# div16

### Clock nets, div16

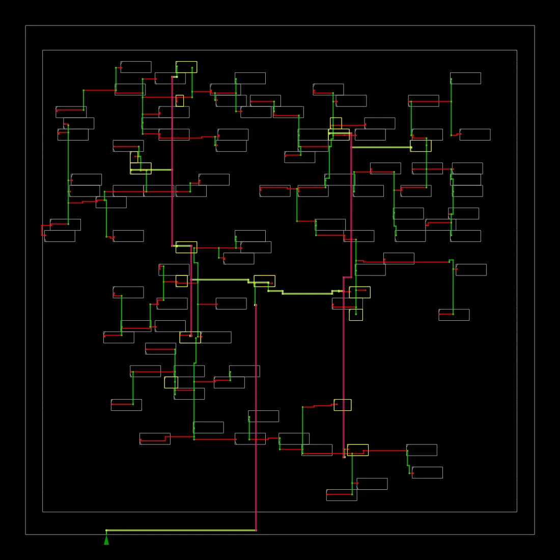
### Met4 routing, div16

Scale: 3 px per um.
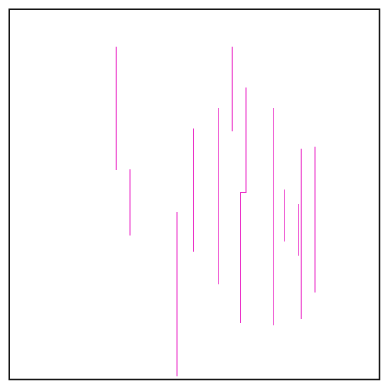
--- src/rtl/div16.sv ---
// Iterative restoring divider: 32-bit dividend / 16-bit divisor, one quotient bit per clock.
// Out-of-range operations (zero divisor or quotient overflow) take a one-cycle error path.
module div16 (
   input  logic        clk,
   input  logic        reset,
   input  logic        start,
   input  logic [31:0] dividend,
   input  logic [15:0] divisor,
   output logic        busy,
   output logic        valid,
   output logic [15:0] quotient,
   output logic [15:0] remainder,
   output logic        div_by_zero,
   output logic        overflow
);

   typedef enum logic [1:0] {IDLE, RUN, ERR} state_t;

   state_t      state, state_next;
   logic [15:0] dvsr;
   logic [15:0] dvnd_lo;
   logic [16:0] part;
   logic [3:0]  count;
   logic [16:0] trial;
   logic [16:0] diff;
   logic        fits;
   logic        bad_op;
   logic        last_iter;

   // The partial remainder stays below the divisor, so one subtraction per step suffices.
   always_comb begin
      trial     = {part[15:0], dvnd_lo[15]};
      fits      = (trial >= {1'b0, dvsr});
      diff      = trial - {1'b0, dvsr};
      bad_op    = (divisor == 16'd0) || (dividend[31:16] >= divisor);
      last_iter = (count == 4'd15);
   end

   always_comb begin
      state_next = state;
      case (state)
         IDLE: if (start) state_next = bad_op ? ERR : RUN;
         RUN:  if (last_iter) state_next = IDLE;
         ERR:  state_next = IDLE;
         default: state_next = IDLE;
      endcase
   end

   always_ff @(posedge clk) begin
      if (reset) state <= IDLE;
      else       state <= state_next;
   end

   assign busy = (state != IDLE);

   always_ff @(posedge clk) begin
      if (reset) begin
         dvsr        <= '0;
         dvnd_lo     <= '0;
         part        <= '0;
         count       <= '0;
         quotient    <= '0;
         remainder   <= '0;
         div_by_zero <= 1'b0;
         overflow    <= 1'b0;
         valid       <= 1'b0;
      end else begin
         valid <= 1'b0;
         case (state)
            IDLE: begin
               if (start) begin
                  dvsr        <= divisor;
                  dvnd_lo     <= dividend[15:0];
                  part        <= {1'b0, dividend[31:16]};
                  count       <= '0;
                  quotient    <= '0;
                  remainder   <= '0;
                  div_by_zero <= 1'b0;
                  overflow    <= 1'b0;
               end
            end
            RUN: begin
               part     <= fits ? diff : trial;
               dvnd_lo  <= {dvnd_lo[14:0], 1'b0};
               quotient <= {quotient[14:0], fits};
               count    <= count + 4'd1;
               if (last_iter) begin
                  remainder <= fits ? diff[15:0] : trial[15:0];
                  valid     <= 1'b1;
               end
            end
            ERR: begin
               // Only reached when the divisor is zero or the quotient cannot fit in 16 bits.
               quotient    <= 16'hFFFF;
               remainder   <= dvnd_lo;
               div_by_zero <= (dvsr == 16'd0);
               overflow    <= (dvsr != 16'd0);
               valid       <= 1'b1;
            end
            default: ;
         endcase
      end
   end

endmodule

--- config.mk ---
export PLATFORM = sky130hd
export DESIGN_NAME = div16
export DESIGN_NICKNAME = d
export VERILOG_FILES = /design/src/rtl/div16.sv
export SDC_FILE = /design/constraint.sdc
export NUM_CORES = 1
export LEC_CHECK = 0
export CORE_MARGIN = 4
export CORE_UTILIZATION = 40
export CTS_BUF_LIST = sky130_fd_sc_hd__clkbuf_8
export DETAILED_ROUTE_END_ITERATION = 12
export GPL_TIMING_DRIVEN = 0
export HOLD_SLACK_MARGIN = 0.08
export PLACE_DENSITY = 0.68
export SYNTH_ARGS = -nofsm -noshare
export SYNTH_HDL_FRONTEND = slang
export SYNTH_SLANG_ARGS = --single-unit
export TNS_END_PERCENT = 20
--- constraint.sdc ---
create_clock -name clk -period 6.23 [get_ports clk]
set_input_delay 0.9345 -clock clk [delete_from_list [all_inputs] [get_ports clk]]
set_output_delay 0.9345 -clock clk [all_outputs]
set_load 0.01 [all_outputs]
==> qor.yml <==
status: "completed"
slew_headroom_pct: 52.9
ant_nets: 0
hold_path.class: "reg2reg"
synth.top_cells.by_count: "dfxtp_1 (89), nor2_1 (83), a21oi_1 (65), nand2_1 (65)"
synthSimpleGateAreaFrac_pct: 17.1
die-area_mm2: 0.0151
topCellsByArea: "dfxtp_1 (34%), ha_1 (8.8%), a21oi_1 (6.2%)"
finalCriticalPeriod_ns: 3.13
power-top-group: "combinational cells"
yosysUniqueCellTypes: 57
hold_path_end: "dvsr[13]"
pwr_density_cell_mw_per_mm2: 264
synth-edff-count: 0
final_max_slew_viol_count: 0
powerClk_uw: 376
hold_viol_final: 0
comb_cells: 487
synth-seq-cells: 89
adder_share_pct: 9.14
r2r_cells: 12
path_buffers: 3
cp-start-kind: "register"
## Picture notes: 'Clock nets' of div16
Latency at later pin: 0.38 ns
Flops: 89
TritonCTS Buffers: 9
clk_buf instances: 9

## Picture notes: 'Met4 routing' of div16
wire length on this layer = 535 um
main direction = vertical
routed via count: 5178
DRT Wirelength: 16.0 mm

==> layer usage <==
layer	share of wire, %	global-route usage [%]
met3	5.1	3.34
met5	0	0
met2	46	34.4
met4	3.3	10.4
met1	45	28.9
==> through the flow <==
stage	utilization [%]	power [uW]	cell area (um^2)	setup slack [ns]
after floorplan	-	1150	5280	3.65
after global placement	49.8	1340	6360	2.93
after detailed placement	49.8	1360	6360	2.89
after CTS	51.2	1730	6540	3.12
after global routing	51.2	1830	6540	2.96
final	51.2	1720	6540	3.10

# btn_event

### Logic cells by family, btn_event

Scale: 6 px per um.
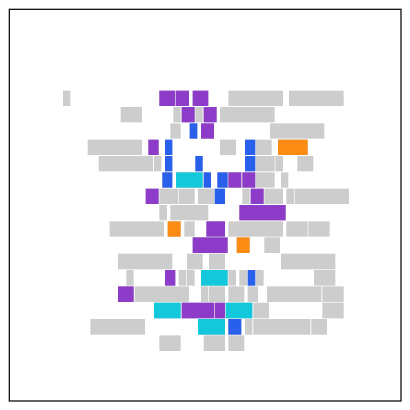
### Wiring by layer, btn_event

Scale: 4 px per um. Only two layers are drawn.
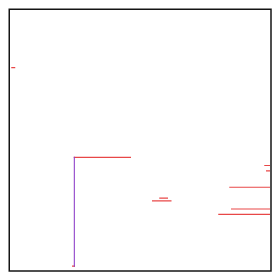
[src/rtl/btn_event.sv]
// rtl/btn_event.sv - debounced button level to press/release/long/repeat pulses
// Optional auto-repeat is built when BTN_AUTOREPEAT_EN is defined.
module btn_event #(
    parameter int LONG_CYCLES   = 100,
    parameter int REPEAT_CYCLES = 20
) (
    input  logic clk,
    input  logic rst_n,
    input  logic btn_level,
    input  logic enable,
    output logic press_pulse,
    output logic release_pulse,
    output logic long_pulse,
    output logic repeat_pulse,
    output logic held
);

    localparam int MAX_CYCLES = (LONG_CYCLES > REPEAT_CYCLES) ? LONG_CYCLES : REPEAT_CYCLES;
    localparam int CW = $clog2(MAX_CYCLES) + 1;
    localparam logic [CW-1:0] LONG_LAST = CW'(LONG_CYCLES - 1);

    typedef enum logic [1:0] {IDLE, PRESSED, LONG} state_t;

    state_t        state_q, state_d;
    logic [CW-1:0] cnt_q, cnt_d;
    logic          prev_q;
    logic          press_d, release_d, long_d, held_d;

`ifdef BTN_AUTOREPEAT_EN
    localparam logic [CW-1:0] REPEAT_LAST = CW'(REPEAT_CYCLES - 1);
    logic repeat_d;
    logic repeat_q;
`endif

    always_comb begin
        state_d   = state_q;
        cnt_d     = cnt_q;
        press_d   = 1'b0;
        release_d = 1'b0;
        long_d    = 1'b0;
`ifdef BTN_AUTOREPEAT_EN
        repeat_d  = 1'b0;
`endif
        if (!enable) begin
            state_d = IDLE;
            cnt_d   = '0;
        end else begin
            case (state_q)
                IDLE: begin
                    // Counting from 0 here puts long_pulse LONG_CYCLES clocks after press_pulse
                    if (btn_level && !prev_q) begin
                        state_d = PRESSED;
                        press_d = 1'b1;
                        cnt_d   = '0;
                    end
                end
                PRESSED: begin
                    if (!btn_level) begin
                        state_d   = IDLE;
                        release_d = 1'b1;
                        cnt_d     = '0;
                    end else if (cnt_q == LONG_LAST) begin
                        state_d = LONG;
                        long_d  = 1'b1;
                        cnt_d   = '0;
                    end else begin
                        cnt_d = cnt_q + CW'(1);
                    end
                end
                LONG: begin
                    if (!btn_level) begin
                        state_d   = IDLE;
                        release_d = 1'b1;
                        cnt_d     = '0;
                    end else begin
`ifdef BTN_AUTOREPEAT_EN
                        if (cnt_q == REPEAT_LAST) begin
                            repeat_d = 1'b1;
                            cnt_d    = '0;
                        end else begin
                            cnt_d = cnt_q + CW'(1);
                        end
`else
                        cnt_d = '0;
`endif
                    end
                end
                default: begin
                    state_d = IDLE;
                    cnt_d   = '0;
                end
            endcase
        end
        held_d = (state_d != IDLE);
    end

    always_ff @(posedge clk or negedge rst_n) begin
        if (!rst_n) begin
            state_q       <= IDLE;
            cnt_q         <= '0;
            prev_q        <= 1'b1;
            press_pulse   <= 1'b0;
            release_pulse <= 1'b0;
            long_pulse    <= 1'b0;
            held          <= 1'b0;
        end else begin
            state_q       <= state_d;
            cnt_q         <= cnt_d;
            prev_q        <= btn_level;
            press_pulse   <= press_d;
            release_pulse <= release_d;
            long_pulse    <= long_d;
            held          <= held_d;
        end
    end

`ifdef BTN_AUTOREPEAT_EN
    always_ff @(posedge clk or negedge rst_n) begin
        if (!rst_n) begin
            repeat_q <= 1'b0;
        end else begin
            repeat_q <= repeat_d;
        end
    end
    assign repeat_pulse = repeat_q;
`else
    assign repeat_pulse = 1'b0;
`endif

endmodule

[config.mk]
export PLATFORM = sky130hd
export DESIGN_NAME = btn_event
export DESIGN_NICKNAME = d
export VERILOG_FILES = /design/src/rtl/btn_event.sv
export SDC_FILE = /design/constraint.sdc
export NUM_CORES = 1
export LEC_CHECK = 0
export CAP_MARGIN = 15
export CORE_MARGIN = 8
export CORE_UTILIZATION = 35
export DETAILED_ROUTE_END_ITERATION = 10
export PLACE_DENSITY_LB_ADDON = 0.25
export SETUP_SLACK_MARGIN = 0.02
export SYNTH_ARGS = -nofsm -noshare
export SYNTH_HDL_FRONTEND = slang
export SYNTH_SLANG_ARGS = --single-unit
[constraint.sdc]
create_clock -name clk -period 1.9 [get_ports clk]
set_clock_uncertainty 0.15 [all_clocks]
set_input_delay 0.38 -clock clk [delete_from_list [all_inputs] [get_ports clk]]
set_output_delay 0.38 -clock clk [all_outputs]
set_load 0.02 [all_outputs]
==> qor.yml <==
status: "completed"
wl_met2_um: 705
powerComb_uw: 83.1
synth-xor-area-share_pct: 4.16
p_int_uw: 443
hold_buffers: 0
ff_type: "dfrtp_1"
p_switching_uw: 155
comb_power_share_pct: 13.9
power_uw: 598
io_pins: 9
drt-met1-wl_um: 844
pg_seq_uw: 329
r2r_cells: 4
placementRows: 17
grt_max_degree: 10
drt_iter0_drc: 14
worst_setup_path_end_kind: "register"
grt-ovfl-total: 0
powerClk_uw: 186
About 'Logic cells by family' of btn_event:
NAND gates -> blue  # cells 12
adder and majority cells -> cyan  # cells 5, where bottom centre
AND and OR gates -> orange  # cells 3
inverting AOI/OAI gates -> purple  # cells 18
most instantiated logic cell after routing: dfrtp_1
fin cells: 127
Comb area share: 41.3%

About 'Wiring by layer' of btn_event:
met4 -> purple  # wire length 27.2 um
met3 -> red  # wire length 55.2 um
gr usage total: 8.97%
DRT Wirelength: 1.63 mm
DR WL/cell: 12.9 um

-- worst max-delay path, stage by stage, from the launching register on --
cell	delay, ns
dfrtp_1	0.39
or4b_4	0.57
o311ai_2	0.28
a2111oi_2	0.13
o21bai_1	0.17
-- synth_stat cells (all sizes together) (2+ instances only) --
master	instances
nand2	6
xnor2	4
o21ai	2
nand3	5
dfrtp	14
buf	3
nor3	3
nor2	8
o211ai	2
a31oi	8
ha	5
inv	7
-- layout make-up --
cell class	instances	share of cell area, %
repair buffers	15	12.9
clock buffers	4	2.60
inverters	7	2.60
multi-input cells	58	41.3
flip-flops and latches	15	37.2
well taps	28	3.46

# alu_logic_arbiter

### Ports around the boundary, alu_logic_arbiter

Scale: 3 px per um. Pins as bars across the die edge, other pins in grey.
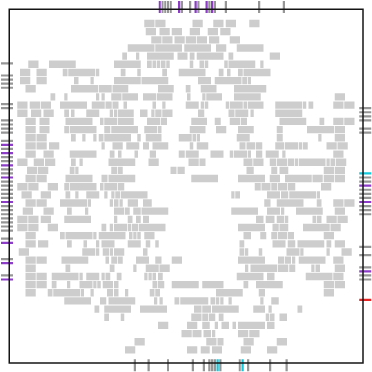
===== src/rtl/alu_logic_arbiter.sv =====
// Two-requester bitwise-logic ALU with a round-robin arbiter.
// One operation is in flight at a time: IDLE accepts a request, EXEC
// computes from the captured operands, RESP holds the result until the
// consumer takes it.
module alu_logic_arbiter #(
    parameter int K = 16
) (
    input  logic         clk,
    input  logic         rst_n,
    input  logic         req0_valid,
    output logic         req0_ready,
    input  logic [2:0]   req0_op,
    input  logic [K-1:0] req0_a,
    input  logic [K-1:0] req0_b,
    input  logic         req1_valid,
    output logic         req1_ready,
    input  logic [2:0]   req1_op,
    input  logic [K-1:0] req1_a,
    input  logic [K-1:0] req1_b,
    output logic         rsp_valid,
    input  logic         rsp_ready,
    output logic         rsp_id,
    output logic [K-1:0] rsp_data,
    output logic         rsp_err
);

    localparam logic [2:0] OP_NAND = 3'b000;
    localparam logic [2:0] OP_AND  = 3'b001;
    localparam logic [2:0] OP_OR   = 3'b010;
    localparam logic [2:0] OP_XOR  = 3'b011;
    localparam logic [2:0] OP_NOR  = 3'b100;
    localparam logic [2:0] OP_NOT  = 3'b101;

    typedef enum logic [1:0] {
        IDLE = 2'd0,
        EXEC = 2'd1,
        RESP = 2'd2
    } state_t;

    state_t       state_reg;
    logic         last_reg;      // requester granted most recently
    logic [2:0]   op_reg;
    logic [K-1:0] a_reg;
    logic [K-1:0] b_reg;
    logic         id_reg;
    logic         rsp_valid_reg;
    logic         rsp_id_reg;
    logic [K-1:0] rsp_data_reg;
    logic         rsp_err_reg;

    logic         grant0;
    logic         grant1;
    logic [K-1:0] result_next;
    logic         err_next;

    // Round-robin grant, only meaningful while IDLE; a tie goes to the
    // requester that was not served last.
    always_comb begin
        grant0 = 1'b0;
        grant1 = 1'b0;
        if (state_reg == IDLE) begin
            if (req0_valid && req1_valid) begin
                grant0 = last_reg;
                grant1 = ~last_reg;
            end else begin
                grant0 = req0_valid;
                grant1 = req1_valid;
            end
        end
    end

    // Readies are gated by rst_n so they drop the instant reset asserts.
    assign req0_ready = grant0 & rst_n;
    assign req1_ready = grant1 & rst_n;

    // Bitwise operation on the captured operands; unused opcodes flag an error.
    always_comb begin
        result_next = '0;
        err_next    = 1'b0;
        case (op_reg)
            OP_NAND: result_next = ~(a_reg & b_reg);
            OP_AND:  result_next = a_reg & b_reg;
            OP_OR:   result_next = a_reg | b_reg;
            OP_XOR:  result_next = a_reg ^ b_reg;
            OP_NOR:  result_next = ~(a_reg | b_reg);
            OP_NOT:  result_next = ~a_reg;
            default: err_next    = 1'b1;
        endcase
    end

    // Control FSM: capture on handshake, compute in EXEC, hold result in RESP.
    always_ff @(posedge clk or negedge rst_n) begin
        if (!rst_n) begin
            state_reg     <= IDLE;
            last_reg      <= 1'b1;
            op_reg        <= '0;
            a_reg         <= '0;
            b_reg         <= '0;
            id_reg        <= 1'b0;
            rsp_valid_reg <= 1'b0;
            rsp_id_reg    <= 1'b0;
            rsp_data_reg  <= '0;
            rsp_err_reg   <= 1'b0;
        end else begin
            case (state_reg)
                IDLE: begin
                    if (grant0) begin
                        op_reg    <= req0_op;
                        a_reg     <= req0_a;
                        b_reg     <= req0_b;
                        id_reg    <= 1'b0;
                        last_reg  <= 1'b0;
                        state_reg <= EXEC;
                    end else if (grant1) begin
                        op_reg    <= req1_op;
                        a_reg     <= req1_a;
                        b_reg     <= req1_b;
                        id_reg    <= 1'b1;
                        last_reg  <= 1'b1;
                        state_reg <= EXEC;
                    end
                end
                EXEC: begin
                    rsp_data_reg  <= result_next;
                    rsp_err_reg   <= err_next;
                    rsp_id_reg    <= id_reg;
                    rsp_valid_reg <= 1'b1;
                    state_reg     <= RESP;
                end
                RESP: begin
                    if (rsp_ready) begin
                        rsp_valid_reg <= 1'b0;
                        state_reg     <= IDLE;
                    end
                end
                default: begin
                    rsp_valid_reg <= 1'b0;
                    state_reg     <= IDLE;
                end
            endcase
        end
    end

    assign rsp_valid = rsp_valid_reg;
    assign rsp_id    = rsp_id_reg;
    assign rsp_data  = rsp_data_reg;
    assign rsp_err   = rsp_err_reg;

endmodule


===== config.mk =====
export PLATFORM = sky130hd
export DESIGN_NAME = alu_logic_arbiter
export DESIGN_NICKNAME = d
export VERILOG_FILES = /design/src/rtl/alu_logic_arbiter.sv
export SDC_FILE = /design/constraint.sdc
export NUM_CORES = 1
export LEC_CHECK = 0
export CORE_MARGIN = 2
export CORE_UTILIZATION = 31
export CTS_CLUSTER_SIZE = 10
export DETAILED_ROUTE_END_ITERATION = 7
export GPL_ROUTABILITY_DRIVEN = 0
export GPL_TIMING_DRIVEN = 1
export SYNTH_ARGS = -nofsm -noshare
export SYNTH_HDL_FRONTEND = slang
export SYNTH_SLANG_ARGS = --single-unit

===== constraint.sdc =====
create_clock -name clk -period 2.6 [get_ports clk]
set_input_delay 0.65 -clock clk [delete_from_list [all_inputs] [get_ports clk]]
set_output_delay 0.65 -clock clk [all_outputs]
set_load 0.01 [all_outputs]

==> qor.yml <==
seqPwrFrac_pct: 27.7
cts_setup_buffers: 0
tool_warnings: 42
p_switching_uw: 2560
vias_per_cell: 4.68
grt_max_degree: 72
worst_pin_slew_ns: 1.11
path_depth: 5
clock_path_buffers: 2
pre_cts_ws_ns: -0.0212
worst_setup_path_end_kind: "output pin"
yosysChipArea_mm2: 0.00399
synth_area_mm2: 0.00399
startpoint: "req1_valid"
power_uw: 6310
synth-seq-cells: 58
p_int_uw: 3750
grt_pass1_vias: 3275
cp.required_ns: 1.95
slew_headroom_pct: 25.5
layout-drive-gt1-share_pct: 9.11
final_max_slew_viol_count: 0
drt-pass1-iter-count: 4
top_layer: "met4"
hold_depth: 2
syn_inst: 424
status: "completed"
yosys_warnings: 0
gr-usage-met3_pct: 4.13
## Picture notes: 'Ports around the boundary' of alu_logic_arbiter
`rst_n` -> red  # pins 1, direction input, edge right
`req0_b` -> purple  # pins 16, direction input, edge 8 left, 5 top, 3 right
`req1_op` -> cyan  # pins 3, direction input, edge 2 bottom, 1 right
die height: 117 um
Die Wd: 117 um
Port Buffers: 95

[power groups by stage]
stage               logic (uW)  clock network (uW)  registers [uW]
finish                    3400                1160            1750
CTS                       3450                1200            1760
detailed placement        3430                   0            1780
global placement          3280                   0            1760
global route              3840                1240            1830
floorplan                 2590                   0            1700
[final cells by class]
type	count	area [um^2]
Sequential cell	58	1450
Clock buffer	10	229
Tap cell	172	215
Inverter	33	124
Clock inverter	6	67.6
Timing Repair Buffer	105	1030
Multi-Input combinational cell	304	2200
Fill cell	1225	7250

# id_ex_stage_buffer

[config.mk]
export PLATFORM = sky130hd
export DESIGN_NAME = id_ex_stage_buffer
export DESIGN_NICKNAME = d
export VERILOG_FILES = /design/src/rtl/rv_pipe_pkg.sv /design/src/rtl/pipe_skid_buffer.sv /design/src/rtl/id_ex_stage_buffer.sv
export SDC_FILE = /design/constraint.sdc
export NUM_CORES = 1
export LEC_CHECK = 0
export CORE_MARGIN = 2
export CORE_UTILIZATION = 55
export DETAILED_ROUTE_END_ITERATION = 10
export PLACE_DENSITY = 0.95
export SETUP_SLACK_MARGIN = 0.2
export SLEW_MARGIN = 0
export SYNTH_ARGS = -nofsm -noshare
export SYNTH_HDL_FRONTEND = slang
export SYNTH_SLANG_ARGS = --single-unit
export TNS_END_PERCENT = 30
[constraint.sdc]
create_clock -name clk -period 3.3 [get_ports clk]
set_input_delay 0.495 -clock clk [delete_from_list [all_inputs] [get_ports clk]]
set_output_delay 0.495 -clock clk [all_outputs]
set_load 0.01 [all_outputs]
[src/rtl/rv_pipe_pkg.sv]
// rv_pipe_pkg: shared pipeline control/payload types for the ID->EX boundary
package rv_pipe_pkg;
   localparam int P_XLEN       = 32;
   localparam int P_IMM_W      = 32;
   localparam int P_REG_ADDR_W = 5;
   localparam int P_FUNCT7_W   = 7;
   typedef enum logic [1:0] {SRC_RS = 2'd0, SRC_PC = 2'd1, SRC_IMM = 2'd2, SRC_ZERO = 2'd3} alu_src_e;
   typedef enum logic [1:0] {ALU_ADD = 2'd0, ALU_SUB = 2'd1, ALU_FN = 2'd2, ALU_BR = 2'd3} alu_op_e;
   typedef struct packed {
      alu_src_e aluSrc1;
      alu_src_e aluSrc2;
      alu_op_e  aluOp;
      logic     memWrite;
      logic     memRead;
      logic     regWrite;
      logic     memToReg;
   } ctrl_t;
   typedef struct packed {
      ctrl_t                   ctrl;
      logic [P_FUNCT7_W-1:0]   funct7;
      logic [2:0]              funct3;
      logic [P_XLEN-1:0]       read1;
      logic [P_XLEN-1:0]       read2;
      logic [P_IMM_W-1:0]      imm_i;
      logic [P_IMM_W-1:0]      imm_s;
      logic [P_IMM_W-1:0]      imm_u;
      logic [P_REG_ADDR_W-1:0] rd;
      logic [P_REG_ADDR_W-1:0] rs1;
      logic [P_REG_ADDR_W-1:0] rs2;
   } id_ex_payload_t;
endpackage

[src/rtl/pipe_skid_buffer.sv]
// pipe_skid_buffer: generic 2-entry valid/ready skid buffer with registered upstream ready
module pipe_skid_buffer #(
   parameter type T = logic [7:0]
) (
   input  logic clk,
   input  logic rst,
   input  logic i_flush,
   input  logic i_valid,
   output logic o_ready,
   input  T     i_data,
   output logic o_valid,
   input  logic i_ready,
   output T     o_data
);
   localparam logic [1:0] EMPTY = 2'd0, ONE = 2'd1, FULL = 2'd2;
   logic [1:0] r_state, w_nxt;
   logic       r_ready, w_acc, w_pop;
   T           r_main, r_skid;
   assign w_acc   = i_valid & r_ready;
   assign w_pop   = (r_state != EMPTY) & i_ready;
   assign o_ready = r_ready;
   assign o_valid = r_state != EMPTY;
   assign o_data  = r_main;
   always_comb
      w_nxt = i_flush ? EMPTY :
              r_state == EMPTY ? (w_acc ? ONE : EMPTY) :
              r_state == ONE ? (w_pop ? (w_acc ? ONE : EMPTY) : (w_acc ? FULL : ONE)) :
              (w_pop ? ONE : FULL);
   always_ff @(posedge clk) begin
      if (rst) begin
         r_state <= EMPTY;
         r_ready <= 1'b0;
         r_main  <= '0;
         r_skid  <= '0;
      end else begin
         r_state <= w_nxt;
         r_ready <= w_nxt != FULL;
         if ((r_state == EMPTY && w_acc) || (r_state == ONE && w_pop && w_acc))
            r_main <= i_data;
         else if (r_state != EMPTY && r_state != ONE && w_pop)
            r_main <= r_skid;
         if (r_state == ONE && !w_pop && w_acc)
            r_skid <= i_data;
      end
   end
endmodule

[src/rtl/id_ex_stage_buffer.sv]
// id_ex_stage_buffer: ID->EX payload register with skid storage, flush, x0 write squash and bubble gating
module id_ex_stage_buffer import rv_pipe_pkg::*; #(
   parameter int XLEN         = P_XLEN,
   parameter int IMM_W        = P_IMM_W,
   parameter int REG_ADDR_W   = P_REG_ADDR_W,
   parameter int FUNCT7_W     = P_FUNCT7_W,
   parameter bit SQUASH_X0_WR = 1'b1
) (
   input  logic                  clk,
   input  logic                  rst,
   input  logic                  flush,
   input  logic                  id_valid,
   output logic                  id_ready,
   input  ctrl_t                 id_ctrl,
   input  logic [FUNCT7_W-1:0]   id_funct7,
   input  logic [2:0]            id_funct3,
   input  logic [XLEN-1:0]       id_read1,
   input  logic [XLEN-1:0]       id_read2,
   input  logic [IMM_W-1:0]      id_imm_i,
   input  logic [IMM_W-1:0]      id_imm_s,
   input  logic [IMM_W-1:0]      id_imm_u,
   input  logic [REG_ADDR_W-1:0] id_rd,
   input  logic [REG_ADDR_W-1:0] id_rs1,
   input  logic [REG_ADDR_W-1:0] id_rs2,
   output logic                  ex_valid,
   input  logic                  ex_ready,
   output ctrl_t                 ex_ctrl,
   output logic [FUNCT7_W-1:0]   ex_funct7,
   output logic [2:0]            ex_funct3,
   output logic [XLEN-1:0]       ex_read1,
   output logic [XLEN-1:0]       ex_read2,
   output logic [IMM_W-1:0]      ex_imm_i,
   output logic [IMM_W-1:0]      ex_imm_s,
   output logic [IMM_W-1:0]      ex_imm_u,
   output logic [REG_ADDR_W-1:0] ex_rd,
   output logic [REG_ADDR_W-1:0] ex_rs1,
   output logic [REG_ADDR_W-1:0] ex_rs2
);
   id_ex_payload_t w_d, w_q;
   logic           w_v;
   always_comb begin
      w_d = '{ctrl: id_ctrl, funct7: id_funct7, funct3: id_funct3, read1: id_read1, read2: id_read2,
              imm_i: id_imm_i, imm_s: id_imm_s, imm_u: id_imm_u, rd: id_rd, rs1: id_rs1, rs2: id_rs2};
      w_d.ctrl.regWrite = id_ctrl.regWrite & (!SQUASH_X0_WR || id_rd != '0);
   end
   pipe_skid_buffer #(.T(id_ex_payload_t)) u_skid (
      .clk(clk), .rst(rst), .i_flush(flush),
      .i_valid(id_valid), .o_ready(id_ready), .i_data(w_d),
      .o_valid(w_v), .i_ready(ex_ready), .o_data(w_q)
   );
   // side-effecting controls are masked so a bubble can never write memory or the regfile
   always_comb begin
      ex_ctrl          = w_q.ctrl;
      ex_ctrl.memWrite = w_q.ctrl.memWrite & w_v;
      ex_ctrl.memRead  = w_q.ctrl.memRead & w_v;
      ex_ctrl.regWrite = w_q.ctrl.regWrite & w_v;
      ex_ctrl.memToReg = w_q.ctrl.memToReg & w_v;
   end
   assign ex_valid  = w_v;
   assign ex_funct7 = w_q.funct7;
   assign ex_funct3 = w_q.funct3;
   assign ex_read1  = w_q.read1;
   assign ex_read2  = w_q.read2;
   assign ex_imm_i  = w_q.imm_i;
   assign ex_imm_s  = w_q.imm_s;
   assign ex_imm_u  = w_q.imm_u;
   assign ex_rd     = w_q.rd;
   assign ex_rs1    = w_q.rs1;
   assign ex_rs2    = w_q.rs2;
endmodule

### Wiring by layer, id_ex_stage_buffer

Scale: 1.5 px per um. Only two layers are drawn.
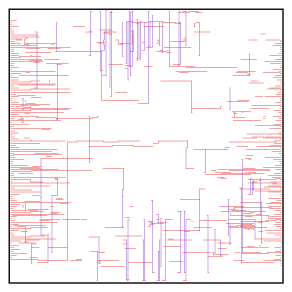
met4 -> purple  # wire length 2130 um
met3 -> red  # wire length 4490 um
DR WL/cell: 17.9 um
gr usage total: 28.0%
DRT Wirelength: 48.1 mm
routed via count: 15.5k

==> qor.yml <==
status: "completed"
syn_inst: 2146
dr_wl_met3_mm: 4.49
inv_count: 1
dp_hpwl_mm: 30.2
vias_per_cell: 5.78
cp_slowest_cell: "clkdlybuf4s50_1"
comb_cells: 1390
crit_arrival_ns: 1.96
flops: 393
cp-endpoint: "ex_ctrl[1]"
grt_pass1_wl_mm: 76.2
synth-edff-count: 0
ys_seq_share_pct: 45.4
final_util_pct: 67.9
yosys_warnings: 0
logic_area_mm2: 0.00719
path_buffers: 1
clock_path_buffers: 3
io_pins: 397
power_uw: 11000
clock-root-buffer: "clkbuf_16"
dp.cells: 2607
clock_buffers: 65
syn_avg_cell_area_um2: 8.08
clkSlewWorstSetupHoldPaths_ns: 0.06
grt-ovfl-total: 0
fin_ws_ns: 0.847
hold_viol_final: 0
rr_endpoint: "u_skid.o_data[136]"
hold_depth: 2
worst_setup_path_end_kind: "output pin"
path_depth: 3
logic_family: "simple AND/OR/NAND/NOR gates"
### Clock nets, id_ex_stage_buffer

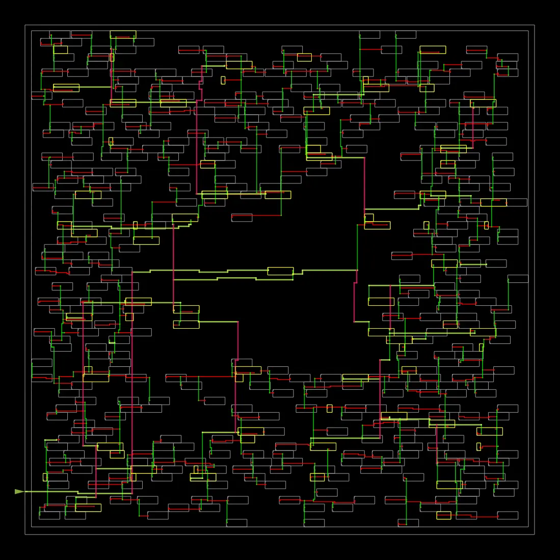
Clk power: 4540 uW
clock sinks: 393
TritonCTS Buffers: 41
Worst Skew: 0.00864 ns

## cells in the mapped netlist (5+ instances only)
library cell  instances  share of area [%]
a311oi_2            100                8.7
nor2b_1               5               0.18
dfxtp_1             393                 45
a21oi_1             195                5.6
a311oi_1             95                4.8
nand2_1             778                 17
nor2_1              197                4.3
clkbuf_1             52                1.1
buf_2                95                2.7
buf_4               200                8.7
buf_6                12               0.78
## power breakdown
group | total [uW] | leakage [uW] | internal (uW) | switching, uW
registers | 5030 | 0.00320 | 4920 | 113
logic | 1400 | 0.00294 | 690 | 715
clock network | 4540 | 0.000659 | 2680 | 1860
total | 11000 | 0.00679 | 8290 | 2680

# gray_counter_ud_flat

### Wiring by layer, gray_counter_ud_flat

Scale: 6 px per um. Only two layers are drawn.
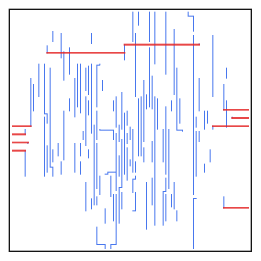
### Clock wires, drivers and flops, gray_counter_ud_flat

Scale: 12 px per um.
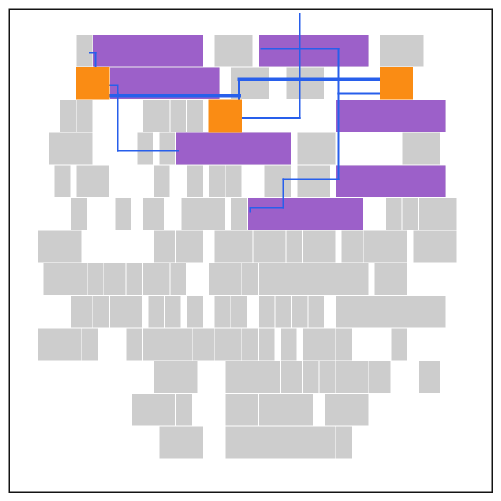
### src/rtl/gray_counter_ud_if.sv
// Control and status bundle for gray_counter_ud; Terminal is present only with GRAY_CNT_TERM_EN.
// The master drives the step/load/clear controls; the slave (the counter) returns the registered count and flags.
interface gray_counter_ud_if #(
    parameter int WIDTH = 3
);
    logic             En;
    logic             Up;
    logic             Load;
    logic [WIDTH-1:0] LoadVal;
    logic             Clear;
    logic [WIDTH-1:0] Output;
    logic [WIDTH-1:0] Binary;
    logic             Overflow;
    logic             Underflow;
`ifdef GRAY_CNT_TERM_EN
    logic             Terminal;

    modport master (
        output En, Up, Load, LoadVal, Clear,
        input  Output, Binary, Overflow, Underflow, Terminal
    );
    modport slave (
        input  En, Up, Load, LoadVal, Clear,
        output Output, Binary, Overflow, Underflow, Terminal
    );
`else
    modport master (
        output En, Up, Load, LoadVal, Clear,
        input  Output, Binary, Overflow, Underflow
    );
    modport slave (
        input  En, Up, Load, LoadVal, Clear,
        output Output, Binary, Overflow, Underflow
    );
`endif
endinterface

### src/rtl/gray_counter_ud.sv
// Up/down Gray counter with load, wrap/saturate, sticky flags; optional Terminal via GRAY_CNT_TERM_EN.
// Latency: one edge from En/Load/Clear to Output, Binary and flags; all outputs registered.
// Backpressure: none; every enabled edge takes exactly one step, Load has priority over En.
module gray_counter_ud #(
    parameter int          WIDTH = 3,
    parameter bit          WRAP  = 1'b1,
    parameter int unsigned INIT  = 0
) (
    input  logic              Clk,
    input  logic              Reset_n,
    gray_counter_ud_if.slave  cnt
);
    localparam logic [WIDTH-1:0] INIT_B = WIDTH'(INIT);
    localparam logic [WIDTH-1:0] INIT_G = INIT_B ^ (INIT_B >> 1);
    localparam logic [WIDTH-1:0] MAXV   = '1;
    localparam logic [WIDTH-1:0] ONE    = WIDTH'(1);

    logic [WIDTH-1:0] b;
    logic [WIDTH-1:0] b_nxt;
    logic [WIDTH-1:0] g;
    logic [WIDTH-1:0] lv_bin;
    logic             ov;
    logic             ov_nxt;
    logic             un;
    logic             un_nxt;

    // Gray to binary: each binary bit is the XOR of all Gray bits at or above it.
    always_comb begin
        lv_bin            = '0;
        lv_bin[WIDTH-1]   = cnt.LoadVal[WIDTH-1];
        for (int i = WIDTH - 2; i >= 0; i--) begin
            lv_bin[i] = lv_bin[i+1] ^ cnt.LoadVal[i];
        end
    end

    always_comb begin
        b_nxt  = b;
        ov_nxt = ov & ~cnt.Clear;
        un_nxt = un & ~cnt.Clear;
        if (cnt.Load) begin
            b_nxt = lv_bin;
        end else if (cnt.En && cnt.Up) begin
            if (b == MAXV) begin
                ov_nxt = 1'b1;
                if (WRAP) b_nxt = '0;
            end else begin
                b_nxt = b + ONE;
            end
        end else if (cnt.En) begin
            if (b == '0) begin
                un_nxt = 1'b1;
                if (WRAP) b_nxt = MAXV;
            end else begin
                b_nxt = b - ONE;
            end
        end
    end

    always_ff @(posedge Clk or negedge Reset_n) begin
        if (!Reset_n) begin
            b  <= INIT_B;
            g  <= INIT_G;
            ov <= 1'b0;
            un <= 1'b0;
        end else begin
            b  <= b_nxt;
            g  <= b_nxt ^ (b_nxt >> 1);
            ov <= ov_nxt;
            un <= un_nxt;
        end
    end

    assign cnt.Output    = g;
    assign cnt.Binary    = b;
    assign cnt.Overflow  = ov;
    assign cnt.Underflow = un;

`ifdef GRAY_CNT_TERM_EN
    logic dir;
    logic dir_nxt;
    logic term;
    logic term_nxt;

    // Terminal flags the state one step before the end of the range, so the
    // registered output warns a cycle ahead of the wrap or saturation.
    always_comb begin
        dir_nxt  = (cnt.Load || cnt.En) ? cnt.Up : dir;
        term_nxt = dir_nxt ? (b_nxt == (MAXV - ONE)) : (b_nxt == ONE);
    end

    always_ff @(posedge Clk or negedge Reset_n) begin
        if (!Reset_n) begin
            dir  <= 1'b1;
            term <= 1'b0;
        end else begin
            dir  <= dir_nxt;
            term <= term_nxt;
        end
    end

    assign cnt.Terminal = term;
`endif
endmodule

### src/flat_wrapper.sv
// flat-port wrapper written by rule: the top's interface ports become plain ports
module gray_counter_ud_flat 
#(
    parameter int          WIDTH = 3,
    parameter bit          WRAP  = 1'b1,
    parameter int unsigned INIT  = 0
)
  (Clk, Reset_n, cnt_En, cnt_Up, cnt_Load, cnt_LoadVal, cnt_Clear, cnt_Output, cnt_Binary, cnt_Overflow, cnt_Underflow);
  gray_counter_ud_if #(.WIDTH(WIDTH)) cnt_i ();
  input  logic Clk;
  input  logic Reset_n;
  input wire logic [$bits(cnt_i.En)-1:0] cnt_En;
  input wire logic [$bits(cnt_i.Up)-1:0] cnt_Up;
  input wire logic [$bits(cnt_i.Load)-1:0] cnt_Load;
  input wire logic [$bits(cnt_i.LoadVal)-1:0] cnt_LoadVal;
  input wire logic [$bits(cnt_i.Clear)-1:0] cnt_Clear;
  output wire logic [$bits(cnt_i.Output)-1:0] cnt_Output;
  output wire logic [$bits(cnt_i.Binary)-1:0] cnt_Binary;
  output wire logic [$bits(cnt_i.Overflow)-1:0] cnt_Overflow;
  output wire logic [$bits(cnt_i.Underflow)-1:0] cnt_Underflow;
  assign cnt_i.En = cnt_En;
  assign cnt_i.Up = cnt_Up;
  assign cnt_i.Load = cnt_Load;
  assign cnt_i.LoadVal = cnt_LoadVal;
  assign cnt_i.Clear = cnt_Clear;
  assign cnt_Output = cnt_i.Output;
  assign cnt_Binary = cnt_i.Binary;
  assign cnt_Overflow = cnt_i.Overflow;
  assign cnt_Underflow = cnt_i.Underflow;
  gray_counter_ud #(.WIDTH(WIDTH), .WRAP(WRAP), .INIT(INIT)) u_core (.Clk(Clk), .Reset_n(Reset_n), .cnt(cnt_i));
endmodule
### config.mk
export PLATFORM = sky130hd
export DESIGN_NAME = gray_counter_ud_flat
export DESIGN_NICKNAME = d
export VERILOG_FILES = /design/src/rtl/gray_counter_ud_if.sv /design/src/rtl/gray_counter_ud.sv /design/src/flat_wrapper.sv
export SDC_FILE = /design/constraint.sdc
export NUM_CORES = 1
export LEC_CHECK = 0
export ABC_AREA = 1
export CORE_MARGIN = 2
export CORE_UTILIZATION = 38
export DETAILED_ROUTE_END_ITERATION = 10
export PLACE_DENSITY = 0.72
export SYNTH_ARGS = -nofsm -noshare
export SYNTH_HDL_FRONTEND = slang
export SYNTH_SLANG_ARGS = --single-unit
### constraint.sdc
create_clock -name Clk -period 1.32 [get_ports Clk]
set_input_delay 0.264 -clock Clk [delete_from_list [all_inputs] [get_ports Clk]]
set_output_delay 0.264 -clock Clk [all_outputs]
set_load 0.02 [all_outputs]
==> qor.yml <==
mostFrequentLayoutCells: "nand2_1 (22), inv_1 (13), buf_4 (10)"
topCellsByArea: "dfrtp_1 (35%), nand2_1 (19%), inv_1 (12%)"
final_cell_area_um2: 825
fin_ws_ns: -0.0448
logic_family: "simple AND/OR/NAND/NOR gates"
reg2reg_from: "u_core.cnt.Binary[1]"
failed_checks: "setup timing"
synth-async-reset-ratio_pct: 100
yosysUniqueCellTypes: 14
setup_viol: 2
clock-root-buffer: "clkbuf_4"
r2r_cells: 10
status: "finished, violations left"
placementRows: 13
clkSlewWorstSetupHoldPaths_ns: 0.05
yosys-stat-cells: 73
crit_path_frequent_cell: "nand2_1"
min_period_over_period_pct: 103
Notes on 'Wiring by layer' of gray_counter_ud_flat above:
met2 -> blue  # wire length 624 um
met3 -> red  # wire length 51.7 um
DR WL/cell: 9.73 um
DRT Wirelength: 1.14 mm
gr usage total: 17.6%
routed via count: 538

Notes on 'Clock wires, drivers and flops' of gray_counter_ud_flat above:
clock wires -> blue  # length 92.2 um
flip-flops -> purple  # count 7
cells driving clock nets -> orange  # count 3
routed clock nets = 4
Worst Skew: 0.00560 ns
Clk power: 189 uW

[final cells by class]
cell class                      instances  area [um^2]  share of cell area (%)
Clock buffer                            4         26.3                    3.19
Inverter                               17         63.8                    7.74
Tap cell                               15         18.8                    2.28
Timing Repair Buffer                   26          220                    26.7
Sequential cell                         7          178                    21.5
Multi-Input combinational cell         48          318                    38.5
[layer usage]
metal	wire (um)	track usage, %	vias up	part of all wire [%]
li1	-	-	281	-
met1	462	19.4	245	41
met2	624	32.3	12	55
met3	51	8.33	0	4.5
met4	0	0	0	0
met5	0	0	-	0

# scfifo_showahead_unpacker

### Met4 routing, scfifo_showahead_unpacker

Scale: 4 px per um.
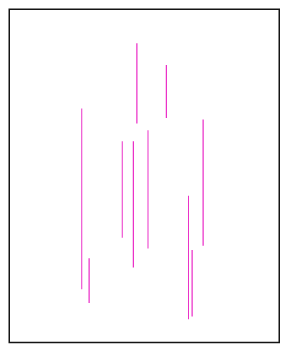
### Ports around the boundary, scfifo_showahead_unpacker

Scale: 4 px per um. Pins as bars across the die edge, other pins in grey.
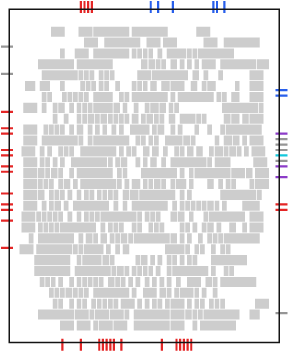
### Logic cells by family, scfifo_showahead_unpacker

Scale: 4 px per um.
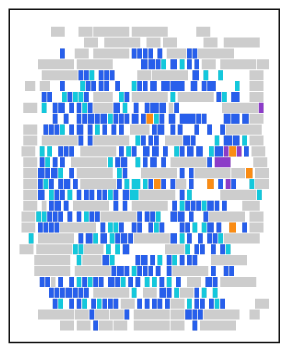
File: config.mk
export PLATFORM = sky130hd
export DESIGN_NAME = scfifo_showahead_unpacker
export DESIGN_NICKNAME = d
export VERILOG_FILES = /design/src/rtl/scfifo_pkg.sv /design/src/rtl/scfifo_unpack_slice_mux.sv /design/src/rtl/scfifo_showahead_unpacker.sv
export SDC_FILE = /design/constraint.sdc
export NUM_CORES = 1
export LEC_CHECK = 0
export ABC_AREA = 1
export CAP_MARGIN = 0
export CORE_ASPECT_RATIO = 1.25
export CORE_MARGIN = 2
export CORE_UTILIZATION = 57
export CTS_CLUSTER_SIZE = 12
export DETAILED_ROUTE_END_ITERATION = 16
export GPL_TIMING_DRIVEN = 1
export HOLD_SLACK_MARGIN = 0.02
export MAX_ROUTING_LAYER = met4
export PLACE_DENSITY = 0.94
export SLEW_MARGIN = 40
export SYNTH_ARGS = -nofsm -noshare
export SYNTH_HDL_FRONTEND = slang
export SYNTH_HIERARCHICAL = 1
export SYNTH_SLANG_ARGS = --single-unit
File: constraint.sdc
create_clock -name clock -period 3.1 [get_ports clock]
set_clock_uncertainty 0.15 [all_clocks]
set_input_delay 0.31 -clock clock [delete_from_list [all_inputs] [get_ports clock]]
set_output_delay 0.31 -clock clock [all_outputs]
set_load 0.05 [all_outputs]
File: src/rtl/scfifo_pkg.sv
// rtl/scfifo_pkg.sv - sizing and slice-selection helpers shared by FIFO unpackers
package scfifo_pkg;

  // Widest beat index any unpacker instance may use.
  localparam int BEAT_IDX_MAX_W = 16;
  typedef logic [BEAT_IDX_MAX_W-1:0] beat_idx_t;

  // Bits needed to index RATIO beats; never less than one.
  function automatic int clog2_beats(input int ratio);
    int w = 1;
    while ((1 << w) < ratio) w++;
    return w;
  endfunction

  // Bit offset of beat 'idx' inside a word of 'ratio' beats. Out-of-range
  // indices fall back to slot 0 so callers never shift past the word.
  function automatic int unsigned slice_lsb(input beat_idx_t idx, input int unsigned ratio,
                                            input int unsigned out_width, input bit msb_first);
    int unsigned slot;
    if (32'(idx) >= ratio) slot = 0;
    else if (msb_first)    slot = ratio - 1 - 32'(idx);
    else                   slot = 32'(idx);
    return slot * out_width;
  endfunction

endpackage

File: src/rtl/scfifo_unpack_slice_mux.sv
// rtl/scfifo_unpack_slice_mux.sv - combinational beat select from a wide word
//   word [IN_WIDTH]  : wide word to slice
//   idx  [IDX_W]     : beat index, 0 = first emitted beat
//   data [OUT_WIDTH] : selected beat
module scfifo_unpack_slice_mux
  import scfifo_pkg::*;
#(
  parameter int  OUT_WIDTH = 8,
  parameter int  RATIO     = 4,
  parameter int  MSB_FIRST = 0,
  localparam int IN_WIDTH  = OUT_WIDTH * RATIO,
  localparam int IDX_W     = clog2_beats(RATIO)
) (
  input  logic [IN_WIDTH-1:0]  word,
  input  logic [IDX_W-1:0]     idx,
  output logic [OUT_WIDTH-1:0] data
);

  assign data = OUT_WIDTH'(word >> slice_lsb(beat_idx_t'(idx), RATIO, OUT_WIDTH, MSB_FIRST != 0));

endmodule

File: src/rtl/scfifo_showahead_unpacker.sv
// rtl/scfifo_showahead_unpacker.sv - drains a show-ahead FIFO into RATIO narrow beats per word
//   clock, aclr_n (async, active low), sclr (sync clear, active high)
//   fifo_q/fifo_empty/fifo_rdreq : show-ahead FIFO read side (rdreq combinational)
//   out_data/out_valid/out_last/out_ready : registered beat stream
//   beats_left : beats still to deliver from the held word, 0 when idle
//   starve_cnt : idle-while-ready cycle count, present only with SCFIFO_UNPACK_STARVE_CNT_EN
module scfifo_showahead_unpacker
  import scfifo_pkg::*;
#(
  parameter int  OUT_WIDTH = 8,
  parameter int  RATIO     = 4,
  parameter int  MSB_FIRST = 0,
  localparam int IN_WIDTH  = OUT_WIDTH * RATIO,
  localparam int IDX_W     = clog2_beats(RATIO),
  localparam int BL_W      = IDX_W + 1
) (
  input  logic                 clock,
  input  logic                 aclr_n,
  input  logic                 sclr,
  input  logic [IN_WIDTH-1:0]  fifo_q,
  input  logic                 fifo_empty,
  output logic                 fifo_rdreq,
  output logic [OUT_WIDTH-1:0] out_data,
  output logic                 out_valid,
  output logic                 out_last,
  input  logic                 out_ready,
  output logic [BL_W-1:0]      beats_left
`ifdef SCFIFO_UNPACK_STARVE_CNT_EN
  ,
  output logic [31:0]          starve_cnt
`endif
);

  logic [IN_WIDTH-1:0]  word_reg;
  logic [IDX_W-1:0]     idx;
  logic [IDX_W-1:0]     next_idx;
  logic [OUT_WIDTH-1:0] first_slice;
  logic [OUT_WIDTH-1:0] next_slice;
  logic                 accept;
  logic                 pop;

  assign accept   = out_valid & out_ready;
  assign next_idx = idx + 1'b1;

  // Pop only when nothing is held, or when the last beat leaves this very
  // cycle; the refill then lands on the same edge and no bubble appears.
  assign pop        = ~fifo_empty & ~sclr & (~out_valid | (out_ready & out_last));
  assign fifo_rdreq = pop;

  // First beat comes straight off the FIFO head so it is ready on the pop edge.
  scfifo_unpack_slice_mux #(
    .OUT_WIDTH(OUT_WIDTH), .RATIO(RATIO), .MSB_FIRST(MSB_FIRST)
  ) u_first_mux (
    .word(fifo_q),
    .idx ('0),
    .data(first_slice)
  );

  scfifo_unpack_slice_mux #(
    .OUT_WIDTH(OUT_WIDTH), .RATIO(RATIO), .MSB_FIRST(MSB_FIRST)
  ) u_next_mux (
    .word(word_reg),
    .idx (next_idx),
    .data(next_slice)
  );

  always_ff @(posedge clock or negedge aclr_n) begin
    if (!aclr_n) begin
      word_reg   <= '0;
      idx        <= '0;
      out_data   <= '0;
      out_valid  <= 1'b0;
      out_last   <= 1'b0;
      beats_left <= '0;
    end else if (sclr) begin
      word_reg   <= '0;
      idx        <= '0;
      out_data   <= '0;
      out_valid  <= 1'b0;
      out_last   <= 1'b0;
      beats_left <= '0;
    end else if (pop) begin
      word_reg   <= fifo_q;
      idx        <= '0;
      out_data   <= first_slice;
      out_valid  <= 1'b1;
      out_last   <= 1'b0;
      beats_left <= BL_W'(RATIO);
    end else if (accept) begin
      if (out_last) begin
        out_valid  <= 1'b0;
        out_last   <= 1'b0;
        beats_left <= '0;
      end else begin
        idx        <= next_idx;
        out_data   <= next_slice;
        out_last   <= (next_idx == IDX_W'(RATIO - 1));
        beats_left <= beats_left - 1'b1;
      end
    end
  end

`ifdef SCFIFO_UNPACK_STARVE_CNT_EN
  always_ff @(posedge clock or negedge aclr_n) begin
    if (!aclr_n) begin
      starve_cnt <= '0;
    end else if (sclr) begin
      starve_cnt <= '0;
    end else if (out_ready && !out_valid && !(&starve_cnt)) begin
      starve_cnt <= starve_cnt + 32'd1;
    end
  end
`endif

endmodule

==> qor.yml <==
status: "completed"
logic_family: "simple AND/OR/NAND/NOR gates"
antenna_found_initial: 0
path_depth: 5
cp.required_ns: 2.64
pg_seq_uw: 681
hold_depth: 2
critPathTopFamily: "buffers and inverters"
die-area_mm2: 0.00557
rsz0062_at_grt: "false"
r2r_slack_ns: 1.11
clkSlewWorstSetupHoldPaths_ns: 0.09
worst_setup_path_end_kind: "output pin"
seq_share_pct: 34.4
ys_sh_aoi_pct: 1.06
yosys.area.top_type_share_pct: 41.4
area_growth_pct: 20.3
placementRows: 28
path_cells: "clkdlybuf4s50_1 > nor2_4 > nand2_4 > inv_2 > buf_4"
Notes on 'Met4 routing' of scfifo_showahead_unpacker above:
longest straight run = 44.9 um
share of all routed wire = 3.6%
routed via count: 2769
DRT Wirelength: 7.07 mm

Notes on 'Ports around the boundary' of scfifo_showahead_unpacker above:
`out_valid` -> cyan  # pins 1, direction output, edge right
`beats_left` -> purple  # pins 3, direction output, edge right
`out_data` -> blue  # pins 8, direction output, edge 6 top, 2 right
`fifo_q` -> red  # pins 32, direction input, edge 14 bottom, 12 left, 4 top, 2 right
all pins by edge = 14 left, 14 bottom, 13 right, 10 top
Die Wd: 67.2 um
Port Buffers: 50

Notes on 'Logic cells by family' of scfifo_showahead_unpacker above:
inverting AOI/OAI gates -> orange  # cells 6, where middle right
inverters -> cyan  # cells 87
NAND gates -> blue  # cells 273
NOR gates -> purple  # cells 5, where middle right
fin cells: 544
Comb area share: 35.5%
most instantiated logic cell after routing: nand2_1

-- what timing repair did --
item | 4_1_cts | 5_1_grt
hold buffers | 1 | 0
endpoints found under the hold margin | 47 | 0
buffers inserted | 0 | 0
resized | 0 | 0
-- through the flow --
step           instances  util, %  hold WS, ns
2_1_floorplan        439        -       -0.136
3_3_place_gp         535     69.4        0.304
3_5_place_dp         535     69.4        0.204
4_1_cts              544     71.7        0.330
5_1_grt              544     71.7        0.350
6_report             544     71.7        0.330
-- routing by layer --
metal,vias up,global-route usage [%]
met4,0,11.1
li1,1373,-
met1,1276,34.6
met2,100,46.0
met5,-,-
met3,20,4.34

# instr_fetch_flat

### Logic cells by family, instr_fetch_flat

Scale: 3 px per um.
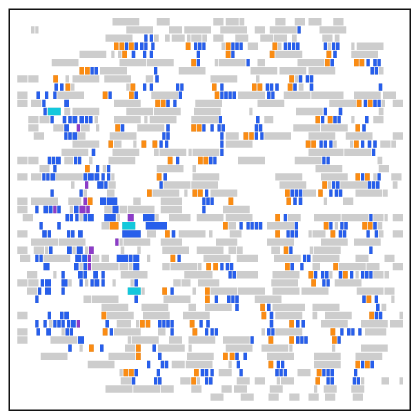
### Clock nets, instr_fetch_flat

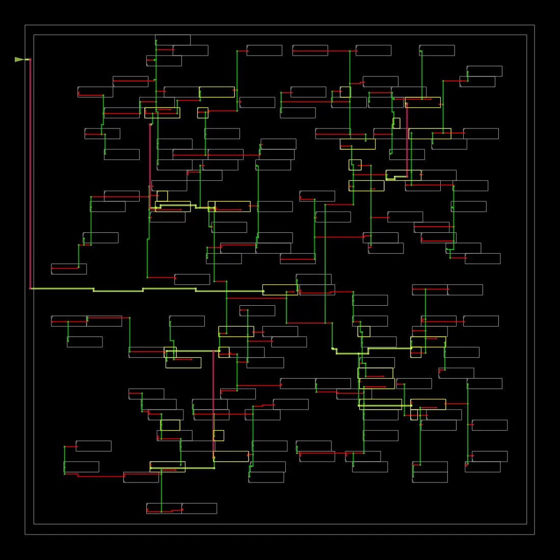
--- config.mk ---
export PLATFORM = sky130hd
export DESIGN_NAME = instr_fetch_flat
export DESIGN_NICKNAME = d
export VERILOG_FILES = /design/src/rtl/instr_fetch_if.sv /design/src/rtl/instr_fetch.sv /design/src/flat_wrapper.sv
export SDC_FILE = /design/constraint.sdc
export NUM_CORES = 1
export LEC_CHECK = 0
export ABC_AREA = 1
export CAP_MARGIN = 20
export CORE_MARGIN = 2
export CORE_UTILIZATION = 35
export CTS_CLUSTER_DIAMETER = 80
export DETAILED_ROUTE_END_ITERATION = 10
export PLACE_DENSITY_LB_ADDON = 0.05
export SLEW_MARGIN = 20
export SYNTH_ARGS = -nofsm -noshare
export SYNTH_HDL_FRONTEND = slang
export SYNTH_SLANG_ARGS = --single-unit
--- constraint.sdc ---
create_clock -name clk -period 2.3 [get_ports clk]
set_input_delay 0.575 -clock clk [delete_from_list [all_inputs] [get_ports clk]]
set_output_delay 0.575 -clock clk [all_outputs]
set_load 0.01 [all_outputs]
--- src/rtl/instr_fetch_if.sv ---
// Fetch-stage bundle: instruction-memory port, redirect input and decode handoff.
// The master side is the fetch stage; the slave side is the memory/decode environment.
interface instr_fetch_if;
  logic [15:0] imem_pc;
  logic [31:0] imem_instr;
  logic        redirect_valid;
  logic [15:0] redirect_pc;
  logic        id_valid;
  logic        id_ready;
  logic [31:0] id_instr;
  logic [15:0] id_pc;

  modport master (
    output imem_pc, id_valid, id_instr, id_pc,
    input  imem_instr, redirect_valid, redirect_pc, id_ready
  );

  modport slave (
    input  imem_pc, id_valid, id_instr, id_pc,
    output imem_instr, redirect_valid, redirect_pc, id_ready
  );
endinterface

--- src/rtl/instr_fetch.sv ---
// Instruction fetch: sequential PC generation against a 1-cycle synchronous imem,
// 2-entry {pc,instr} buffer toward decode, and full flush on control-flow redirect.
module instr_fetch #(
  parameter logic [15:0] RESET_PC = 16'h0000
) (
  input  logic          clk,
  input  logic          rst_n,
  instr_fetch_if.master bus
);

  logic [15:0] fetch_pc_q, fetch_pc_d;
  logic        inflight_q, inflight_d;
  logic [15:0] inflight_pc_q, inflight_pc_d;
  logic [1:0]  count_q, count_d;
  logic        head_q, head_d;
  logic [15:0] fifo_pc_q    [2];
  logic [31:0] fifo_instr_q [2];

  logic       pop;
  logic       land;
  logic       issue;
  logic       wr_idx;
  logic [1:0] count_after_pop;
  logic [1:0] count_land;

  always_comb begin
    pop             = (count_q != 2'd0) & bus.id_ready;
    land            = inflight_q & ~bus.redirect_valid;
    count_after_pop = count_q - {1'b0, pop};
    count_land      = count_after_pop + {1'b0, land};
    // Tail slot is head+count; with a full buffer it reuses the slot being popped.
    wr_idx          = head_q ^ count_q[0];
    issue           = 1'b0;

    fetch_pc_d      = fetch_pc_q;
    inflight_d      = 1'b0;
    inflight_pc_d   = inflight_pc_q;
    count_d         = count_land;
    head_d          = head_q ^ pop;

    if (bus.redirect_valid) begin
      count_d    = 2'd0;
      fetch_pc_d = bus.redirect_pc & 16'hFFFC;
    end else begin
      issue = (count_land < 2'd2);
      if (issue) begin
        inflight_d    = 1'b1;
        inflight_pc_d = fetch_pc_q;
        fetch_pc_d    = fetch_pc_q + 16'd4;
      end
    end
  end

  always_ff @(posedge clk or negedge rst_n) begin
    if (!rst_n) begin
      fetch_pc_q    <= RESET_PC;
      inflight_q    <= 1'b0;
      inflight_pc_q <= 16'h0000;
      count_q       <= 2'd0;
      head_q        <= 1'b0;
    end else begin
      fetch_pc_q    <= fetch_pc_d;
      inflight_q    <= inflight_d;
      inflight_pc_q <= inflight_pc_d;
      count_q       <= count_d;
      head_q        <= head_d;
    end
  end

  // Buffer storage is reset so the decode-facing outputs read zero out of reset.
  always_ff @(posedge clk or negedge rst_n) begin
    if (!rst_n) begin
      fifo_pc_q[0]    <= 16'h0000;
      fifo_pc_q[1]    <= 16'h0000;
      fifo_instr_q[0] <= 32'h0000_0000;
      fifo_instr_q[1] <= 32'h0000_0000;
    end else if (land) begin
      fifo_pc_q[wr_idx]    <= inflight_pc_q;
      fifo_instr_q[wr_idx] <= bus.imem_instr;
    end
  end

  assign bus.imem_pc  = fetch_pc_q;
  assign bus.id_valid = (count_q != 2'd0);
  assign bus.id_instr = fifo_instr_q[head_q];
  assign bus.id_pc    = fifo_pc_q[head_q];

endmodule

--- src/flat_wrapper.sv ---
// flat-port wrapper written by rule: the top's interface ports become plain ports
module instr_fetch_flat 
#(
  parameter logic [15:0] RESET_PC = 16'h0000
)
  (clk, rst_n, bus_imem_pc, bus_id_valid, bus_id_instr, bus_id_pc, bus_imem_instr, bus_redirect_valid, bus_redirect_pc, bus_id_ready);
  instr_fetch_if bus_i ();
  input  logic clk;
  input  logic rst_n;
  output wire logic [$bits(bus_i.imem_pc)-1:0] bus_imem_pc;
  output wire logic [$bits(bus_i.id_valid)-1:0] bus_id_valid;
  output wire logic [$bits(bus_i.id_instr)-1:0] bus_id_instr;
  output wire logic [$bits(bus_i.id_pc)-1:0] bus_id_pc;
  input wire logic [$bits(bus_i.imem_instr)-1:0] bus_imem_instr;
  input wire logic [$bits(bus_i.redirect_valid)-1:0] bus_redirect_valid;
  input wire logic [$bits(bus_i.redirect_pc)-1:0] bus_redirect_pc;
  input wire logic [$bits(bus_i.id_ready)-1:0] bus_id_ready;
  assign bus_imem_pc = bus_i.imem_pc;
  assign bus_id_valid = bus_i.id_valid;
  assign bus_id_instr = bus_i.id_instr;
  assign bus_id_pc = bus_i.id_pc;
  assign bus_i.imem_instr = bus_imem_instr;
  assign bus_i.redirect_valid = bus_redirect_valid;
  assign bus_i.redirect_pc = bus_redirect_pc;
  assign bus_i.id_ready = bus_id_ready;
  instr_fetch #(.RESET_PC(RESET_PC)) u_core (.clk(clk), .rst_n(rst_n), .bus(bus_i));
endmodule
==> qor.yml <==
area_growth_pct: 34.3
clock-root-buffer: "clkbuf_16"
grt_max_degree: 65
vias_per_cell: 4.55
syn_inst: 729
powerComb_uw: 4690
tap_cells: 220
r2r_cells: 13
layout.nets: 901
cts_tree: "done"
yosysUniqueCellTypes: 26
p_switching_uw: 4140
ant_nets: 0
grt_pass1_wl_mm: 23.2
leakage_uw: 0.00435
status: "completed"
max_stage_delay_ns: 0.45
p_int_uw: 6940
skew_ns: 0.00636
mostFrequentLayoutCells: "nand2_1 (314), dfrtp_1 (123), inv_1 (75)"
yosys_warnings: 0
regArea_mm2: 0.00310
synth-edff-count: 0
## Picture notes: 'Logic cells by family' of instr_fetch_flat
adder and majority cells -> cyan  # cells 3
inverting AOI/OAI gates -> orange  # cells 111, where widely spread
NOR gates -> purple  # cells 12, where middle left
NAND gates -> blue  # cells 355, where widely spread
Comb area share: 27.5%
fin cells: 1079
most instantiated logic cell after routing: nand2_1

## Picture notes: 'Clock nets' of instr_fetch_flat
TritonCTS Buffers: 17
clk_buf instances: 18

-- how the worst max path moves through the flow --
stage / end / slack [ns]
after global placement: u_core.inflight_pc_q[4] / -0.14
after CTS: bus_id_pc[9] / -0.16
after global routing: bus_id_instr[19] / 0.03
after floorplan: u_core.inflight_pc_q[11] / 0.36
after detailed placement: u_core.inflight_pc_q[7] / -0.15
final: bus_id_instr[20] / 0.11
-- registers in the layout, summed over array words and instances, names as in the netlist --
signal	cells
u_core.inflight_q	1
u_core.bus.imem_pc	14
u_core.fifo_instr_q	64
u_core.fifo_pc_q	28
u_core.head_q	1
u_core.count_q	2
u_core.inflight_pc_q	14

# ball_motion

--- src/rtl/breakout_pkg.sv ---
`default_nettype none
// ============================================================================
// breakout_pkg : shared constants for the breakout ball/paddle/render blocks
// Rev 1.0
// ============================================================================
package breakout_pkg;

  localparam int COORD_W     = 10;
  localparam int SCREEN_W    = 320;
  localparam int SCREEN_H    = 240;
  localparam int START_X_DEF = 160;
  localparam int START_Y_DEF = 200;

  localparam logic [1:0] ST_PARK = 2'd0;
  localparam logic [1:0] ST_MOVE = 2'd1;
  localparam logic [1:0] ST_LOST = 2'd2;

  typedef logic [COORD_W-1:0] coord_t;

endpackage
`default_nettype wire

--- src/rtl/move_tick.sv ---
`default_nettype none
// ============================================================================
// move_tick : free-running divider producing a one-cycle tick every TICK_DIV
//             clocks; clr holds the count at zero and suppresses the tick
// Rev 1.0
// ============================================================================
module move_tick #(
  parameter int TICK_DIV = 100000
) (
  input  logic clk,
  input  logic rst_n,
  input  logic clr,
  output logic tick
);

  localparam int            CW   = (TICK_DIV > 1) ? $clog2(TICK_DIV) : 1;
  localparam logic [CW-1:0] LAST = CW'(TICK_DIV - 1);

  logic [CW-1:0] cnt;

  always_ff @(posedge clk or negedge rst_n) begin
    if (!rst_n) begin
      cnt <= '0;
    end else if (clr || cnt == LAST) begin
      cnt <= '0;
    end else begin
      cnt <= cnt + CW'(1);
    end
  end

  assign tick = !clr && (cnt == LAST);

endmodule
`default_nettype wire

--- src/rtl/ball_motion.sv ---
`default_nettype none
// ============================================================================
// ball_motion : ball position/direction tracker with park, move and loss states
// Rev 1.0
// ============================================================================
module ball_motion
  import breakout_pkg::*;
#(
  parameter int X_MIN    = 0,
  parameter int X_MAX    = SCREEN_W,
  parameter int Y_MIN    = 1,
  parameter int Y_MAX    = SCREEN_H,
  parameter int START_X  = START_X_DEF,
  parameter int START_Y  = START_Y_DEF,
  parameter int STEP     = 1,
  parameter int TICK_DIV = 100000
) (
  input  logic               clk,
  input  logic               rst,
  input  logic               launch,
  input  logic               topbotcol,
  input  logic               LRcol,
  input  logic               paddlecol,
  output logic [COORD_W-1:0] ballx,
  output logic [COORD_W-1:0] bally,
  output logic               dir_x,
  output logic               dir_y,
  output logic               moving,
  output logic               ball_lost
);

  localparam logic [10:0]        STEP_W  = 11'(STEP);
  localparam logic [10:0]        X_MIN_W = 11'(X_MIN);
  localparam logic [10:0]        X_MAX_W = 11'(X_MAX);
  localparam logic [10:0]        Y_MIN_W = 11'(Y_MIN);
  localparam logic [10:0]        Y_MAX_W = 11'(Y_MAX);
  localparam logic [COORD_W-1:0] SX      = COORD_W'(START_X);
  localparam logic [COORD_W-1:0] SY      = COORD_W'(START_Y);

  logic [1:0]  state;
  logic        tb_q, lr_q, pad_q;
  logic        tick;
  logic        dx_new, dy_new;
  logic [10:0] x_ext, y_ext, x_sum, y_sum, x_next, y_next;

  wire tb_rise  = topbotcol & ~tb_q;
  wire lr_rise  = LRcol & ~lr_q;
  wire pad_rise = paddlecol & ~pad_q;
  wire cnt_clr  = (state != ST_MOVE);

  move_tick #(
    .TICK_DIV (TICK_DIV)
  ) u_move_tick (
    .clk   (clk),
    .rst_n (rst),
    .clr   (cnt_clr),
    .tick  (tick)
  );

  // New direction is resolved first so a collision on a tick cycle steers that move.
  always_comb begin
    dx_new = dir_x;
    dy_new = dir_y;
    if (lr_rise) dx_new = ~dir_x;
    if (pad_rise)     dy_new = 1'b0;
    else if (tb_rise) dy_new = 1'b1;

    x_ext = {1'b0, ballx};
    y_ext = {1'b0, bally};
    x_sum = x_ext + STEP_W;
    y_sum = y_ext + STEP_W;

    if (dx_new)                       x_next = (x_sum > X_MAX_W) ? X_MAX_W : x_sum;
    else if (x_ext < X_MIN_W + STEP_W) x_next = X_MIN_W;
    else                              x_next = x_ext - STEP_W;

    if (dy_new)                       y_next = y_sum;
    else if (y_ext < Y_MIN_W + STEP_W) y_next = Y_MIN_W;
    else                              y_next = y_ext - STEP_W;
  end

  always_ff @(posedge clk or negedge rst) begin
    if (!rst) begin
      state     <= ST_PARK;
      ballx     <= SX;
      bally     <= SY;
      dir_x     <= 1'b1;
      dir_y     <= 1'b0;
      moving    <= 1'b0;
      ball_lost <= 1'b0;
      tb_q      <= 1'b0;
      lr_q      <= 1'b0;
      pad_q     <= 1'b0;
    end else begin
      tb_q      <= topbotcol;
      lr_q      <= LRcol;
      pad_q     <= paddlecol;
      ball_lost <= 1'b0;
      case (state)
        ST_PARK: begin
          if (launch) begin
            state  <= ST_MOVE;
            moving <= 1'b1;
            dir_x  <= 1'b1;
            dir_y  <= 1'b0;
          end
        end
        ST_MOVE: begin
          dir_x <= dx_new;
          dir_y <= dy_new;
          if (tick) begin
            ballx <= x_next[COORD_W-1:0];
            bally <= y_next[COORD_W-1:0];
            if (y_next >= Y_MAX_W) begin
              state     <= ST_LOST;
              moving    <= 1'b0;
              ball_lost <= 1'b1;
            end
          end
        end
        ST_LOST: begin
          state <= ST_PARK;
          ballx <= SX;
          bally <= SY;
        end
        default: begin
          state  <= ST_PARK;
          moving <= 1'b0;
        end
      endcase
    end
  end

endmodule
`default_nettype wire

--- config.mk ---
export PLATFORM = sky130hd
export DESIGN_NAME = ball_motion
export DESIGN_NICKNAME = d
export VERILOG_FILES = /design/src/rtl/breakout_pkg.sv /design/src/rtl/move_tick.sv /design/src/rtl/ball_motion.sv
export SDC_FILE = /design/constraint.sdc
export NUM_CORES = 1
export LEC_CHECK = 0
export CAP_MARGIN = 20
export CORE_MARGIN = 2
export CORE_UTILIZATION = 57
export DETAILED_ROUTE_END_ITERATION = 10
export HOLD_SLACK_MARGIN = 0.1
export PLACE_DENSITY = 0.8
export REMOVE_ABC_BUFFERS = 1
export SYNTH_ARGS = -nofsm -noshare
export SYNTH_HDL_FRONTEND = slang
export SYNTH_SLANG_ARGS = --single-unit
--- constraint.sdc ---
create_clock -name clk -period 2.9 [get_ports clk]
set_input_delay 0.58 -clock clk [delete_from_list [all_inputs] [get_ports clk]]
set_output_delay 0.58 -clock clk [all_outputs]
set_load 0.005 [all_outputs]
### Clock wires, drivers and flops, ball_motion

Scale: 6 px per um.
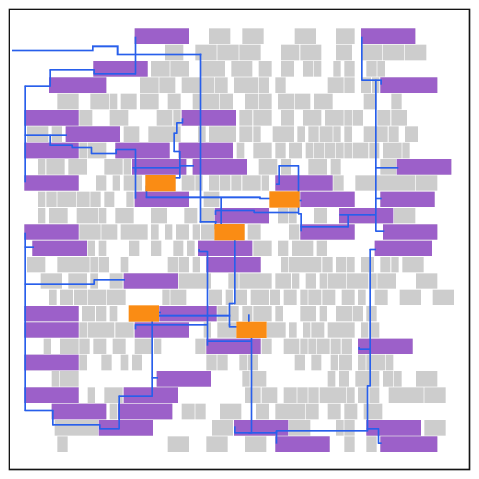
flip-flops -> purple  # count 46
cells driving clock nets -> orange  # count 5
clock wires -> blue  # length 542 um
flops lie = widely spread
Clk power: 369 uW
Worst Skew: 0.0134 ns
clock group share of total power: 25.3%
Latency at later pin: 0.29 ns

### Ports around the boundary, ball_motion

Scale: 4 px per um. Pins as bars across the die edge, other pins in grey.
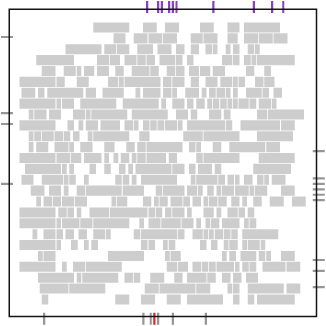
`dir_y` -> red  # pins 1, direction output, edge bottom
`ballx` -> purple  # pins 10, direction output, edge top
all pins by edge = 10 top, 9 right, 7 bottom, 4 left
die height: 76.4 um
Die Wd: 76.4 um

-- per-stage QoR --
step           utilization (%)  total power [uW]
5_1_grt                   67.6              1540
3_5_place_dp              65.6              1100
2_1_floorplan                -               980
4_1_cts                   67.2              1470
6_report                  67.6              1460
3_3_place_gp              65.6              1080
-- per-layer routing --
metal,up-vias,track usage [%]
met4,0,6.73
met5,-,0
li1,1267,-
met2,105,38.8
met3,10,4.62
met1,1273,34.9
-- power by group through the flow --
stage	combinational, uW	sequential, uW	clock (uW)
floorplan	203	777	0
global placement	295	789	0
detailed placement	305	792	0
CTS	306	781	382
global route	344	793	405
finish	309	781	369
==> qor.yml <==
status: "completed"
final_max_slew_viol_count: 0
dp_hpwl_mm: 4.85
wl_met2_mm: 3.18
cp_slowest_cell: "o32ai_1"
min_period_over_period_pct: 82.0
synth.top_cells.by_count: "dfrtp_1 (40), nor2_1 (37), nand3_1 (30)"
hold_viol_final: 0
clkSlewWorstSetupHoldPaths_ns: 0.08
mostFrequentLayoutCells: "dfrtp_1 (40), nor2_1 (37), nand3_1 (30)"
dp.cells: 428
grt-ovfl-total: 0
cts_setup_buffers: 0
drt-met1-wl_mm: 3.08
comb_power_share_pct: 21.2
io_pins: 30
final-nonclk-buf-share_pct: 10.0
top_cell: "dfrtp_1"
wl_per_cell_um: 15.4
path_cells: "clkdlybuf4s50_1 > nor2b_4 > o21a_1 > buf_4 > o32ai_1 > xor2_1 > nand4_1 > nand3_2 > and2_1"
worst_pin_slew_ns: 0.644
die-area_mm2: 0.00584
track_usage_pct: 24.6
path_buffers: 2
adder_share_pct: 2.09
rsz0062_at_grt: "false"
fin_cells: 436
tns_ns: 0
ff_type: "dfrtp_1"
worst_setup_path_end_kind: "register"
tap_cells: 70

# result_tx_flat

### Met4 routing, result_tx_flat

Scale: 3 px per um.
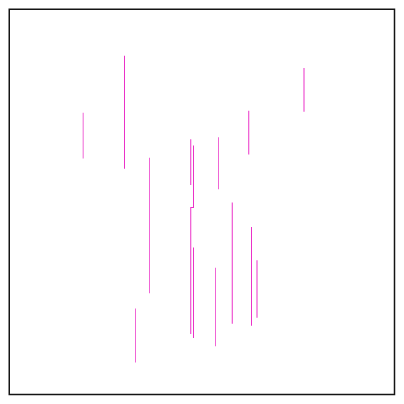
### config.mk
export PLATFORM = sky130hd
export DESIGN_NAME = result_tx_flat
export DESIGN_NICKNAME = d
export VERILOG_FILES = /design/src/rtl/aes_pkg.sv /design/src/rtl/result_tx_if.sv /design/src/rtl/result_tx.sv /design/src/flat_wrapper.sv
export SDC_FILE = /design/constraint.sdc
export NUM_CORES = 1
export LEC_CHECK = 0
export ABC_CLOCK_PERIOD_IN_PS = 2200
export CORE_MARGIN = 8
export CORE_UTILIZATION = 54
export CTS_BUF_LIST = sky130_fd_sc_hd__clkbuf_4 sky130_fd_sc_hd__clkbuf_8
export CTS_CLUSTER_SIZE = 14
export DETAILED_ROUTE_END_ITERATION = 12
export PLACE_DENSITY = 0.83
export SETUP_SLACK_MARGIN = 0.4
export SLEW_MARGIN = 20
export SYNTH_ARGS = -nofsm -noshare
export SYNTH_HDL_FRONTEND = slang
export SYNTH_SLANG_ARGS = --single-unit
### constraint.sdc
create_clock -name clk -period 2.2 [get_ports clk]
set_clock_uncertainty 0.05 [all_clocks]
set_input_delay 0.44 -clock clk [delete_from_list [all_inputs] [get_ports clk]]
set_output_delay 0.44 -clock clk [all_outputs]
set_load 0.01 [all_outputs]
### src/rtl/aes_pkg.sv
// -----------------------------------------------------------------------------
// aes_pkg
//
// Shared definitions for the AES result path.
//
// Contents:
//   AES_DATASIZE : default block width in bits (one AES state block).
//   tx_state_e   : state encoding of the result_tx serialiser.
//
// Optional feature macro: RESULT_TX_PARITY_EN
//   When it is defined, the enum gains the TX_PARITY state. That state sends
//   one trailing even-parity bit after the data bits.
//   When it is not defined, the state does not exist at all.
// -----------------------------------------------------------------------------
package aes_pkg;

  localparam int AES_DATASIZE = 128;

`ifdef RESULT_TX_PARITY_EN
  typedef enum logic [2:0] {
    TX_IDLE   = 3'd0,
    TX_READY  = 3'd1,
    TX_SHIFT  = 3'd2,
    TX_PARITY = 3'd3,
    TX_DONE   = 3'd4
  } tx_state_e;
`else
  typedef enum logic [1:0] {
    TX_IDLE  = 2'd0,
    TX_READY = 2'd1,
    TX_SHIFT = 2'd2,
    TX_DONE  = 2'd3
  } tx_state_e;
`endif

endpackage : aes_pkg

### src/rtl/result_tx_if.sv
// -----------------------------------------------------------------------------
// result_tx_if
//
// Bundles the signals between result_tx and its environment.
//
// Two parties drive the inputs:
//   - the cipher stage drives load and data_in;
//   - the external serial master drives cs.
// The serialiser drives the status outputs and the serial line.
//
// Signals:
//   load     : one-cycle strobe; data_in is valid in this cycle
//   data_in  : DATASIZE-bit result block
//   cs       : active-low chip select; low consumes one bit per cycle
//   miso     : serial data, MSB first
//   busy     : high while a block is in flight, through the DONE cycle
//   done     : one-cycle pulse after the last bit has been consumed
//   overrun  : sticky flag; set when a load arrives while the block is busy
//
// Modports:
//   master : the environment side (cipher and serial master)
//   slave  : the result_tx side
// -----------------------------------------------------------------------------
interface result_tx_if
  import aes_pkg::*;
#(
  parameter int DATASIZE = AES_DATASIZE
);

  logic                load;
  logic [DATASIZE-1:0] data_in;
  logic                cs;
  logic                miso;
  logic                busy;
  logic                done;
  logic                overrun;

  modport master (
    output load,
    output data_in,
    output cs,
    input  miso,
    input  busy,
    input  done,
    input  overrun
  );

  modport slave (
    input  load,
    input  data_in,
    input  cs,
    output miso,
    output busy,
    output done,
    output overrun
  );

endinterface : result_tx_if

### src/rtl/result_tx.sv
// -----------------------------------------------------------------------------
// result_tx
//
// Serialises one cipher result block onto a chip-selected serial line.
//
// Operation:
//   - A load pulse in IDLE captures data_in.
//   - Each clock edge with cs low consumes the bit currently on miso.
//   - Bits leave MSB first.
//   - cs high pauses the transfer indefinitely. There is no timeout.
//   - After the last bit, DONE lasts one cycle. In that cycle done pulses.
//   - The FSM then returns to IDLE and can accept the next block at once.
//   - A load that arrives while a block is in flight is dropped.
//     The dropped load sets the sticky overrun flag.
//
// Parameters:
//   DATASIZE : block width in bits (at least 2); default from aes_pkg.
//
// Ports:
//   clk : system clock; all state changes on its rising edge
//   rst : synchronous, active-low reset; it overrides load and cs
//   bus : result_tx_if.slave; carries load, data_in, cs, miso, busy,
//         done and overrun
//
// Optional feature macro: RESULT_TX_PARITY_EN
//   When it is defined:
//     - the even parity (XOR) of the block is stored at load;
//     - the PARITY state sends that bit as an extra cs-low cycle after the
//       data bits.
//   When it is not defined, neither the state nor the register exists.
// -----------------------------------------------------------------------------
module result_tx
  import aes_pkg::*;
#(
  parameter int DATASIZE = AES_DATASIZE
) (
  input  logic       clk,
  input  logic       rst,
  result_tx_if.slave bus
);

  localparam int            CNT_W    = $clog2(DATASIZE);
  localparam logic [CNT_W-1:0] CNT_LAST = CNT_W'(DATASIZE - 1);

  tx_state_e           state_q, state_d;
  logic [DATASIZE-1:0] shreg_q, shreg_d;
  logic [CNT_W-1:0]    cnt_q,   cnt_d;
  logic                ovr_q,   ovr_d;
`ifdef RESULT_TX_PARITY_EN
  logic                parity_q, parity_d;
`endif

  // ---------------------------------------------------------------------------
  // State register.
  // Reset also clears the shift register, so no trace of an aborted block
  // survives reset.
  // ---------------------------------------------------------------------------
  always_ff @(posedge clk) begin
    if (!rst) begin
      state_q  <= TX_IDLE;
      shreg_q  <= '0;
      cnt_q    <= '0;
      ovr_q    <= 1'b0;
`ifdef RESULT_TX_PARITY_EN
      parity_q <= 1'b0;
`endif
    end else begin
      // NOTE: non-blocking assignments make every register here sample the
      // pre-edge value of the others, which is what a flop does.
      state_q  <= state_d;
      shreg_q  <= shreg_d;
      cnt_q    <= cnt_d;
      ovr_q    <= ovr_d;
`ifdef RESULT_TX_PARITY_EN
      parity_q <= parity_d;
`endif
    end
  end

  // ---------------------------------------------------------------------------
  // Next-state logic.
  // A cycle with cs high falls through every branch, so all the _d defaults
  // (hold) apply. That is how a pause keeps the block, the counter and the
  // state unchanged.
  // ---------------------------------------------------------------------------
  always_comb begin
    // NOTE: every _d gets a default before the case. A path that leaves one
    // unassigned would infer a latch.
    state_d  = state_q;
    shreg_d  = shreg_q;
    cnt_d    = cnt_q;
    ovr_d    = ovr_q;
`ifdef RESULT_TX_PARITY_EN
    parity_d = parity_q;
`endif

    case (state_q)
      TX_IDLE: begin
        if (bus.load) begin
          shreg_d  = bus.data_in;
          cnt_d    = '0;
          ovr_d    = 1'b0;
`ifdef RESULT_TX_PARITY_EN
          parity_d = ^bus.data_in;
`endif
          state_d  = TX_READY;
        end
      end

      TX_READY, TX_SHIFT: begin
        if (!bus.cs) begin
          shreg_d = {shreg_q[DATASIZE-2:0], 1'b0};
          // On the last bit the counter is left at DATASIZE-1 rather than
          // incremented. It therefore never wraps inside a transfer, and the
          // next load clears it anyway.
          if (cnt_q == CNT_LAST) begin
`ifdef RESULT_TX_PARITY_EN
            state_d = TX_PARITY;
`else
            state_d = TX_DONE;
`endif
          end else begin
            cnt_d   = cnt_q + CNT_W'(1);
            state_d = TX_SHIFT;
          end
        end
      end

`ifdef RESULT_TX_PARITY_EN
      TX_PARITY: begin
        if (!bus.cs) begin
          state_d = TX_DONE;
        end
      end
`endif

      TX_DONE: begin
        state_d = TX_IDLE;
      end

      default: begin
        state_d = TX_IDLE;
      end
    endcase

    // Any load outside IDLE is dropped. The block in flight is untouched,
    // and the drop is remembered until the next accepted load.
    if (bus.load && (state_q != TX_IDLE)) begin
      ovr_d = 1'b1;
    end
  end

  // ---------------------------------------------------------------------------
  // Outputs.
  // All outputs are decoded from registered state only, so miso is stable
  // for the whole cycle in which the master samples it.
  // ---------------------------------------------------------------------------
  always_comb begin
    bus.miso = 1'b0;
    case (state_q)
      TX_READY, TX_SHIFT: bus.miso = shreg_q[DATASIZE-1];
`ifdef RESULT_TX_PARITY_EN
      TX_PARITY:          bus.miso = parity_q;
`endif
      default:            bus.miso = 1'b0;
    endcase
  end

  assign bus.busy    = (state_q != TX_IDLE);
  assign bus.done    = (state_q == TX_DONE);
  assign bus.overrun = ovr_q;

endmodule : result_tx

### src/flat_wrapper.sv
// flat-port wrapper written by rule: the top's interface ports become plain ports
module result_tx_flat import aes_pkg::*;
#(
  parameter int DATASIZE = AES_DATASIZE
)
  (clk, rst, bus_load, bus_data_in, bus_cs, bus_miso, bus_busy, bus_done, bus_overrun);
  result_tx_if #(.DATASIZE(DATASIZE)) bus_i ();
  input  logic clk;
  input  logic rst;
  input wire logic [$bits(bus_i.load)-1:0] bus_load;
  input wire logic [$bits(bus_i.data_in)-1:0] bus_data_in;
  input wire logic [$bits(bus_i.cs)-1:0] bus_cs;
  output wire logic [$bits(bus_i.miso)-1:0] bus_miso;
  output wire logic [$bits(bus_i.busy)-1:0] bus_busy;
  output wire logic [$bits(bus_i.done)-1:0] bus_done;
  output wire logic [$bits(bus_i.overrun)-1:0] bus_overrun;
  assign bus_i.load = bus_load;
  assign bus_i.data_in = bus_data_in;
  assign bus_i.cs = bus_cs;
  assign bus_miso = bus_i.miso;
  assign bus_busy = bus_i.busy;
  assign bus_done = bus_i.done;
  assign bus_overrun = bus_i.overrun;
  result_tx #(.DATASIZE(DATASIZE)) u_core (.clk(clk), .rst(rst), .bus(bus_i));
endmodule
==> qor.yml <==
clock-root-buffer: "clkbuf_8"
dp.cells: 914
ff_type: "dfxtp_1"
placementRows: 41
mostFrequentLayoutCells: "dfxtp_1 (136), clkdlybuf4s50_1 (131), mux2i_1 (127)"
io_pins: 136
r2r_slack_ns: 0.23
grt-ovfl-total: 0
status: "completed"
wl_per_cell_um: 17.3
rr_endpoint: "u_core.shreg_q[7]"
yosys-stat-cells: 644
cts_max_level: 4
reg2reg_from: "u_core.state_q[1]"
largest_cell_class: "logic gates"
comb_power_share_pct: 59.2
grt_pass1_vias: 5577
ys_seq_share_pct: 40.9
ant_nets: 0
use_met1_pct: 21.0
dp_hpwl_mm: 10.9
antenna_cells: 1
## Picture notes: 'Met4 routing' of result_tx_flat
nets with wire on the layer = 10
main direction = vertical
longest straight run = 44.9 um
share of all routed wire = 2.3%
wire length on this layer = 386 um
routed via count: 5354
DRT Wirelength: 16.8 mm

==> timing repair <==
action / CTS / global route
cloned: 4 / 2
endpoints found under the hold margin: 0 / 0
pin swaps: 8 / 23
gates resized: 43 / 39
buffers inserted: 14 / 8
endpoints found under the setup margin: 132 / 138
==> critical path, cell delays in order (launching register included) <==
cell and delay (ns):
dfxtp_2 0.35, inv_4 0.05, ha_4 0.26, buf_6 0.14, nand2_4 0.06, a21boi_4 0.25
buf_12 0.16, buf_12 0.14, buf_16 0.15, nor2_4 0.04, a211oi_2 0.22

# axis_deadlock_watchdog

### Wiring by layer, axis_deadlock_watchdog

Scale: 4 px per um. Only two layers are drawn.
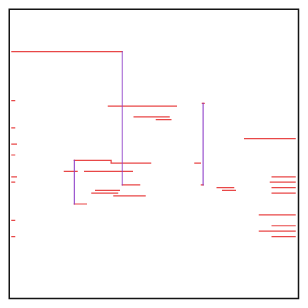
### src/rtl/axis_deadlock_pkg.sv
// rtl/axis_deadlock_pkg.sv - shared types and helpers for the AXIS deadlock watchdog
package axis_deadlock_pkg;

  typedef enum logic [1:0] {
    MONITOR  = 2'd0,
    COUNTING = 2'd1,
    TRIPPED  = 2'd2
  } wd_state_t;

  localparam int TRIP_CNT_W = 8;

  function automatic logic [TRIP_CNT_W-1:0] sat_inc(input logic [TRIP_CNT_W-1:0] v);
    return (&v) ? v : v + TRIP_CNT_W'(1);
  endfunction

endpackage

### src/rtl/axis_deadlock_watchdog.sv
// rtl/axis_deadlock_watchdog.sv - persistence-filtered stall/deadlock watchdog
// Trips when a nonzero block vector holds steady for TIMEOUT cycles while the kernel is not idle.
module axis_deadlock_watchdog
  import axis_deadlock_pkg::*;
#(
  parameter  int NUM_AXIS = 4,
  parameter  int NUM_INST = 4,
  parameter  int TIMEOUT  = 1024,
  localparam int CNT_W    = $clog2(TIMEOUT + 1)
) (
  input  logic                  kernel_monitor_clock,
  input  logic                  kernel_monitor_reset,
  input  logic                  enable,
  input  logic                  clear,
  input  logic [NUM_AXIS-1:0]   axis_block_sigs,
  input  logic [NUM_INST-1:0]   inst_idle_sigs,
  input  logic [NUM_INST-1:0]   inst_block_sigs,
  output logic                  block,
  output logic                  trip_pulse,
  output logic [NUM_AXIS-1:0]   block_chan,
  output logic [NUM_INST-1:0]   block_inst,
  output logic [CNT_W-1:0]      stall_cnt,
  output logic [TRIP_CNT_W-1:0] trip_count
);

  localparam int BV_W = NUM_AXIS + NUM_INST;
  localparam logic [CNT_W-1:0] CNT_LAST = CNT_W'(TIMEOUT - 1);
  localparam logic [CNT_W-1:0] CNT_FULL = CNT_W'(TIMEOUT);

  wd_state_t             r_state;
  logic [BV_W-1:0]       r_prev_bv;
  logic                  r_block;
  logic                  r_trip_pulse;
  logic [NUM_AXIS-1:0]   r_block_chan;
  logic [NUM_INST-1:0]   r_block_inst;
  logic [CNT_W-1:0]      r_stall_cnt;
  logic [TRIP_CNT_W-1:0] r_trip_count;

  logic [BV_W-1:0] w_bv;
  logic            w_stall;

  assign w_bv = {inst_block_sigs, axis_block_sigs};
  // All instances idle means the kernel finished, so a frozen vector is not a deadlock.
  assign w_stall = enable && (w_bv != '0) && (w_bv == r_prev_bv) && !(&inst_idle_sigs);

  always_ff @(posedge kernel_monitor_clock) begin
    if (kernel_monitor_reset) begin
      r_state      <= MONITOR;
      r_prev_bv    <= '0;
      r_block      <= 1'b0;
      r_trip_pulse <= 1'b0;
      r_block_chan <= '0;
      r_block_inst <= '0;
      r_stall_cnt  <= '0;
      r_trip_count <= '0;
    end else begin
      r_prev_bv    <= w_bv;
      r_trip_pulse <= 1'b0;
      if (clear) begin
        r_state      <= MONITOR;
        r_stall_cnt  <= '0;
        r_block      <= 1'b0;
        r_block_chan <= '0;
        r_block_inst <= '0;
      end else begin
        case (r_state)
          MONITOR: begin
            if (w_stall) begin
              r_state     <= COUNTING;
              r_stall_cnt <= CNT_W'(1);
            end
          end
          COUNTING: begin
            if (!w_stall) begin
              r_state     <= MONITOR;
              r_stall_cnt <= '0;
            end else if (r_stall_cnt == CNT_LAST) begin
              r_state      <= TRIPPED;
              r_stall_cnt  <= CNT_FULL;
              r_block      <= 1'b1;
              r_trip_pulse <= 1'b1;
              r_block_chan <= axis_block_sigs;
              r_block_inst <= inst_block_sigs;
              r_trip_count <= sat_inc(r_trip_count);
            end else begin
              r_stall_cnt <= r_stall_cnt + CNT_W'(1);
            end
          end
          TRIPPED: r_state <= TRIPPED;
          default: begin
            r_state     <= MONITOR;
            r_stall_cnt <= '0;
          end
        endcase
      end
    end
  end

  assign block      = r_block;
  assign trip_pulse = r_trip_pulse;
  assign block_chan = r_block_chan;
  assign block_inst = r_block_inst;
  assign stall_cnt  = r_stall_cnt;
  assign trip_count = r_trip_count;

endmodule
### config.mk
export PLATFORM = sky130hd
export DESIGN_NAME = axis_deadlock_watchdog
export DESIGN_NICKNAME = d
export VERILOG_FILES = /design/src/rtl/axis_deadlock_pkg.sv /design/src/rtl/axis_deadlock_watchdog.sv
export SDC_FILE = /design/constraint.sdc
export NUM_CORES = 1
export LEC_CHECK = 0
export ABC_CLOCK_PERIOD_IN_PS = 5800
export CAP_MARGIN = 20
export CORE_MARGIN = 5
export CORE_UTILIZATION = 50
export DETAILED_ROUTE_END_ITERATION = 7
export GPL_ROUTABILITY_DRIVEN = 0
export MAX_ROUTING_LAYER = met4
export PLACE_DENSITY = 0.8
export SLEW_MARGIN = 20
export SYNTH_ARGS = -nofsm -noshare
export SYNTH_HDL_FRONTEND = slang
export SYNTH_SLANG_ARGS = --single-unit
### constraint.sdc
create_clock -name kernel_monitor_clock -period 5.8 [get_ports kernel_monitor_clock]
set_input_delay 0.87 -clock kernel_monitor_clock [delete_from_list [all_inputs] [get_ports kernel_monitor_clock]]
set_output_delay 0.87 -clock kernel_monitor_clock [all_outputs]
set_load 0.05 [all_outputs]
==> qor.yml <==
worst_pin_slew_ns: 0.798
final_util_pct: 67.0
use_met1_pct: 23.7
synthMuxAreaShare_pct: 3.52
pwr_density_cell_mw_per_mm2: 216
clkSlewWorstSetupHoldPaths_ns: 0.08
logic_family: "simple AND/OR/NAND/NOR gates"
synth-xor-area-share_pct: 5.93
mostFrequentLayoutCells: "clkdlybuf4s50_1 (44), dfxtp_1 (39), a21oi_1 (21)"
grt_pass1_wl_mm: 7.43
fp_util_pct: 52.0
yosys.area.top_type: "dfxtp_1"
seqPwrFrac_pct: 50.9
cts_resized: 0
largest_reg_flops: 11
syn_nets: 236
dp.cells: 296
yosysUniqueCellTypes: 36
ys_seq_share_pct: 40.7
ff_type: "dfxtp_1"
vias_per_cell: 5.66
min_period_over_period_pct: 52.7
crit_arrival_ns: 3.24
path_cells: "clkdlybuf4s50_1 > xor2_1 > nor4_4 > nand4_2 > nor4_1 > mux2_2"
drc: 0
fin_ws_ns: 2.74
status: "completed"
power_uw: 534
nFillCells: 311
## Picture notes: 'Wiring by layer' of axis_deadlock_watchdog
met3 -> red  # wire length 201 um
met4 -> purple  # wire length 64.6 um
gr usage total: 18.3%
DR WL/cell: 15.1 um
DRT Wirelength: 4.58 mm
routed via count: 1721

-- per-layer routing --
layer | up-vias | wire (um)
met4 | 0 | 64
met3 | 6 | 200
met5 | - | 0
li1 | 868 | -
met2 | 49 | 2120
met1 | 798 | 2190
-- worst max-delay path: cells and delay by family --
family	cells	cell delay, ns
AND/OR/NAND/NOR	3	1.29
buffers and inverters	1	0.49
multiplexers	1	0.37
XOR/XNOR	1	0.22
-- layout make-up --
cell class,instances,area share (%)
Tap cell,48,2.43
Clock buffer,5,2.78
Multi-Input combinational cell,165,43.6
Clock inverter,3,1.77
Sequential cell,39,31.6
Timing Repair Buffer,44,17.8

# reg_write_sched

## config.mk

```make
export PLATFORM = sky130hd
export DESIGN_NAME = reg_write_sched
export DESIGN_NICKNAME = d
export VERILOG_FILES = /design/src/rtl/reg_write_sched.sv
export SDC_FILE = /design/constraint.sdc
export NUM_CORES = 1
export LEC_CHECK = 0
export CAP_MARGIN = 40
export CORE_MARGIN = 1.5
export CORE_UTILIZATION = 45
export DETAILED_ROUTE_END_ITERATION = 10
export GPL_TIMING_DRIVEN = 0
export HOLD_SLACK_MARGIN = 0.1
export PLACE_DENSITY = 0.8
export SYNTH_ARGS = -nofsm -noshare
export SYNTH_HDL_FRONTEND = slang
export SYNTH_SLANG_ARGS = --single-unit
```

## constraint.sdc

```tcl
create_clock -name clk -period 2.1 [get_ports clk]
set_input_delay 0.42 -clock clk [delete_from_list [all_inputs] [get_ports clk]]
set_output_delay 0.42 -clock clk [all_outputs]
set_load 0.01 [all_outputs]
```

## src/rtl/reg_write_sched.sv

```systemverilog
`default_nettype none
// ============================================================================
// Module      : reg_write_sched
// Description : Write-port scheduler for the register bank. Two writeback
//               requesters (port A = ALU result, port B = LDR load data) each
//               hand requests over valid/ready into a one-entry holding
//               buffer. Buffered writes are serialised onto the bank's single
//               write port as a registered one-hot enable plus write data.
//               A pending bitmap is published for upstream hazard logic.
// Ports       : clk, rst                  - clock, synchronous active-high reset
//               a_valid/a_ready/a_dest/a_data - ALU writeback handshake
//               b_valid/b_ready/b_dest/b_data - LDR writeback handshake
//               enable                    - one-hot bank write enable (registered)
//               ldr_data                  - bank write data (registered)
//               pending                   - per-register outstanding-write bitmap
//               idle                      - no buffered or in-flight write
// Revision    : 1.0 - initial release
// ============================================================================
module reg_write_sched #(
    parameter int DATA_W = 32,
    parameter int ADDR_W = 4
) (
    input  logic                 clk,
    input  logic                 rst,
    input  logic                 a_valid,
    output logic                 a_ready,
    input  logic [ADDR_W-1:0]    a_dest,
    input  logic [DATA_W-1:0]    a_data,
    input  logic                 b_valid,
    output logic                 b_ready,
    input  logic [ADDR_W-1:0]    b_dest,
    input  logic [DATA_W-1:0]    b_data,
    output logic [2**ADDR_W-1:0] enable,
    output logic [DATA_W-1:0]    ldr_data,
    output logic [2**ADDR_W-1:0] pending,
    output logic                 idle
);

    localparam int               c_NREG  = 2**ADDR_W;
    localparam logic [c_NREG-1:0] c_ONE  = {{(c_NREG-1){1'b0}}, 1'b1};

    // Per-port buffer states
    localparam logic [0:0] c_EMPTY = 1'b0;
    localparam logic [0:0] c_FULL  = 1'b1;

    // ------------------------------------------------------------------------
    // State
    // ------------------------------------------------------------------------
    logic [0:0]        r_a_state;
    logic [0:0]        r_b_state;
    logic [ADDR_W-1:0] r_a_dest;
    logic [ADDR_W-1:0] r_b_dest;
    logic [DATA_W-1:0] r_a_data;
    logic [DATA_W-1:0] r_b_data;
    logic              r_age;   // 0: A holds the older entry, 1: B does
    logic              r_tie;   // both entries were captured at the same edge
    logic              r_rr;    // tie-break pointer, 0: A first, 1: B first
    logic [c_NREG-1:0] r_enable;
    logic [DATA_W-1:0] r_ldr_data;

    logic [0:0]        w_a_state_nxt;
    logic [0:0]        w_b_state_nxt;
    logic              w_age_nxt;
    logic              w_tie_nxt;
    logic              w_rr_nxt;

    logic              w_a_full;
    logic              w_b_full;
    logic              w_gnt_a;
    logic              w_gnt_b;
    logic              w_gnt_any;
    logic              w_a_load;
    logic              w_b_load;
    logic [ADDR_W-1:0] w_gnt_dest;
    logic [DATA_W-1:0] w_gnt_data;

    assign w_a_full = (r_a_state == c_FULL);
    assign w_b_full = (r_b_state == c_FULL);

    // ------------------------------------------------------------------------
    // State register
    // ------------------------------------------------------------------------
    always_ff @(posedge clk) begin
        if (rst) begin
            r_a_state  <= c_EMPTY;
            r_b_state  <= c_EMPTY;
            r_a_dest   <= '0;
            r_b_dest   <= '0;
            r_a_data   <= '0;
            r_b_data   <= '0;
            r_age      <= 1'b0;
            r_tie      <= 1'b0;
            r_rr       <= 1'b0;
            r_enable   <= '0;
            r_ldr_data <= '0;
        end else begin
            r_a_state <= w_a_state_nxt;
            r_b_state <= w_b_state_nxt;
            r_age     <= w_age_nxt;
            r_tie     <= w_tie_nxt;
            r_rr      <= w_rr_nxt;
            if (w_a_load) begin
                r_a_dest <= a_dest;
                r_a_data <= a_data;
            end
            if (w_b_load) begin
                r_b_dest <= b_dest;
                r_b_data <= b_data;
            end
            r_enable <= w_gnt_any ? (c_ONE << w_gnt_dest) : '0;
            if (w_gnt_any) begin
                r_ldr_data <= w_gnt_data;
            end
        end
    end

    // ------------------------------------------------------------------------
    // Next-state logic
    // ------------------------------------------------------------------------
    always_comb begin
        w_a_load      = a_valid & a_ready;
        w_b_load      = b_valid & b_ready;
        w_a_state_nxt = r_a_state;
        w_b_state_nxt = r_b_state;
        w_age_nxt     = r_age;
        w_tie_nxt     = r_tie;
        w_rr_nxt      = r_rr;

        case (r_a_state)
            c_EMPTY: if (w_a_load) w_a_state_nxt = c_FULL;
            default: if (w_gnt_a && !w_a_load) w_a_state_nxt = c_EMPTY;
        endcase

        case (r_b_state)
            c_EMPTY: if (w_b_load) w_b_state_nxt = c_FULL;
            default: if (w_gnt_b && !w_b_load) w_b_state_nxt = c_EMPTY;
        endcase

        // A freshly loaded entry is always the younger one; a reload while
        // granted counts as fresh content.
        if (w_a_state_nxt == c_FULL && w_b_state_nxt == c_FULL) begin
            if (w_a_load && w_b_load) begin
                w_tie_nxt = 1'b1;
            end else if (w_a_load) begin
                w_age_nxt = 1'b1;
                w_tie_nxt = 1'b0;
            end else if (w_b_load) begin
                w_age_nxt = 1'b0;
                w_tie_nxt = 1'b0;
            end
        end else begin
            w_tie_nxt = 1'b0;
        end

        // Pointer only advances when it actually decided a grant.
        if (w_a_full && w_b_full && r_tie) begin
            w_rr_nxt = ~r_rr;
        end
    end

    // ------------------------------------------------------------------------
    // Output logic: grant depends on state only, so ready never sees valid.
    // ------------------------------------------------------------------------
    always_comb begin
        w_gnt_a = 1'b0;
        w_gnt_b = 1'b0;
        if (w_a_full && w_b_full) begin
            if (r_tie) begin
                w_gnt_a = ~r_rr;
                w_gnt_b =  r_rr;
            end else begin
                w_gnt_a = ~r_age;
                w_gnt_b =  r_age;
            end
        end else if (w_a_full) begin
            w_gnt_a = 1'b1;
        end else if (w_b_full) begin
            w_gnt_b = 1'b1;
        end

        w_gnt_any  = w_gnt_a | w_gnt_b;
        w_gnt_dest = w_gnt_b ? r_b_dest : r_a_dest;
        w_gnt_data = w_gnt_b ? r_b_data : r_a_data;

        a_ready = ~w_a_full | w_gnt_a;
        b_ready = ~w_b_full | w_gnt_b;
    end

    // ------------------------------------------------------------------------
    // Pending bitmap: buffered destinations plus the write on the output stage
    // ------------------------------------------------------------------------
    genvar gi;
    generate
        for (gi = 0; gi < c_NREG; gi++) begin : g_pending
            assign pending[gi] = (w_a_full && (r_a_dest == ADDR_W'(gi)))
                               | (w_b_full && (r_b_dest == ADDR_W'(gi)))
                               | r_enable[gi];
        end
    endgenerate

    assign enable   = r_enable;
    assign ldr_data = r_ldr_data;
    assign idle     = ~w_a_full & ~w_b_full & (r_enable == '0);

endmodule
`default_nettype wire

```

### Clock nets, reg_write_sched

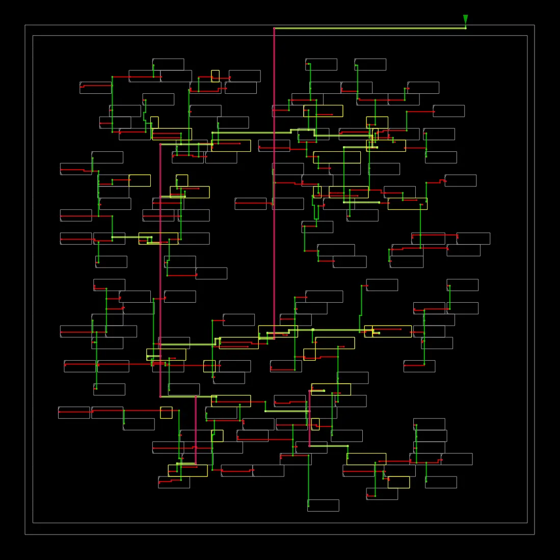
Flops: 125
clock sinks: 125
TritonCTS Buffers: 17
Worst Skew: 0.0155 ns

==> qor.yml <==
status: "finished, violations left"
failed_checks: "setup timing"
top_cell: "nand2_1"
power-top-group: "the clock network"
drt-pass1-iter-count: 5
final_cell_area_mm2: 0.00869
fin_cells: 1066
pre_cts_ws_ns: -0.477
setup_viol: 6
top_layer: "met4"
grt_pass1_vias: 5900
die-area_mm2: 0.0143
syn_inst: 693
grt_util_met2_pct: 43.9
drc: 0
topCellsByArea: "dfxtp_1 (41%), mux2i_1 (12%), nand2_1 (9.4%)"
path_depth: 7
synth_area_mm2: 0.00610
layout.nets: 955
dp.cells: 1011
slew_headroom_pct: 55.5
p_switching_uw: 1710
wl_per_cell_um: 18.6
postPlaceCellArea_mm2: 0.00774
worst_pin_slew_ns: 0.667
powerClk_uw: 2770
synth-edff-count: 0
final_util_pct: 65.6
fp_util_pct: 46.1
cp.required_ns: 1.68
powerComb_uw: 1050
fin_ws_ns: -0.176
area_growth_pct: 42.5
cp_max_fo: 7
==> area by class of cell <==
cell class,instances,area (um^2)
multi-input combinational,489,3420
timing repair buffer,172,1570
buffer,56,343
clock inverter,11,92.6
tap,176,220
inverter,16,60.1
fill,1045,4550
clock buffer,21,470
sequential,125,2520
==> flip-flops by register name (all words and copies together), names as in the netlist <==
signal / cells
enable: 16
ldr_data: 32
r_a_data: 32
r_a_dest: 4
r_a_state: 1
r_age: 1
r_b_data: 32
r_b_dest: 4
r_b_state: 1
r_rr: 1
r_tie: 1

# truth_table_sweeper

--- config.mk ---
export PLATFORM = sky130hd
export DESIGN_NAME = truth_table_sweeper
export DESIGN_NICKNAME = d
export VERILOG_FILES = /design/src/rtl/truth_table_sweeper.sv
export SDC_FILE = /design/constraint.sdc
export NUM_CORES = 1
export LEC_CHECK = 0
export CORE_MARGIN = 10
export CORE_UTILIZATION = 35
export DETAILED_ROUTE_END_ITERATION = 8
export PLACE_DENSITY = 0.62
export SLEW_MARGIN = 20
export SYNTH_ARGS = -nofsm -noshare
export SYNTH_HDL_FRONTEND = slang
export SYNTH_SLANG_ARGS = --single-unit
--- constraint.sdc ---
create_clock -name clk -period 4.06 [get_ports clk]
set_input_delay 0.812 -clock clk [delete_from_list [all_inputs] [get_ports clk]]
set_output_delay 0.812 -clock clk [all_outputs]
set_load 0.1 [all_outputs]
--- src/rtl/truth_table_sweeper.sv ---
// Clocked exhaustive sweep of 2^N input vectors with settle wait, compare and error capture.
// States: IDLE reset/aborted | WAIT settle count | CHECK compare cycle | DONE results held.
module truth_table_sweeper #(
    parameter int N      = 3,
    parameter int SETTLE = 1
) (
    input  logic         clk,
    input  logic         rst,
    input  logic         start,
    input  logic         abort,
    input  logic         dut_f,
    input  logic         exp_f,
    output logic [N-1:0] vec,
    output logic         busy,
    output logic         done,
    output logic         pass,
    output logic [N:0]   err_count,
    output logic         first_err_valid,
    output logic [N-1:0] first_err_vec
);
    typedef enum logic [1:0] {S_IDLE, S_WAIT, S_CHECK, S_DONE} state_t;

    localparam logic [N-1:0] VEC_LAST = {N{1'b1}};
    localparam logic [N-1:0] VEC_ONE  = N'(1);
    localparam logic [N:0]   ERR_ONE  = (N + 1)'(1);
    localparam logic [7:0]   CNT_LAST = 8'(SETTLE - 1);
    localparam logic [7:0]   CNT_ONE  = 8'd1;

    state_t       state, state_nxt;
    logic [7:0]   cnt, cnt_nxt;
    logic [N-1:0] vec_nxt;
    logic [N:0]   err_nxt;
    logic         fev_nxt;
    logic [N-1:0] fevec_nxt;
    logic         busy_nxt;
    logic         done_nxt;
    logic         mismatch;

    always_ff @(posedge clk) begin
        if (rst) begin
            state           <= S_IDLE;
            cnt             <= '0;
            vec             <= '0;
            err_count       <= '0;
            first_err_valid <= 1'b0;
            first_err_vec   <= '0;
            busy            <= 1'b0;
            done            <= 1'b0;
        end else begin
            state           <= state_nxt;
            cnt             <= cnt_nxt;
            vec             <= vec_nxt;
            err_count       <= err_nxt;
            first_err_valid <= fev_nxt;
            first_err_vec   <= fevec_nxt;
            busy            <= busy_nxt;
            done            <= done_nxt;
        end
    end

    always_comb begin
        state_nxt = state;
        cnt_nxt   = cnt;
        vec_nxt   = vec;
        err_nxt   = err_count;
        fev_nxt   = first_err_valid;
        fevec_nxt = first_err_vec;
        busy_nxt  = busy;
        done_nxt  = done;
        // Case inequality so an X/Z from either side is flagged in simulation.
        mismatch  = (dut_f !== exp_f);

        case (state)
            S_IDLE, S_DONE: begin
                if (start) begin
                    state_nxt = S_WAIT;
                    vec_nxt   = '0;
                    cnt_nxt   = '0;
                    err_nxt   = '0;
                    fev_nxt   = 1'b0;
                    fevec_nxt = '0;
                    done_nxt  = 1'b0;
                    busy_nxt  = 1'b1;
                end
            end
            S_WAIT: begin
                if (abort) begin
                    state_nxt = S_IDLE;
                    busy_nxt  = 1'b0;
                    done_nxt  = 1'b0;
                end else begin
                    cnt_nxt = cnt + CNT_ONE;
                    if (cnt == CNT_LAST) begin
                        state_nxt = S_CHECK;
                    end
                end
            end
            S_CHECK: begin
                if (abort) begin
                    state_nxt = S_IDLE;
                    busy_nxt  = 1'b0;
                    done_nxt  = 1'b0;
                end else begin
                    if (mismatch) begin
                        err_nxt = err_count + ERR_ONE;
                        if (!first_err_valid) begin
                            fev_nxt   = 1'b1;
                            fevec_nxt = vec;
                        end
                    end
                    if (vec == VEC_LAST) begin
                        state_nxt = S_DONE;
                        busy_nxt  = 1'b0;
                        done_nxt  = 1'b1;
                    end else begin
                        state_nxt = S_WAIT;
                        vec_nxt   = vec + VEC_ONE;
                        cnt_nxt   = '0;
                    end
                end
            end
            default: state_nxt = S_IDLE;
        endcase
    end

    assign pass = done && (err_count == '0);

endmodule

### Logic cells by family, truth_table_sweeper

Scale: 4 px per um.
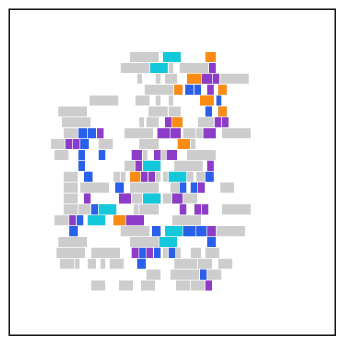
NAND gates -> blue  # cells 27
inverting AOI/OAI gates -> purple  # cells 33, where centre
AND and OR gates -> orange  # cells 10
adder and majority cells -> cyan  # cells 9
Comb area share: 49.3%
fin cells: 211
most instantiated logic cell after routing: dfxtp_1

### Clock wires, drivers and flops, truth_table_sweeper

Scale: 6 px per um.
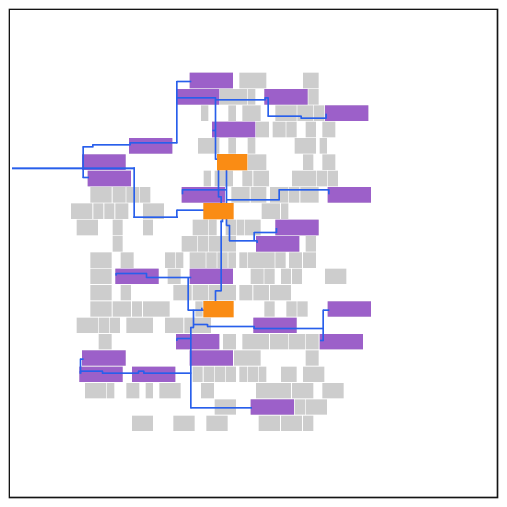
cells driving clock nets -> orange  # count 3
flip-flops -> purple  # count 23
clock wires -> blue  # length 307 um
routed clock nets = 4
clock group share of total power: 28.5%
Clk power: 143 uW
Worst Skew: 0.00660 ns
Latency at later pin: 0.26 ns

==> qor.yml <==
drt_iter0_drc: 60
cp-start-kind: "register"
syn_inst: 147
fp.coreArea_mm2: 0.00363
switching_share_pct: 30.6
final-nonclk-buf-share_pct: 12.3
nFillCells: 383
fin_hold_ws_ns: 0.487
path_buffers: 2
ys_sh_aoi_pct: 17.9
numPortBuffers: 19
comb_cells: 110
track_usage_pct: 8.94
layout.nets: 179
yosys.area.top_type: "dfxtp_1"
hold_path_end: "first_err_vec[2]"
die_h_um: 81.1
topCellsByArea: "dfxtp_1 (35%), ha_1 (8.6%), a21oi_1 (6.5%)"
largest_register: "cnt"
worst_setup_path_end_kind: "output pin"
grt-ovfl-total: 0
ff_type: "dfxtp_1"
fp.dieW_um: 81.1
logic_area_um2: 761
postPlaceCellArea_mm2: 0.00150
clock.fmax_mhz: 325
ir_drop_mv: 0.140
status: "completed"
pre_cts_ws_ns: 1.26
powerComb_uw: 121
hold_viol_final: 0
cts_resized: 0
critPathTopFamily: "buffers and inverters"
clock-root-buffer: "clkbuf_8"
seq_share_pct: 29.8
top_layer: "met4"
r2r_cells: 5
synth.top_cells.by_count: "dfxtp_1 (23), a21oi_1 (17), nand3_1 (13)"
yosys_warnings: 0
[metal layers]
layer  up-vias  GRT usage, %
li1        561             -
met2        15          14.1
met3         2          3.09
met1       518          11.3
met4         0          2.60
met5         -             0
[cell usage in the layout, fill, tap and decap left out, drive strengths merged, types with 2 or more instances in the layout]
master          n
mux2i           4
or3             2
dfxtp          23
nand2b         10
nor3            3
clkdlybuf4s50  19
inv             7
nor2            9
ha              9
o211ai          2
o31ai           2
o21ai           6
or4             2
xor2            3
a21oi          17
nand3          13
clkbuf          4
nor2b           4
xnor2           2

# uart_rx_param

### Wiring by layer, uart_rx_param

Scale: 3 px per um. Only two layers are drawn.
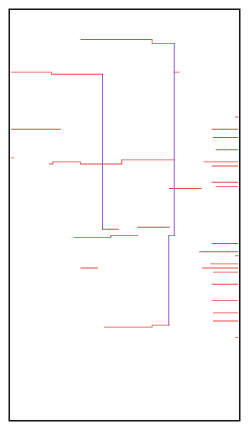
File: src/rtl/uart_pkg.sv
// Shared constants, FSM state encoding and the 3-sample vote for the UART receiver.
package uart_pkg;

    localparam int unsigned PARITY_NONE          = 0;
    localparam int unsigned PARITY_ODD           = 1;
    localparam int unsigned PARITY_EVEN          = 2;
    localparam int unsigned CLKS_PER_BIT_DEFAULT = 5208;  // 50 MHz / 9600 baud

    typedef enum logic [2:0] {
        ST_IDLE,
        ST_START,
        ST_DATA,
        ST_PARITY,
        ST_STOP
    } rx_state_t;

    function automatic logic maj3(input logic a, input logic b, input logic c);
        return (a & b) | (a & c) | (b & c);
    endfunction

endpackage

File: src/rtl/uart_baud_sampler.sv
// Per-bit baud counter with three mid-bit samples; the vote is resolved on the bit tick.
module uart_baud_sampler
    import uart_pkg::*;
#(
    parameter int unsigned CLKS_PER_BIT = CLKS_PER_BIT_DEFAULT
) (
    input  logic clk,
    input  logic rst_n,
    input  logic i_run,
    input  logic i_rx_s,
    output logic o_bit_tick_c,
    output logic o_bit_val_c,
    output logic o_wrap_c
);

    localparam int unsigned     CNT_W    = $clog2(CLKS_PER_BIT);
    localparam int unsigned     HALF     = CLKS_PER_BIT / 2;
    localparam logic [CNT_W-1:0] CNT_LAST = CNT_W'(CLKS_PER_BIT - 1);
    localparam logic [CNT_W-1:0] SAMP_A   = CNT_W'(HALF - 1);
    localparam logic [CNT_W-1:0] SAMP_B   = CNT_W'(HALF);
    localparam logic [CNT_W-1:0] SAMP_C   = CNT_W'(HALF + 1);

    logic [CNT_W-1:0] r_cnt;
    logic             r_samp_a;
    logic             r_samp_b;

    // Counter is held at zero while idle so a start edge always begins at cnt=0.
    always_ff @(posedge clk or negedge rst_n) begin
        if (!rst_n) begin
            r_cnt    <= '0;
            r_samp_a <= 1'b1;
            r_samp_b <= 1'b1;
        end else begin
            if (!i_run || (r_cnt == CNT_LAST)) begin
                r_cnt <= '0;
            end else begin
                r_cnt <= r_cnt + CNT_W'(1);
            end
            if (r_cnt == SAMP_A) r_samp_a <= i_rx_s;
            if (r_cnt == SAMP_B) r_samp_b <= i_rx_s;
        end
    end

    assign o_bit_tick_c = i_run && (r_cnt == SAMP_C);
    assign o_wrap_c     = i_run && (r_cnt == CNT_LAST);
    assign o_bit_val_c  = maj3(r_samp_a, r_samp_b, i_rx_s);

endmodule

File: src/rtl/uart_rx_param.sv
// Parametrised UART receiver feeding the instruction-memory loader through a
// one-entry valid/ready buffer, with sticky error flags and a load-address counter.
module uart_rx_param
    import uart_pkg::*;
#(
    parameter int unsigned CLKS_PER_BIT = CLKS_PER_BIT_DEFAULT,
    parameter int unsigned DATA_BITS    = 8,
    parameter int unsigned PARITY_MODE  = PARITY_NONE,
    parameter int unsigned STOP_BITS    = 1,
    parameter int unsigned ADDR_WIDTH   = 16
) (
    input  logic                  clk,
    input  logic                  rst_n,
    input  logic                  i_uart_rx,
    input  logic                  i_rx_ready,
    input  logic                  i_err_clr,
    output logic [DATA_BITS-1:0]  o_rx_data,
    output logic                  o_rx_valid,
    output logic [ADDR_WIDTH-1:0] o_data_addr,
    output logic                  o_busy,
    output logic                  o_parity_err,
    output logic                  o_frame_err,
    output logic                  o_overrun_err
);

    localparam int unsigned  BCW        = 4;
    localparam logic [BCW-1:0] BITS_LAST = BCW'(DATA_BITS);
    localparam logic         STOP_LAST  = 1'(STOP_BITS - 1);
    localparam logic         ODD_INV    = 1'(PARITY_MODE == PARITY_ODD);
    localparam logic         HAS_PARITY = 1'(PARITY_MODE != PARITY_NONE);

    rx_state_t             r_state, w_state_nxt;
    logic                  r_sync1, r_rx_s, r_rx_prev;
    logic [DATA_BITS-1:0]  r_shift, w_shift_nxt;
    logic [BCW-1:0]        r_bit_cnt, w_bit_cnt_nxt;
    logic                  r_stop_cnt, w_stop_cnt_nxt;
    logic                  r_bad_par, w_bad_par_nxt;
    logic                  r_bad_frm, w_bad_frm_nxt;
    logic                  r_done, w_done_nxt;
    logic [DATA_BITS-1:0]  r_rx_data, w_rx_data_nxt;
    logic                  r_rx_valid, w_rx_valid_nxt;
    logic [ADDR_WIDTH-1:0] r_addr, w_addr_nxt;
    logic                  r_busy, w_busy_nxt;
    logic                  r_parity_err, w_parity_err_nxt;
    logic                  r_frame_err, w_frame_err_nxt;
    logic                  r_overrun_err, w_overrun_err_nxt;
    logic                  w_bit_tick, w_bit_val, w_wrap;
    logic                  w_xfer, w_good, w_load;

    uart_baud_sampler #(.CLKS_PER_BIT(CLKS_PER_BIT)) u_sampler (
        .clk          (clk),
        .rst_n        (rst_n),
        .i_run        (r_state != ST_IDLE),
        .i_rx_s       (r_rx_s),
        .o_bit_tick_c (w_bit_tick),
        .o_bit_val_c  (w_bit_val),
        .o_wrap_c     (w_wrap)
    );

    always_ff @(posedge clk or negedge rst_n) begin
        if (!rst_n) begin
            r_state       <= ST_IDLE;
            r_sync1       <= 1'b1;
            r_rx_s        <= 1'b1;
            r_rx_prev     <= 1'b1;
            r_shift       <= '0;
            r_bit_cnt     <= '0;
            r_stop_cnt    <= 1'b0;
            r_bad_par     <= 1'b0;
            r_bad_frm     <= 1'b0;
            r_done        <= 1'b0;
            r_rx_data     <= '0;
            r_rx_valid    <= 1'b0;
            r_addr        <= '0;
            r_busy        <= 1'b0;
            r_parity_err  <= 1'b0;
            r_frame_err   <= 1'b0;
            r_overrun_err <= 1'b0;
        end else begin
            r_state       <= w_state_nxt;
            r_sync1       <= i_uart_rx;
            r_rx_s        <= r_sync1;
            r_rx_prev     <= r_rx_s;
            r_shift       <= w_shift_nxt;
            r_bit_cnt     <= w_bit_cnt_nxt;
            r_stop_cnt    <= w_stop_cnt_nxt;
            r_bad_par     <= w_bad_par_nxt;
            r_bad_frm     <= w_bad_frm_nxt;
            r_done        <= w_done_nxt;
            r_rx_data     <= w_rx_data_nxt;
            r_rx_valid    <= w_rx_valid_nxt;
            r_addr        <= w_addr_nxt;
            r_busy        <= w_busy_nxt;
            r_parity_err  <= w_parity_err_nxt;
            r_frame_err   <= w_frame_err_nxt;
            r_overrun_err <= w_overrun_err_nxt;
        end
    end

    always_comb begin
        w_state_nxt    = r_state;
        w_shift_nxt    = r_shift;
        w_bit_cnt_nxt  = r_bit_cnt;
        w_stop_cnt_nxt = r_stop_cnt;
        w_bad_par_nxt  = r_bad_par;
        w_bad_frm_nxt  = r_bad_frm;
        w_done_nxt     = 1'b0;

        unique case (r_state)
            // A held-low line never shows a 1->0 edge, so a break cannot restart a frame.
            ST_IDLE: begin
                if (r_rx_prev && !r_rx_s) begin
                    w_state_nxt    = ST_START;
                    w_bit_cnt_nxt  = '0;
                    w_stop_cnt_nxt = 1'b0;
                    w_bad_par_nxt  = 1'b0;
                    w_bad_frm_nxt  = 1'b0;
                end
            end
            ST_START: begin
                if (w_bit_tick && w_bit_val) begin
                    w_state_nxt = ST_IDLE;
                end else if (w_wrap) begin
                    w_state_nxt = ST_DATA;
                end
            end
            ST_DATA: begin
                if (w_bit_tick) begin
                    w_shift_nxt   = {w_bit_val, r_shift[DATA_BITS-1:1]};
                    w_bit_cnt_nxt = r_bit_cnt + BCW'(1);
                end
                if (w_wrap && (r_bit_cnt == BITS_LAST)) begin
                    w_state_nxt = HAS_PARITY ? ST_PARITY : ST_STOP;
                end
            end
            ST_PARITY: begin
                if (w_bit_tick) begin
                    w_bad_par_nxt = (w_bit_val != ((^r_shift) ^ ODD_INV));
                end
                if (w_wrap) begin
                    w_state_nxt = ST_STOP;
                end
            end
            ST_STOP: begin
                if (w_bit_tick) begin
                    if (!w_bit_val) w_bad_frm_nxt = 1'b1;
                    if (r_stop_cnt == STOP_LAST) begin
                        w_done_nxt  = 1'b1;
                        w_state_nxt = ST_IDLE;
                    end else begin
                        w_stop_cnt_nxt = 1'b1;
                    end
                end
            end
            default: w_state_nxt = ST_IDLE;
        endcase

        // Completion and handshake act one cycle after the last stop tick.
        w_xfer            = r_rx_valid & i_rx_ready;
        w_good            = r_done & ~r_bad_par & ~r_bad_frm;
        w_load            = w_good & (~r_rx_valid | i_rx_ready);
        w_rx_data_nxt     = w_load ? r_shift : r_rx_data;
        w_rx_valid_nxt    = w_load | (r_rx_valid & ~i_rx_ready);
        w_addr_nxt        = r_addr + ADDR_WIDTH'(w_xfer);
        w_busy_nxt        = (w_state_nxt != ST_IDLE);
        w_parity_err_nxt  = (r_done & r_bad_par) | (r_parity_err & ~i_err_clr);
        w_frame_err_nxt   = (r_done & r_bad_frm) | (r_frame_err & ~i_err_clr);
        w_overrun_err_nxt = (w_good & r_rx_valid & ~i_rx_ready) | (r_overrun_err & ~i_err_clr);
    end

    assign o_rx_data     = r_rx_data;
    assign o_rx_valid    = r_rx_valid;
    assign o_data_addr   = r_addr;
    assign o_busy        = r_busy;
    assign o_parity_err  = r_parity_err;
    assign o_frame_err   = r_frame_err;
    assign o_overrun_err = r_overrun_err;

endmodule

File: config.mk
export PLATFORM = sky130hd
export DESIGN_NAME = uart_rx_param
export DESIGN_NICKNAME = d
export VERILOG_FILES = /design/src/rtl/uart_pkg.sv /design/src/rtl/uart_baud_sampler.sv /design/src/rtl/uart_rx_param.sv
export SDC_FILE = /design/constraint.sdc
export NUM_CORES = 1
export LEC_CHECK = 0
export ABC_AREA = 1
export CAP_MARGIN = 15
export CORE_ASPECT_RATIO = 2
export CORE_MARGIN = 8
export CORE_UTILIZATION = 44
export DETAILED_ROUTE_END_ITERATION = 8
export HOLD_SLACK_MARGIN = 0.1
export MAX_ROUTING_LAYER = met4
export PLACE_DENSITY = 0.72
export SLEW_MARGIN = 40
export SYNTH_ARGS = -nofsm -noshare
export SYNTH_HDL_FRONTEND = slang
export SYNTH_SLANG_ARGS = --single-unit
File: constraint.sdc
create_clock -name clk -period 4.25 [get_ports clk]
set_input_delay 1.0625 -clock clk [delete_from_list [all_inputs] [get_ports clk]]
set_output_delay 1.0625 -clock clk [all_outputs]
set_load 0.01 [all_outputs]
==> qor.yml <==
status: "completed"
gr-usage-met3_pct: 5.72
layout.nets: 427
cts_resized: 0
numClockSinks: 65
clkPwrFrac_pct: 48.9
p_switching_uw: 392
numPortBuffers: 33
slew_headroom_pct: 60.5
logic_family: "simple AND/OR/NAND/NOR gates"
fin_hold_ws_ns: 0.355
grt_pass1_vias: 2355
antenna_cells: 0
drt_iter0_drc: 143
vias_per_cell: 4.84
cts_max_level: 3
antenna_found_initial: 0
pg_seq_uw: 690
largest_reg_flops: 16
pre_cts_ws_ns: 1.42
fp.coreArea_mm2: 0.00716
skew_ns: 0.00303
clk_share_pct: 8.33
synth.top_cells.by_count: "nand2_1 (91), dfrtp_1 (60), inv_1 (51)"
finalCriticalPeriod_ns: 2.54
rsz0062_at_grt: "false"
tns_ns: 0
grt-ovfl-total: 0
power_uw: 1640
synthSimpleGateAreaFrac_pct: 25.2
topCellsByArea: "dfrtp_1 (47%), nand2_1 (11%), inv_1 (6.0%)"
## Picture notes: 'Wiring by layer' of uart_rx_param
met3 -> red  # wire length 349 um
met4 -> purple  # wire length 146 um
DRT Wirelength: 6.14 mm
routed via count: 2479
gr usage total: 13.3%

-- worst paths after layout --
| kind | to | depth (start not counted) | slack [ns] |
|---|---|---|---|
| setup / recovery | o_data_addr[12] | 10 | 1.71 |
| hold / removal | r_rx_s | 0 | 0.35 |
| hold reg to reg | r_rx_s | 0 | 0.35 |
| min in group asynchronous | o_data_addr[8] | 1 | 0.67 |
| setup reg to reg | u_sampler.r_cnt[9] | 7 | 2.44 |
| max in group asynchronous | r_rx_prev | 2 | 2.78 |


## Gallery

Clock wires, drivers and flops.
Plate I
Scale: 4 px per um.
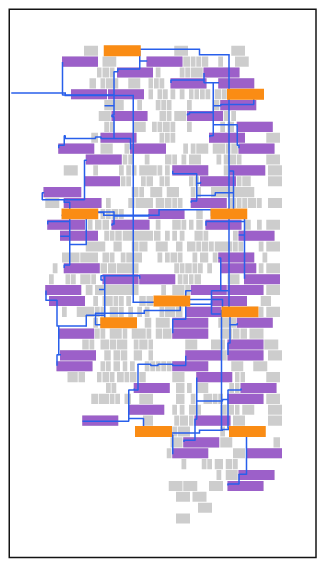
Plate II
Scale: 4 px per um.
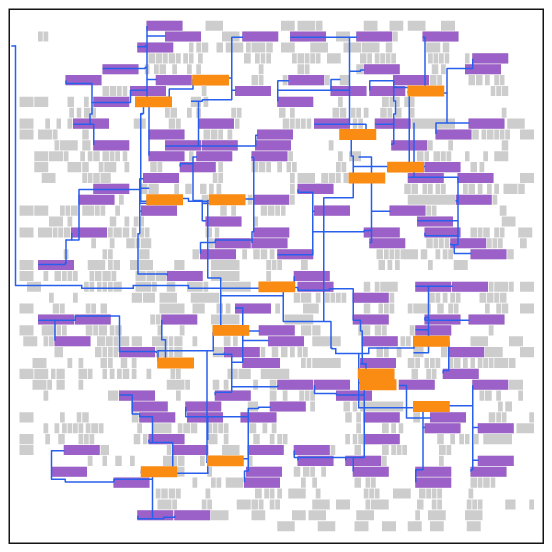
Plate III
Scale: 4 px per um.
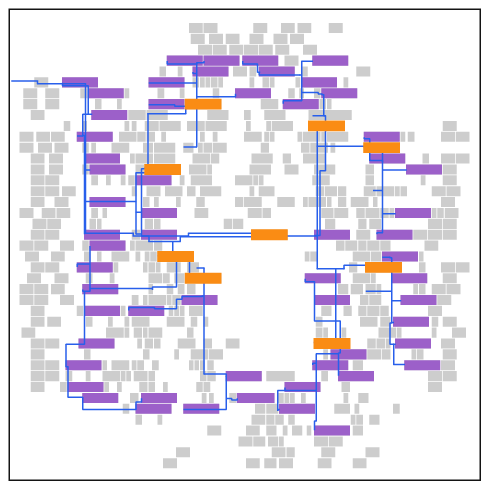
Plate IV
Scale: 6 px per um.
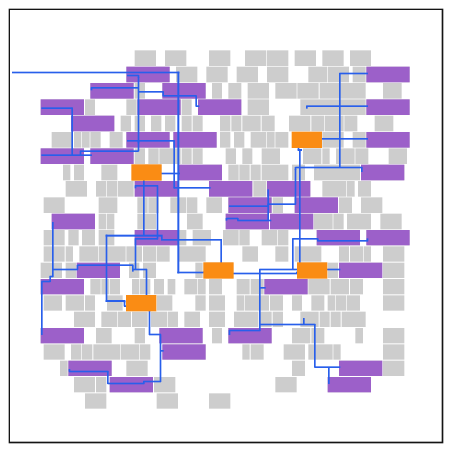
Plate V
Scale: 8 px per um.
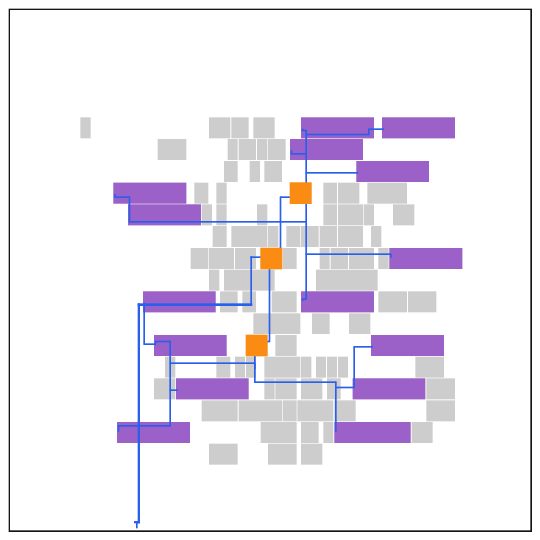
For instr_fetch_flat, see Plate II.
For uart_rx_param, see Plate I.
For alu_logic_arbiter, see Plate III.
For axis_deadlock_watchdog, see Plate IV.
For btn_event, see Plate V.
The one with the fewest sequential cells is Plate V.
The one with the most sequential cells is Plate II.

Key to Plate III:
clock wires -> blue  # length 895 um
cells driving clock nets -> orange  # count 9
flip-flops -> purple  # count 58
flops lie = widely spread


==> gallery <==
Ports around the boundary.
(a)
Scale: 4 px per um. Pins as bars across the die edge, other pins in grey.
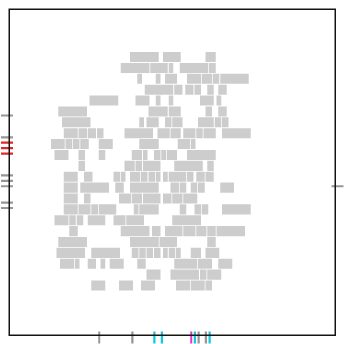
(b)
Scale: 10 px per um. Pins as bars across the die edge, other pins in grey.
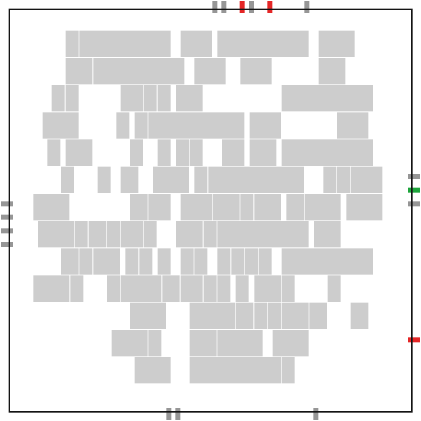
(c)
Scale: 3 px per um. Pins as bars across the die edge, other pins in grey.
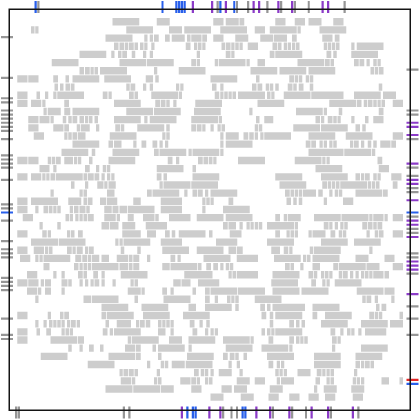
(d)
Scale: 3 px per um. Pins as bars across the die edge, other pins in grey.
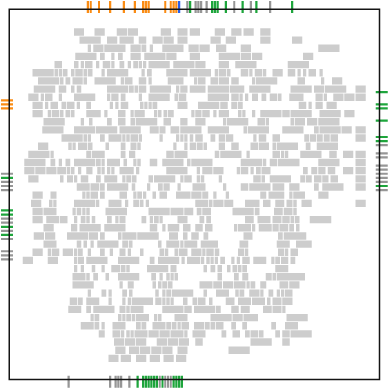
(e)
Scale: 2 px per um. Pins as bars across the die edge, other pins in grey.
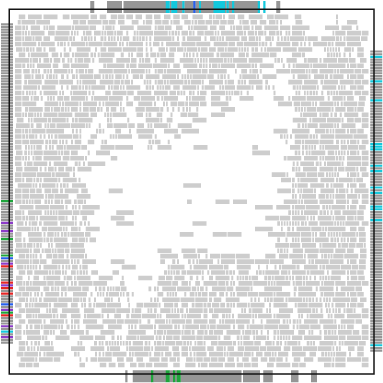
(f)
Scale: 3 px per um. Pins as bars across the die edge, other pins in grey.
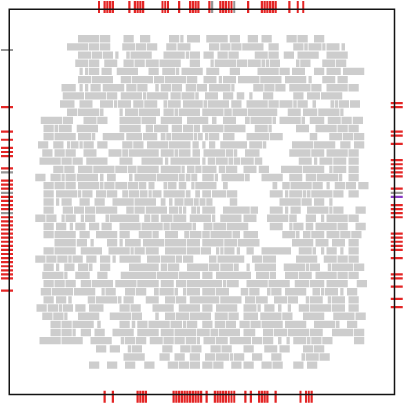
For result_tx_flat, see (f).
For gray_counter_ud_flat, see (b).
For id_ex_stage_buffer, see (e).
For instr_fetch_flat, see (c).
For truth_table_sweeper, see (a).
For div16, see (d).

Key to (a):
`busy` -> magenta  # pins 1, direction output, edge bottom
`err_count` -> cyan  # pins 4, direction output, edge bottom
`first_err_vec` -> red  # pins 3, direction output, edge left

No activity file was given, so power comes from the tool's default toggle rates.
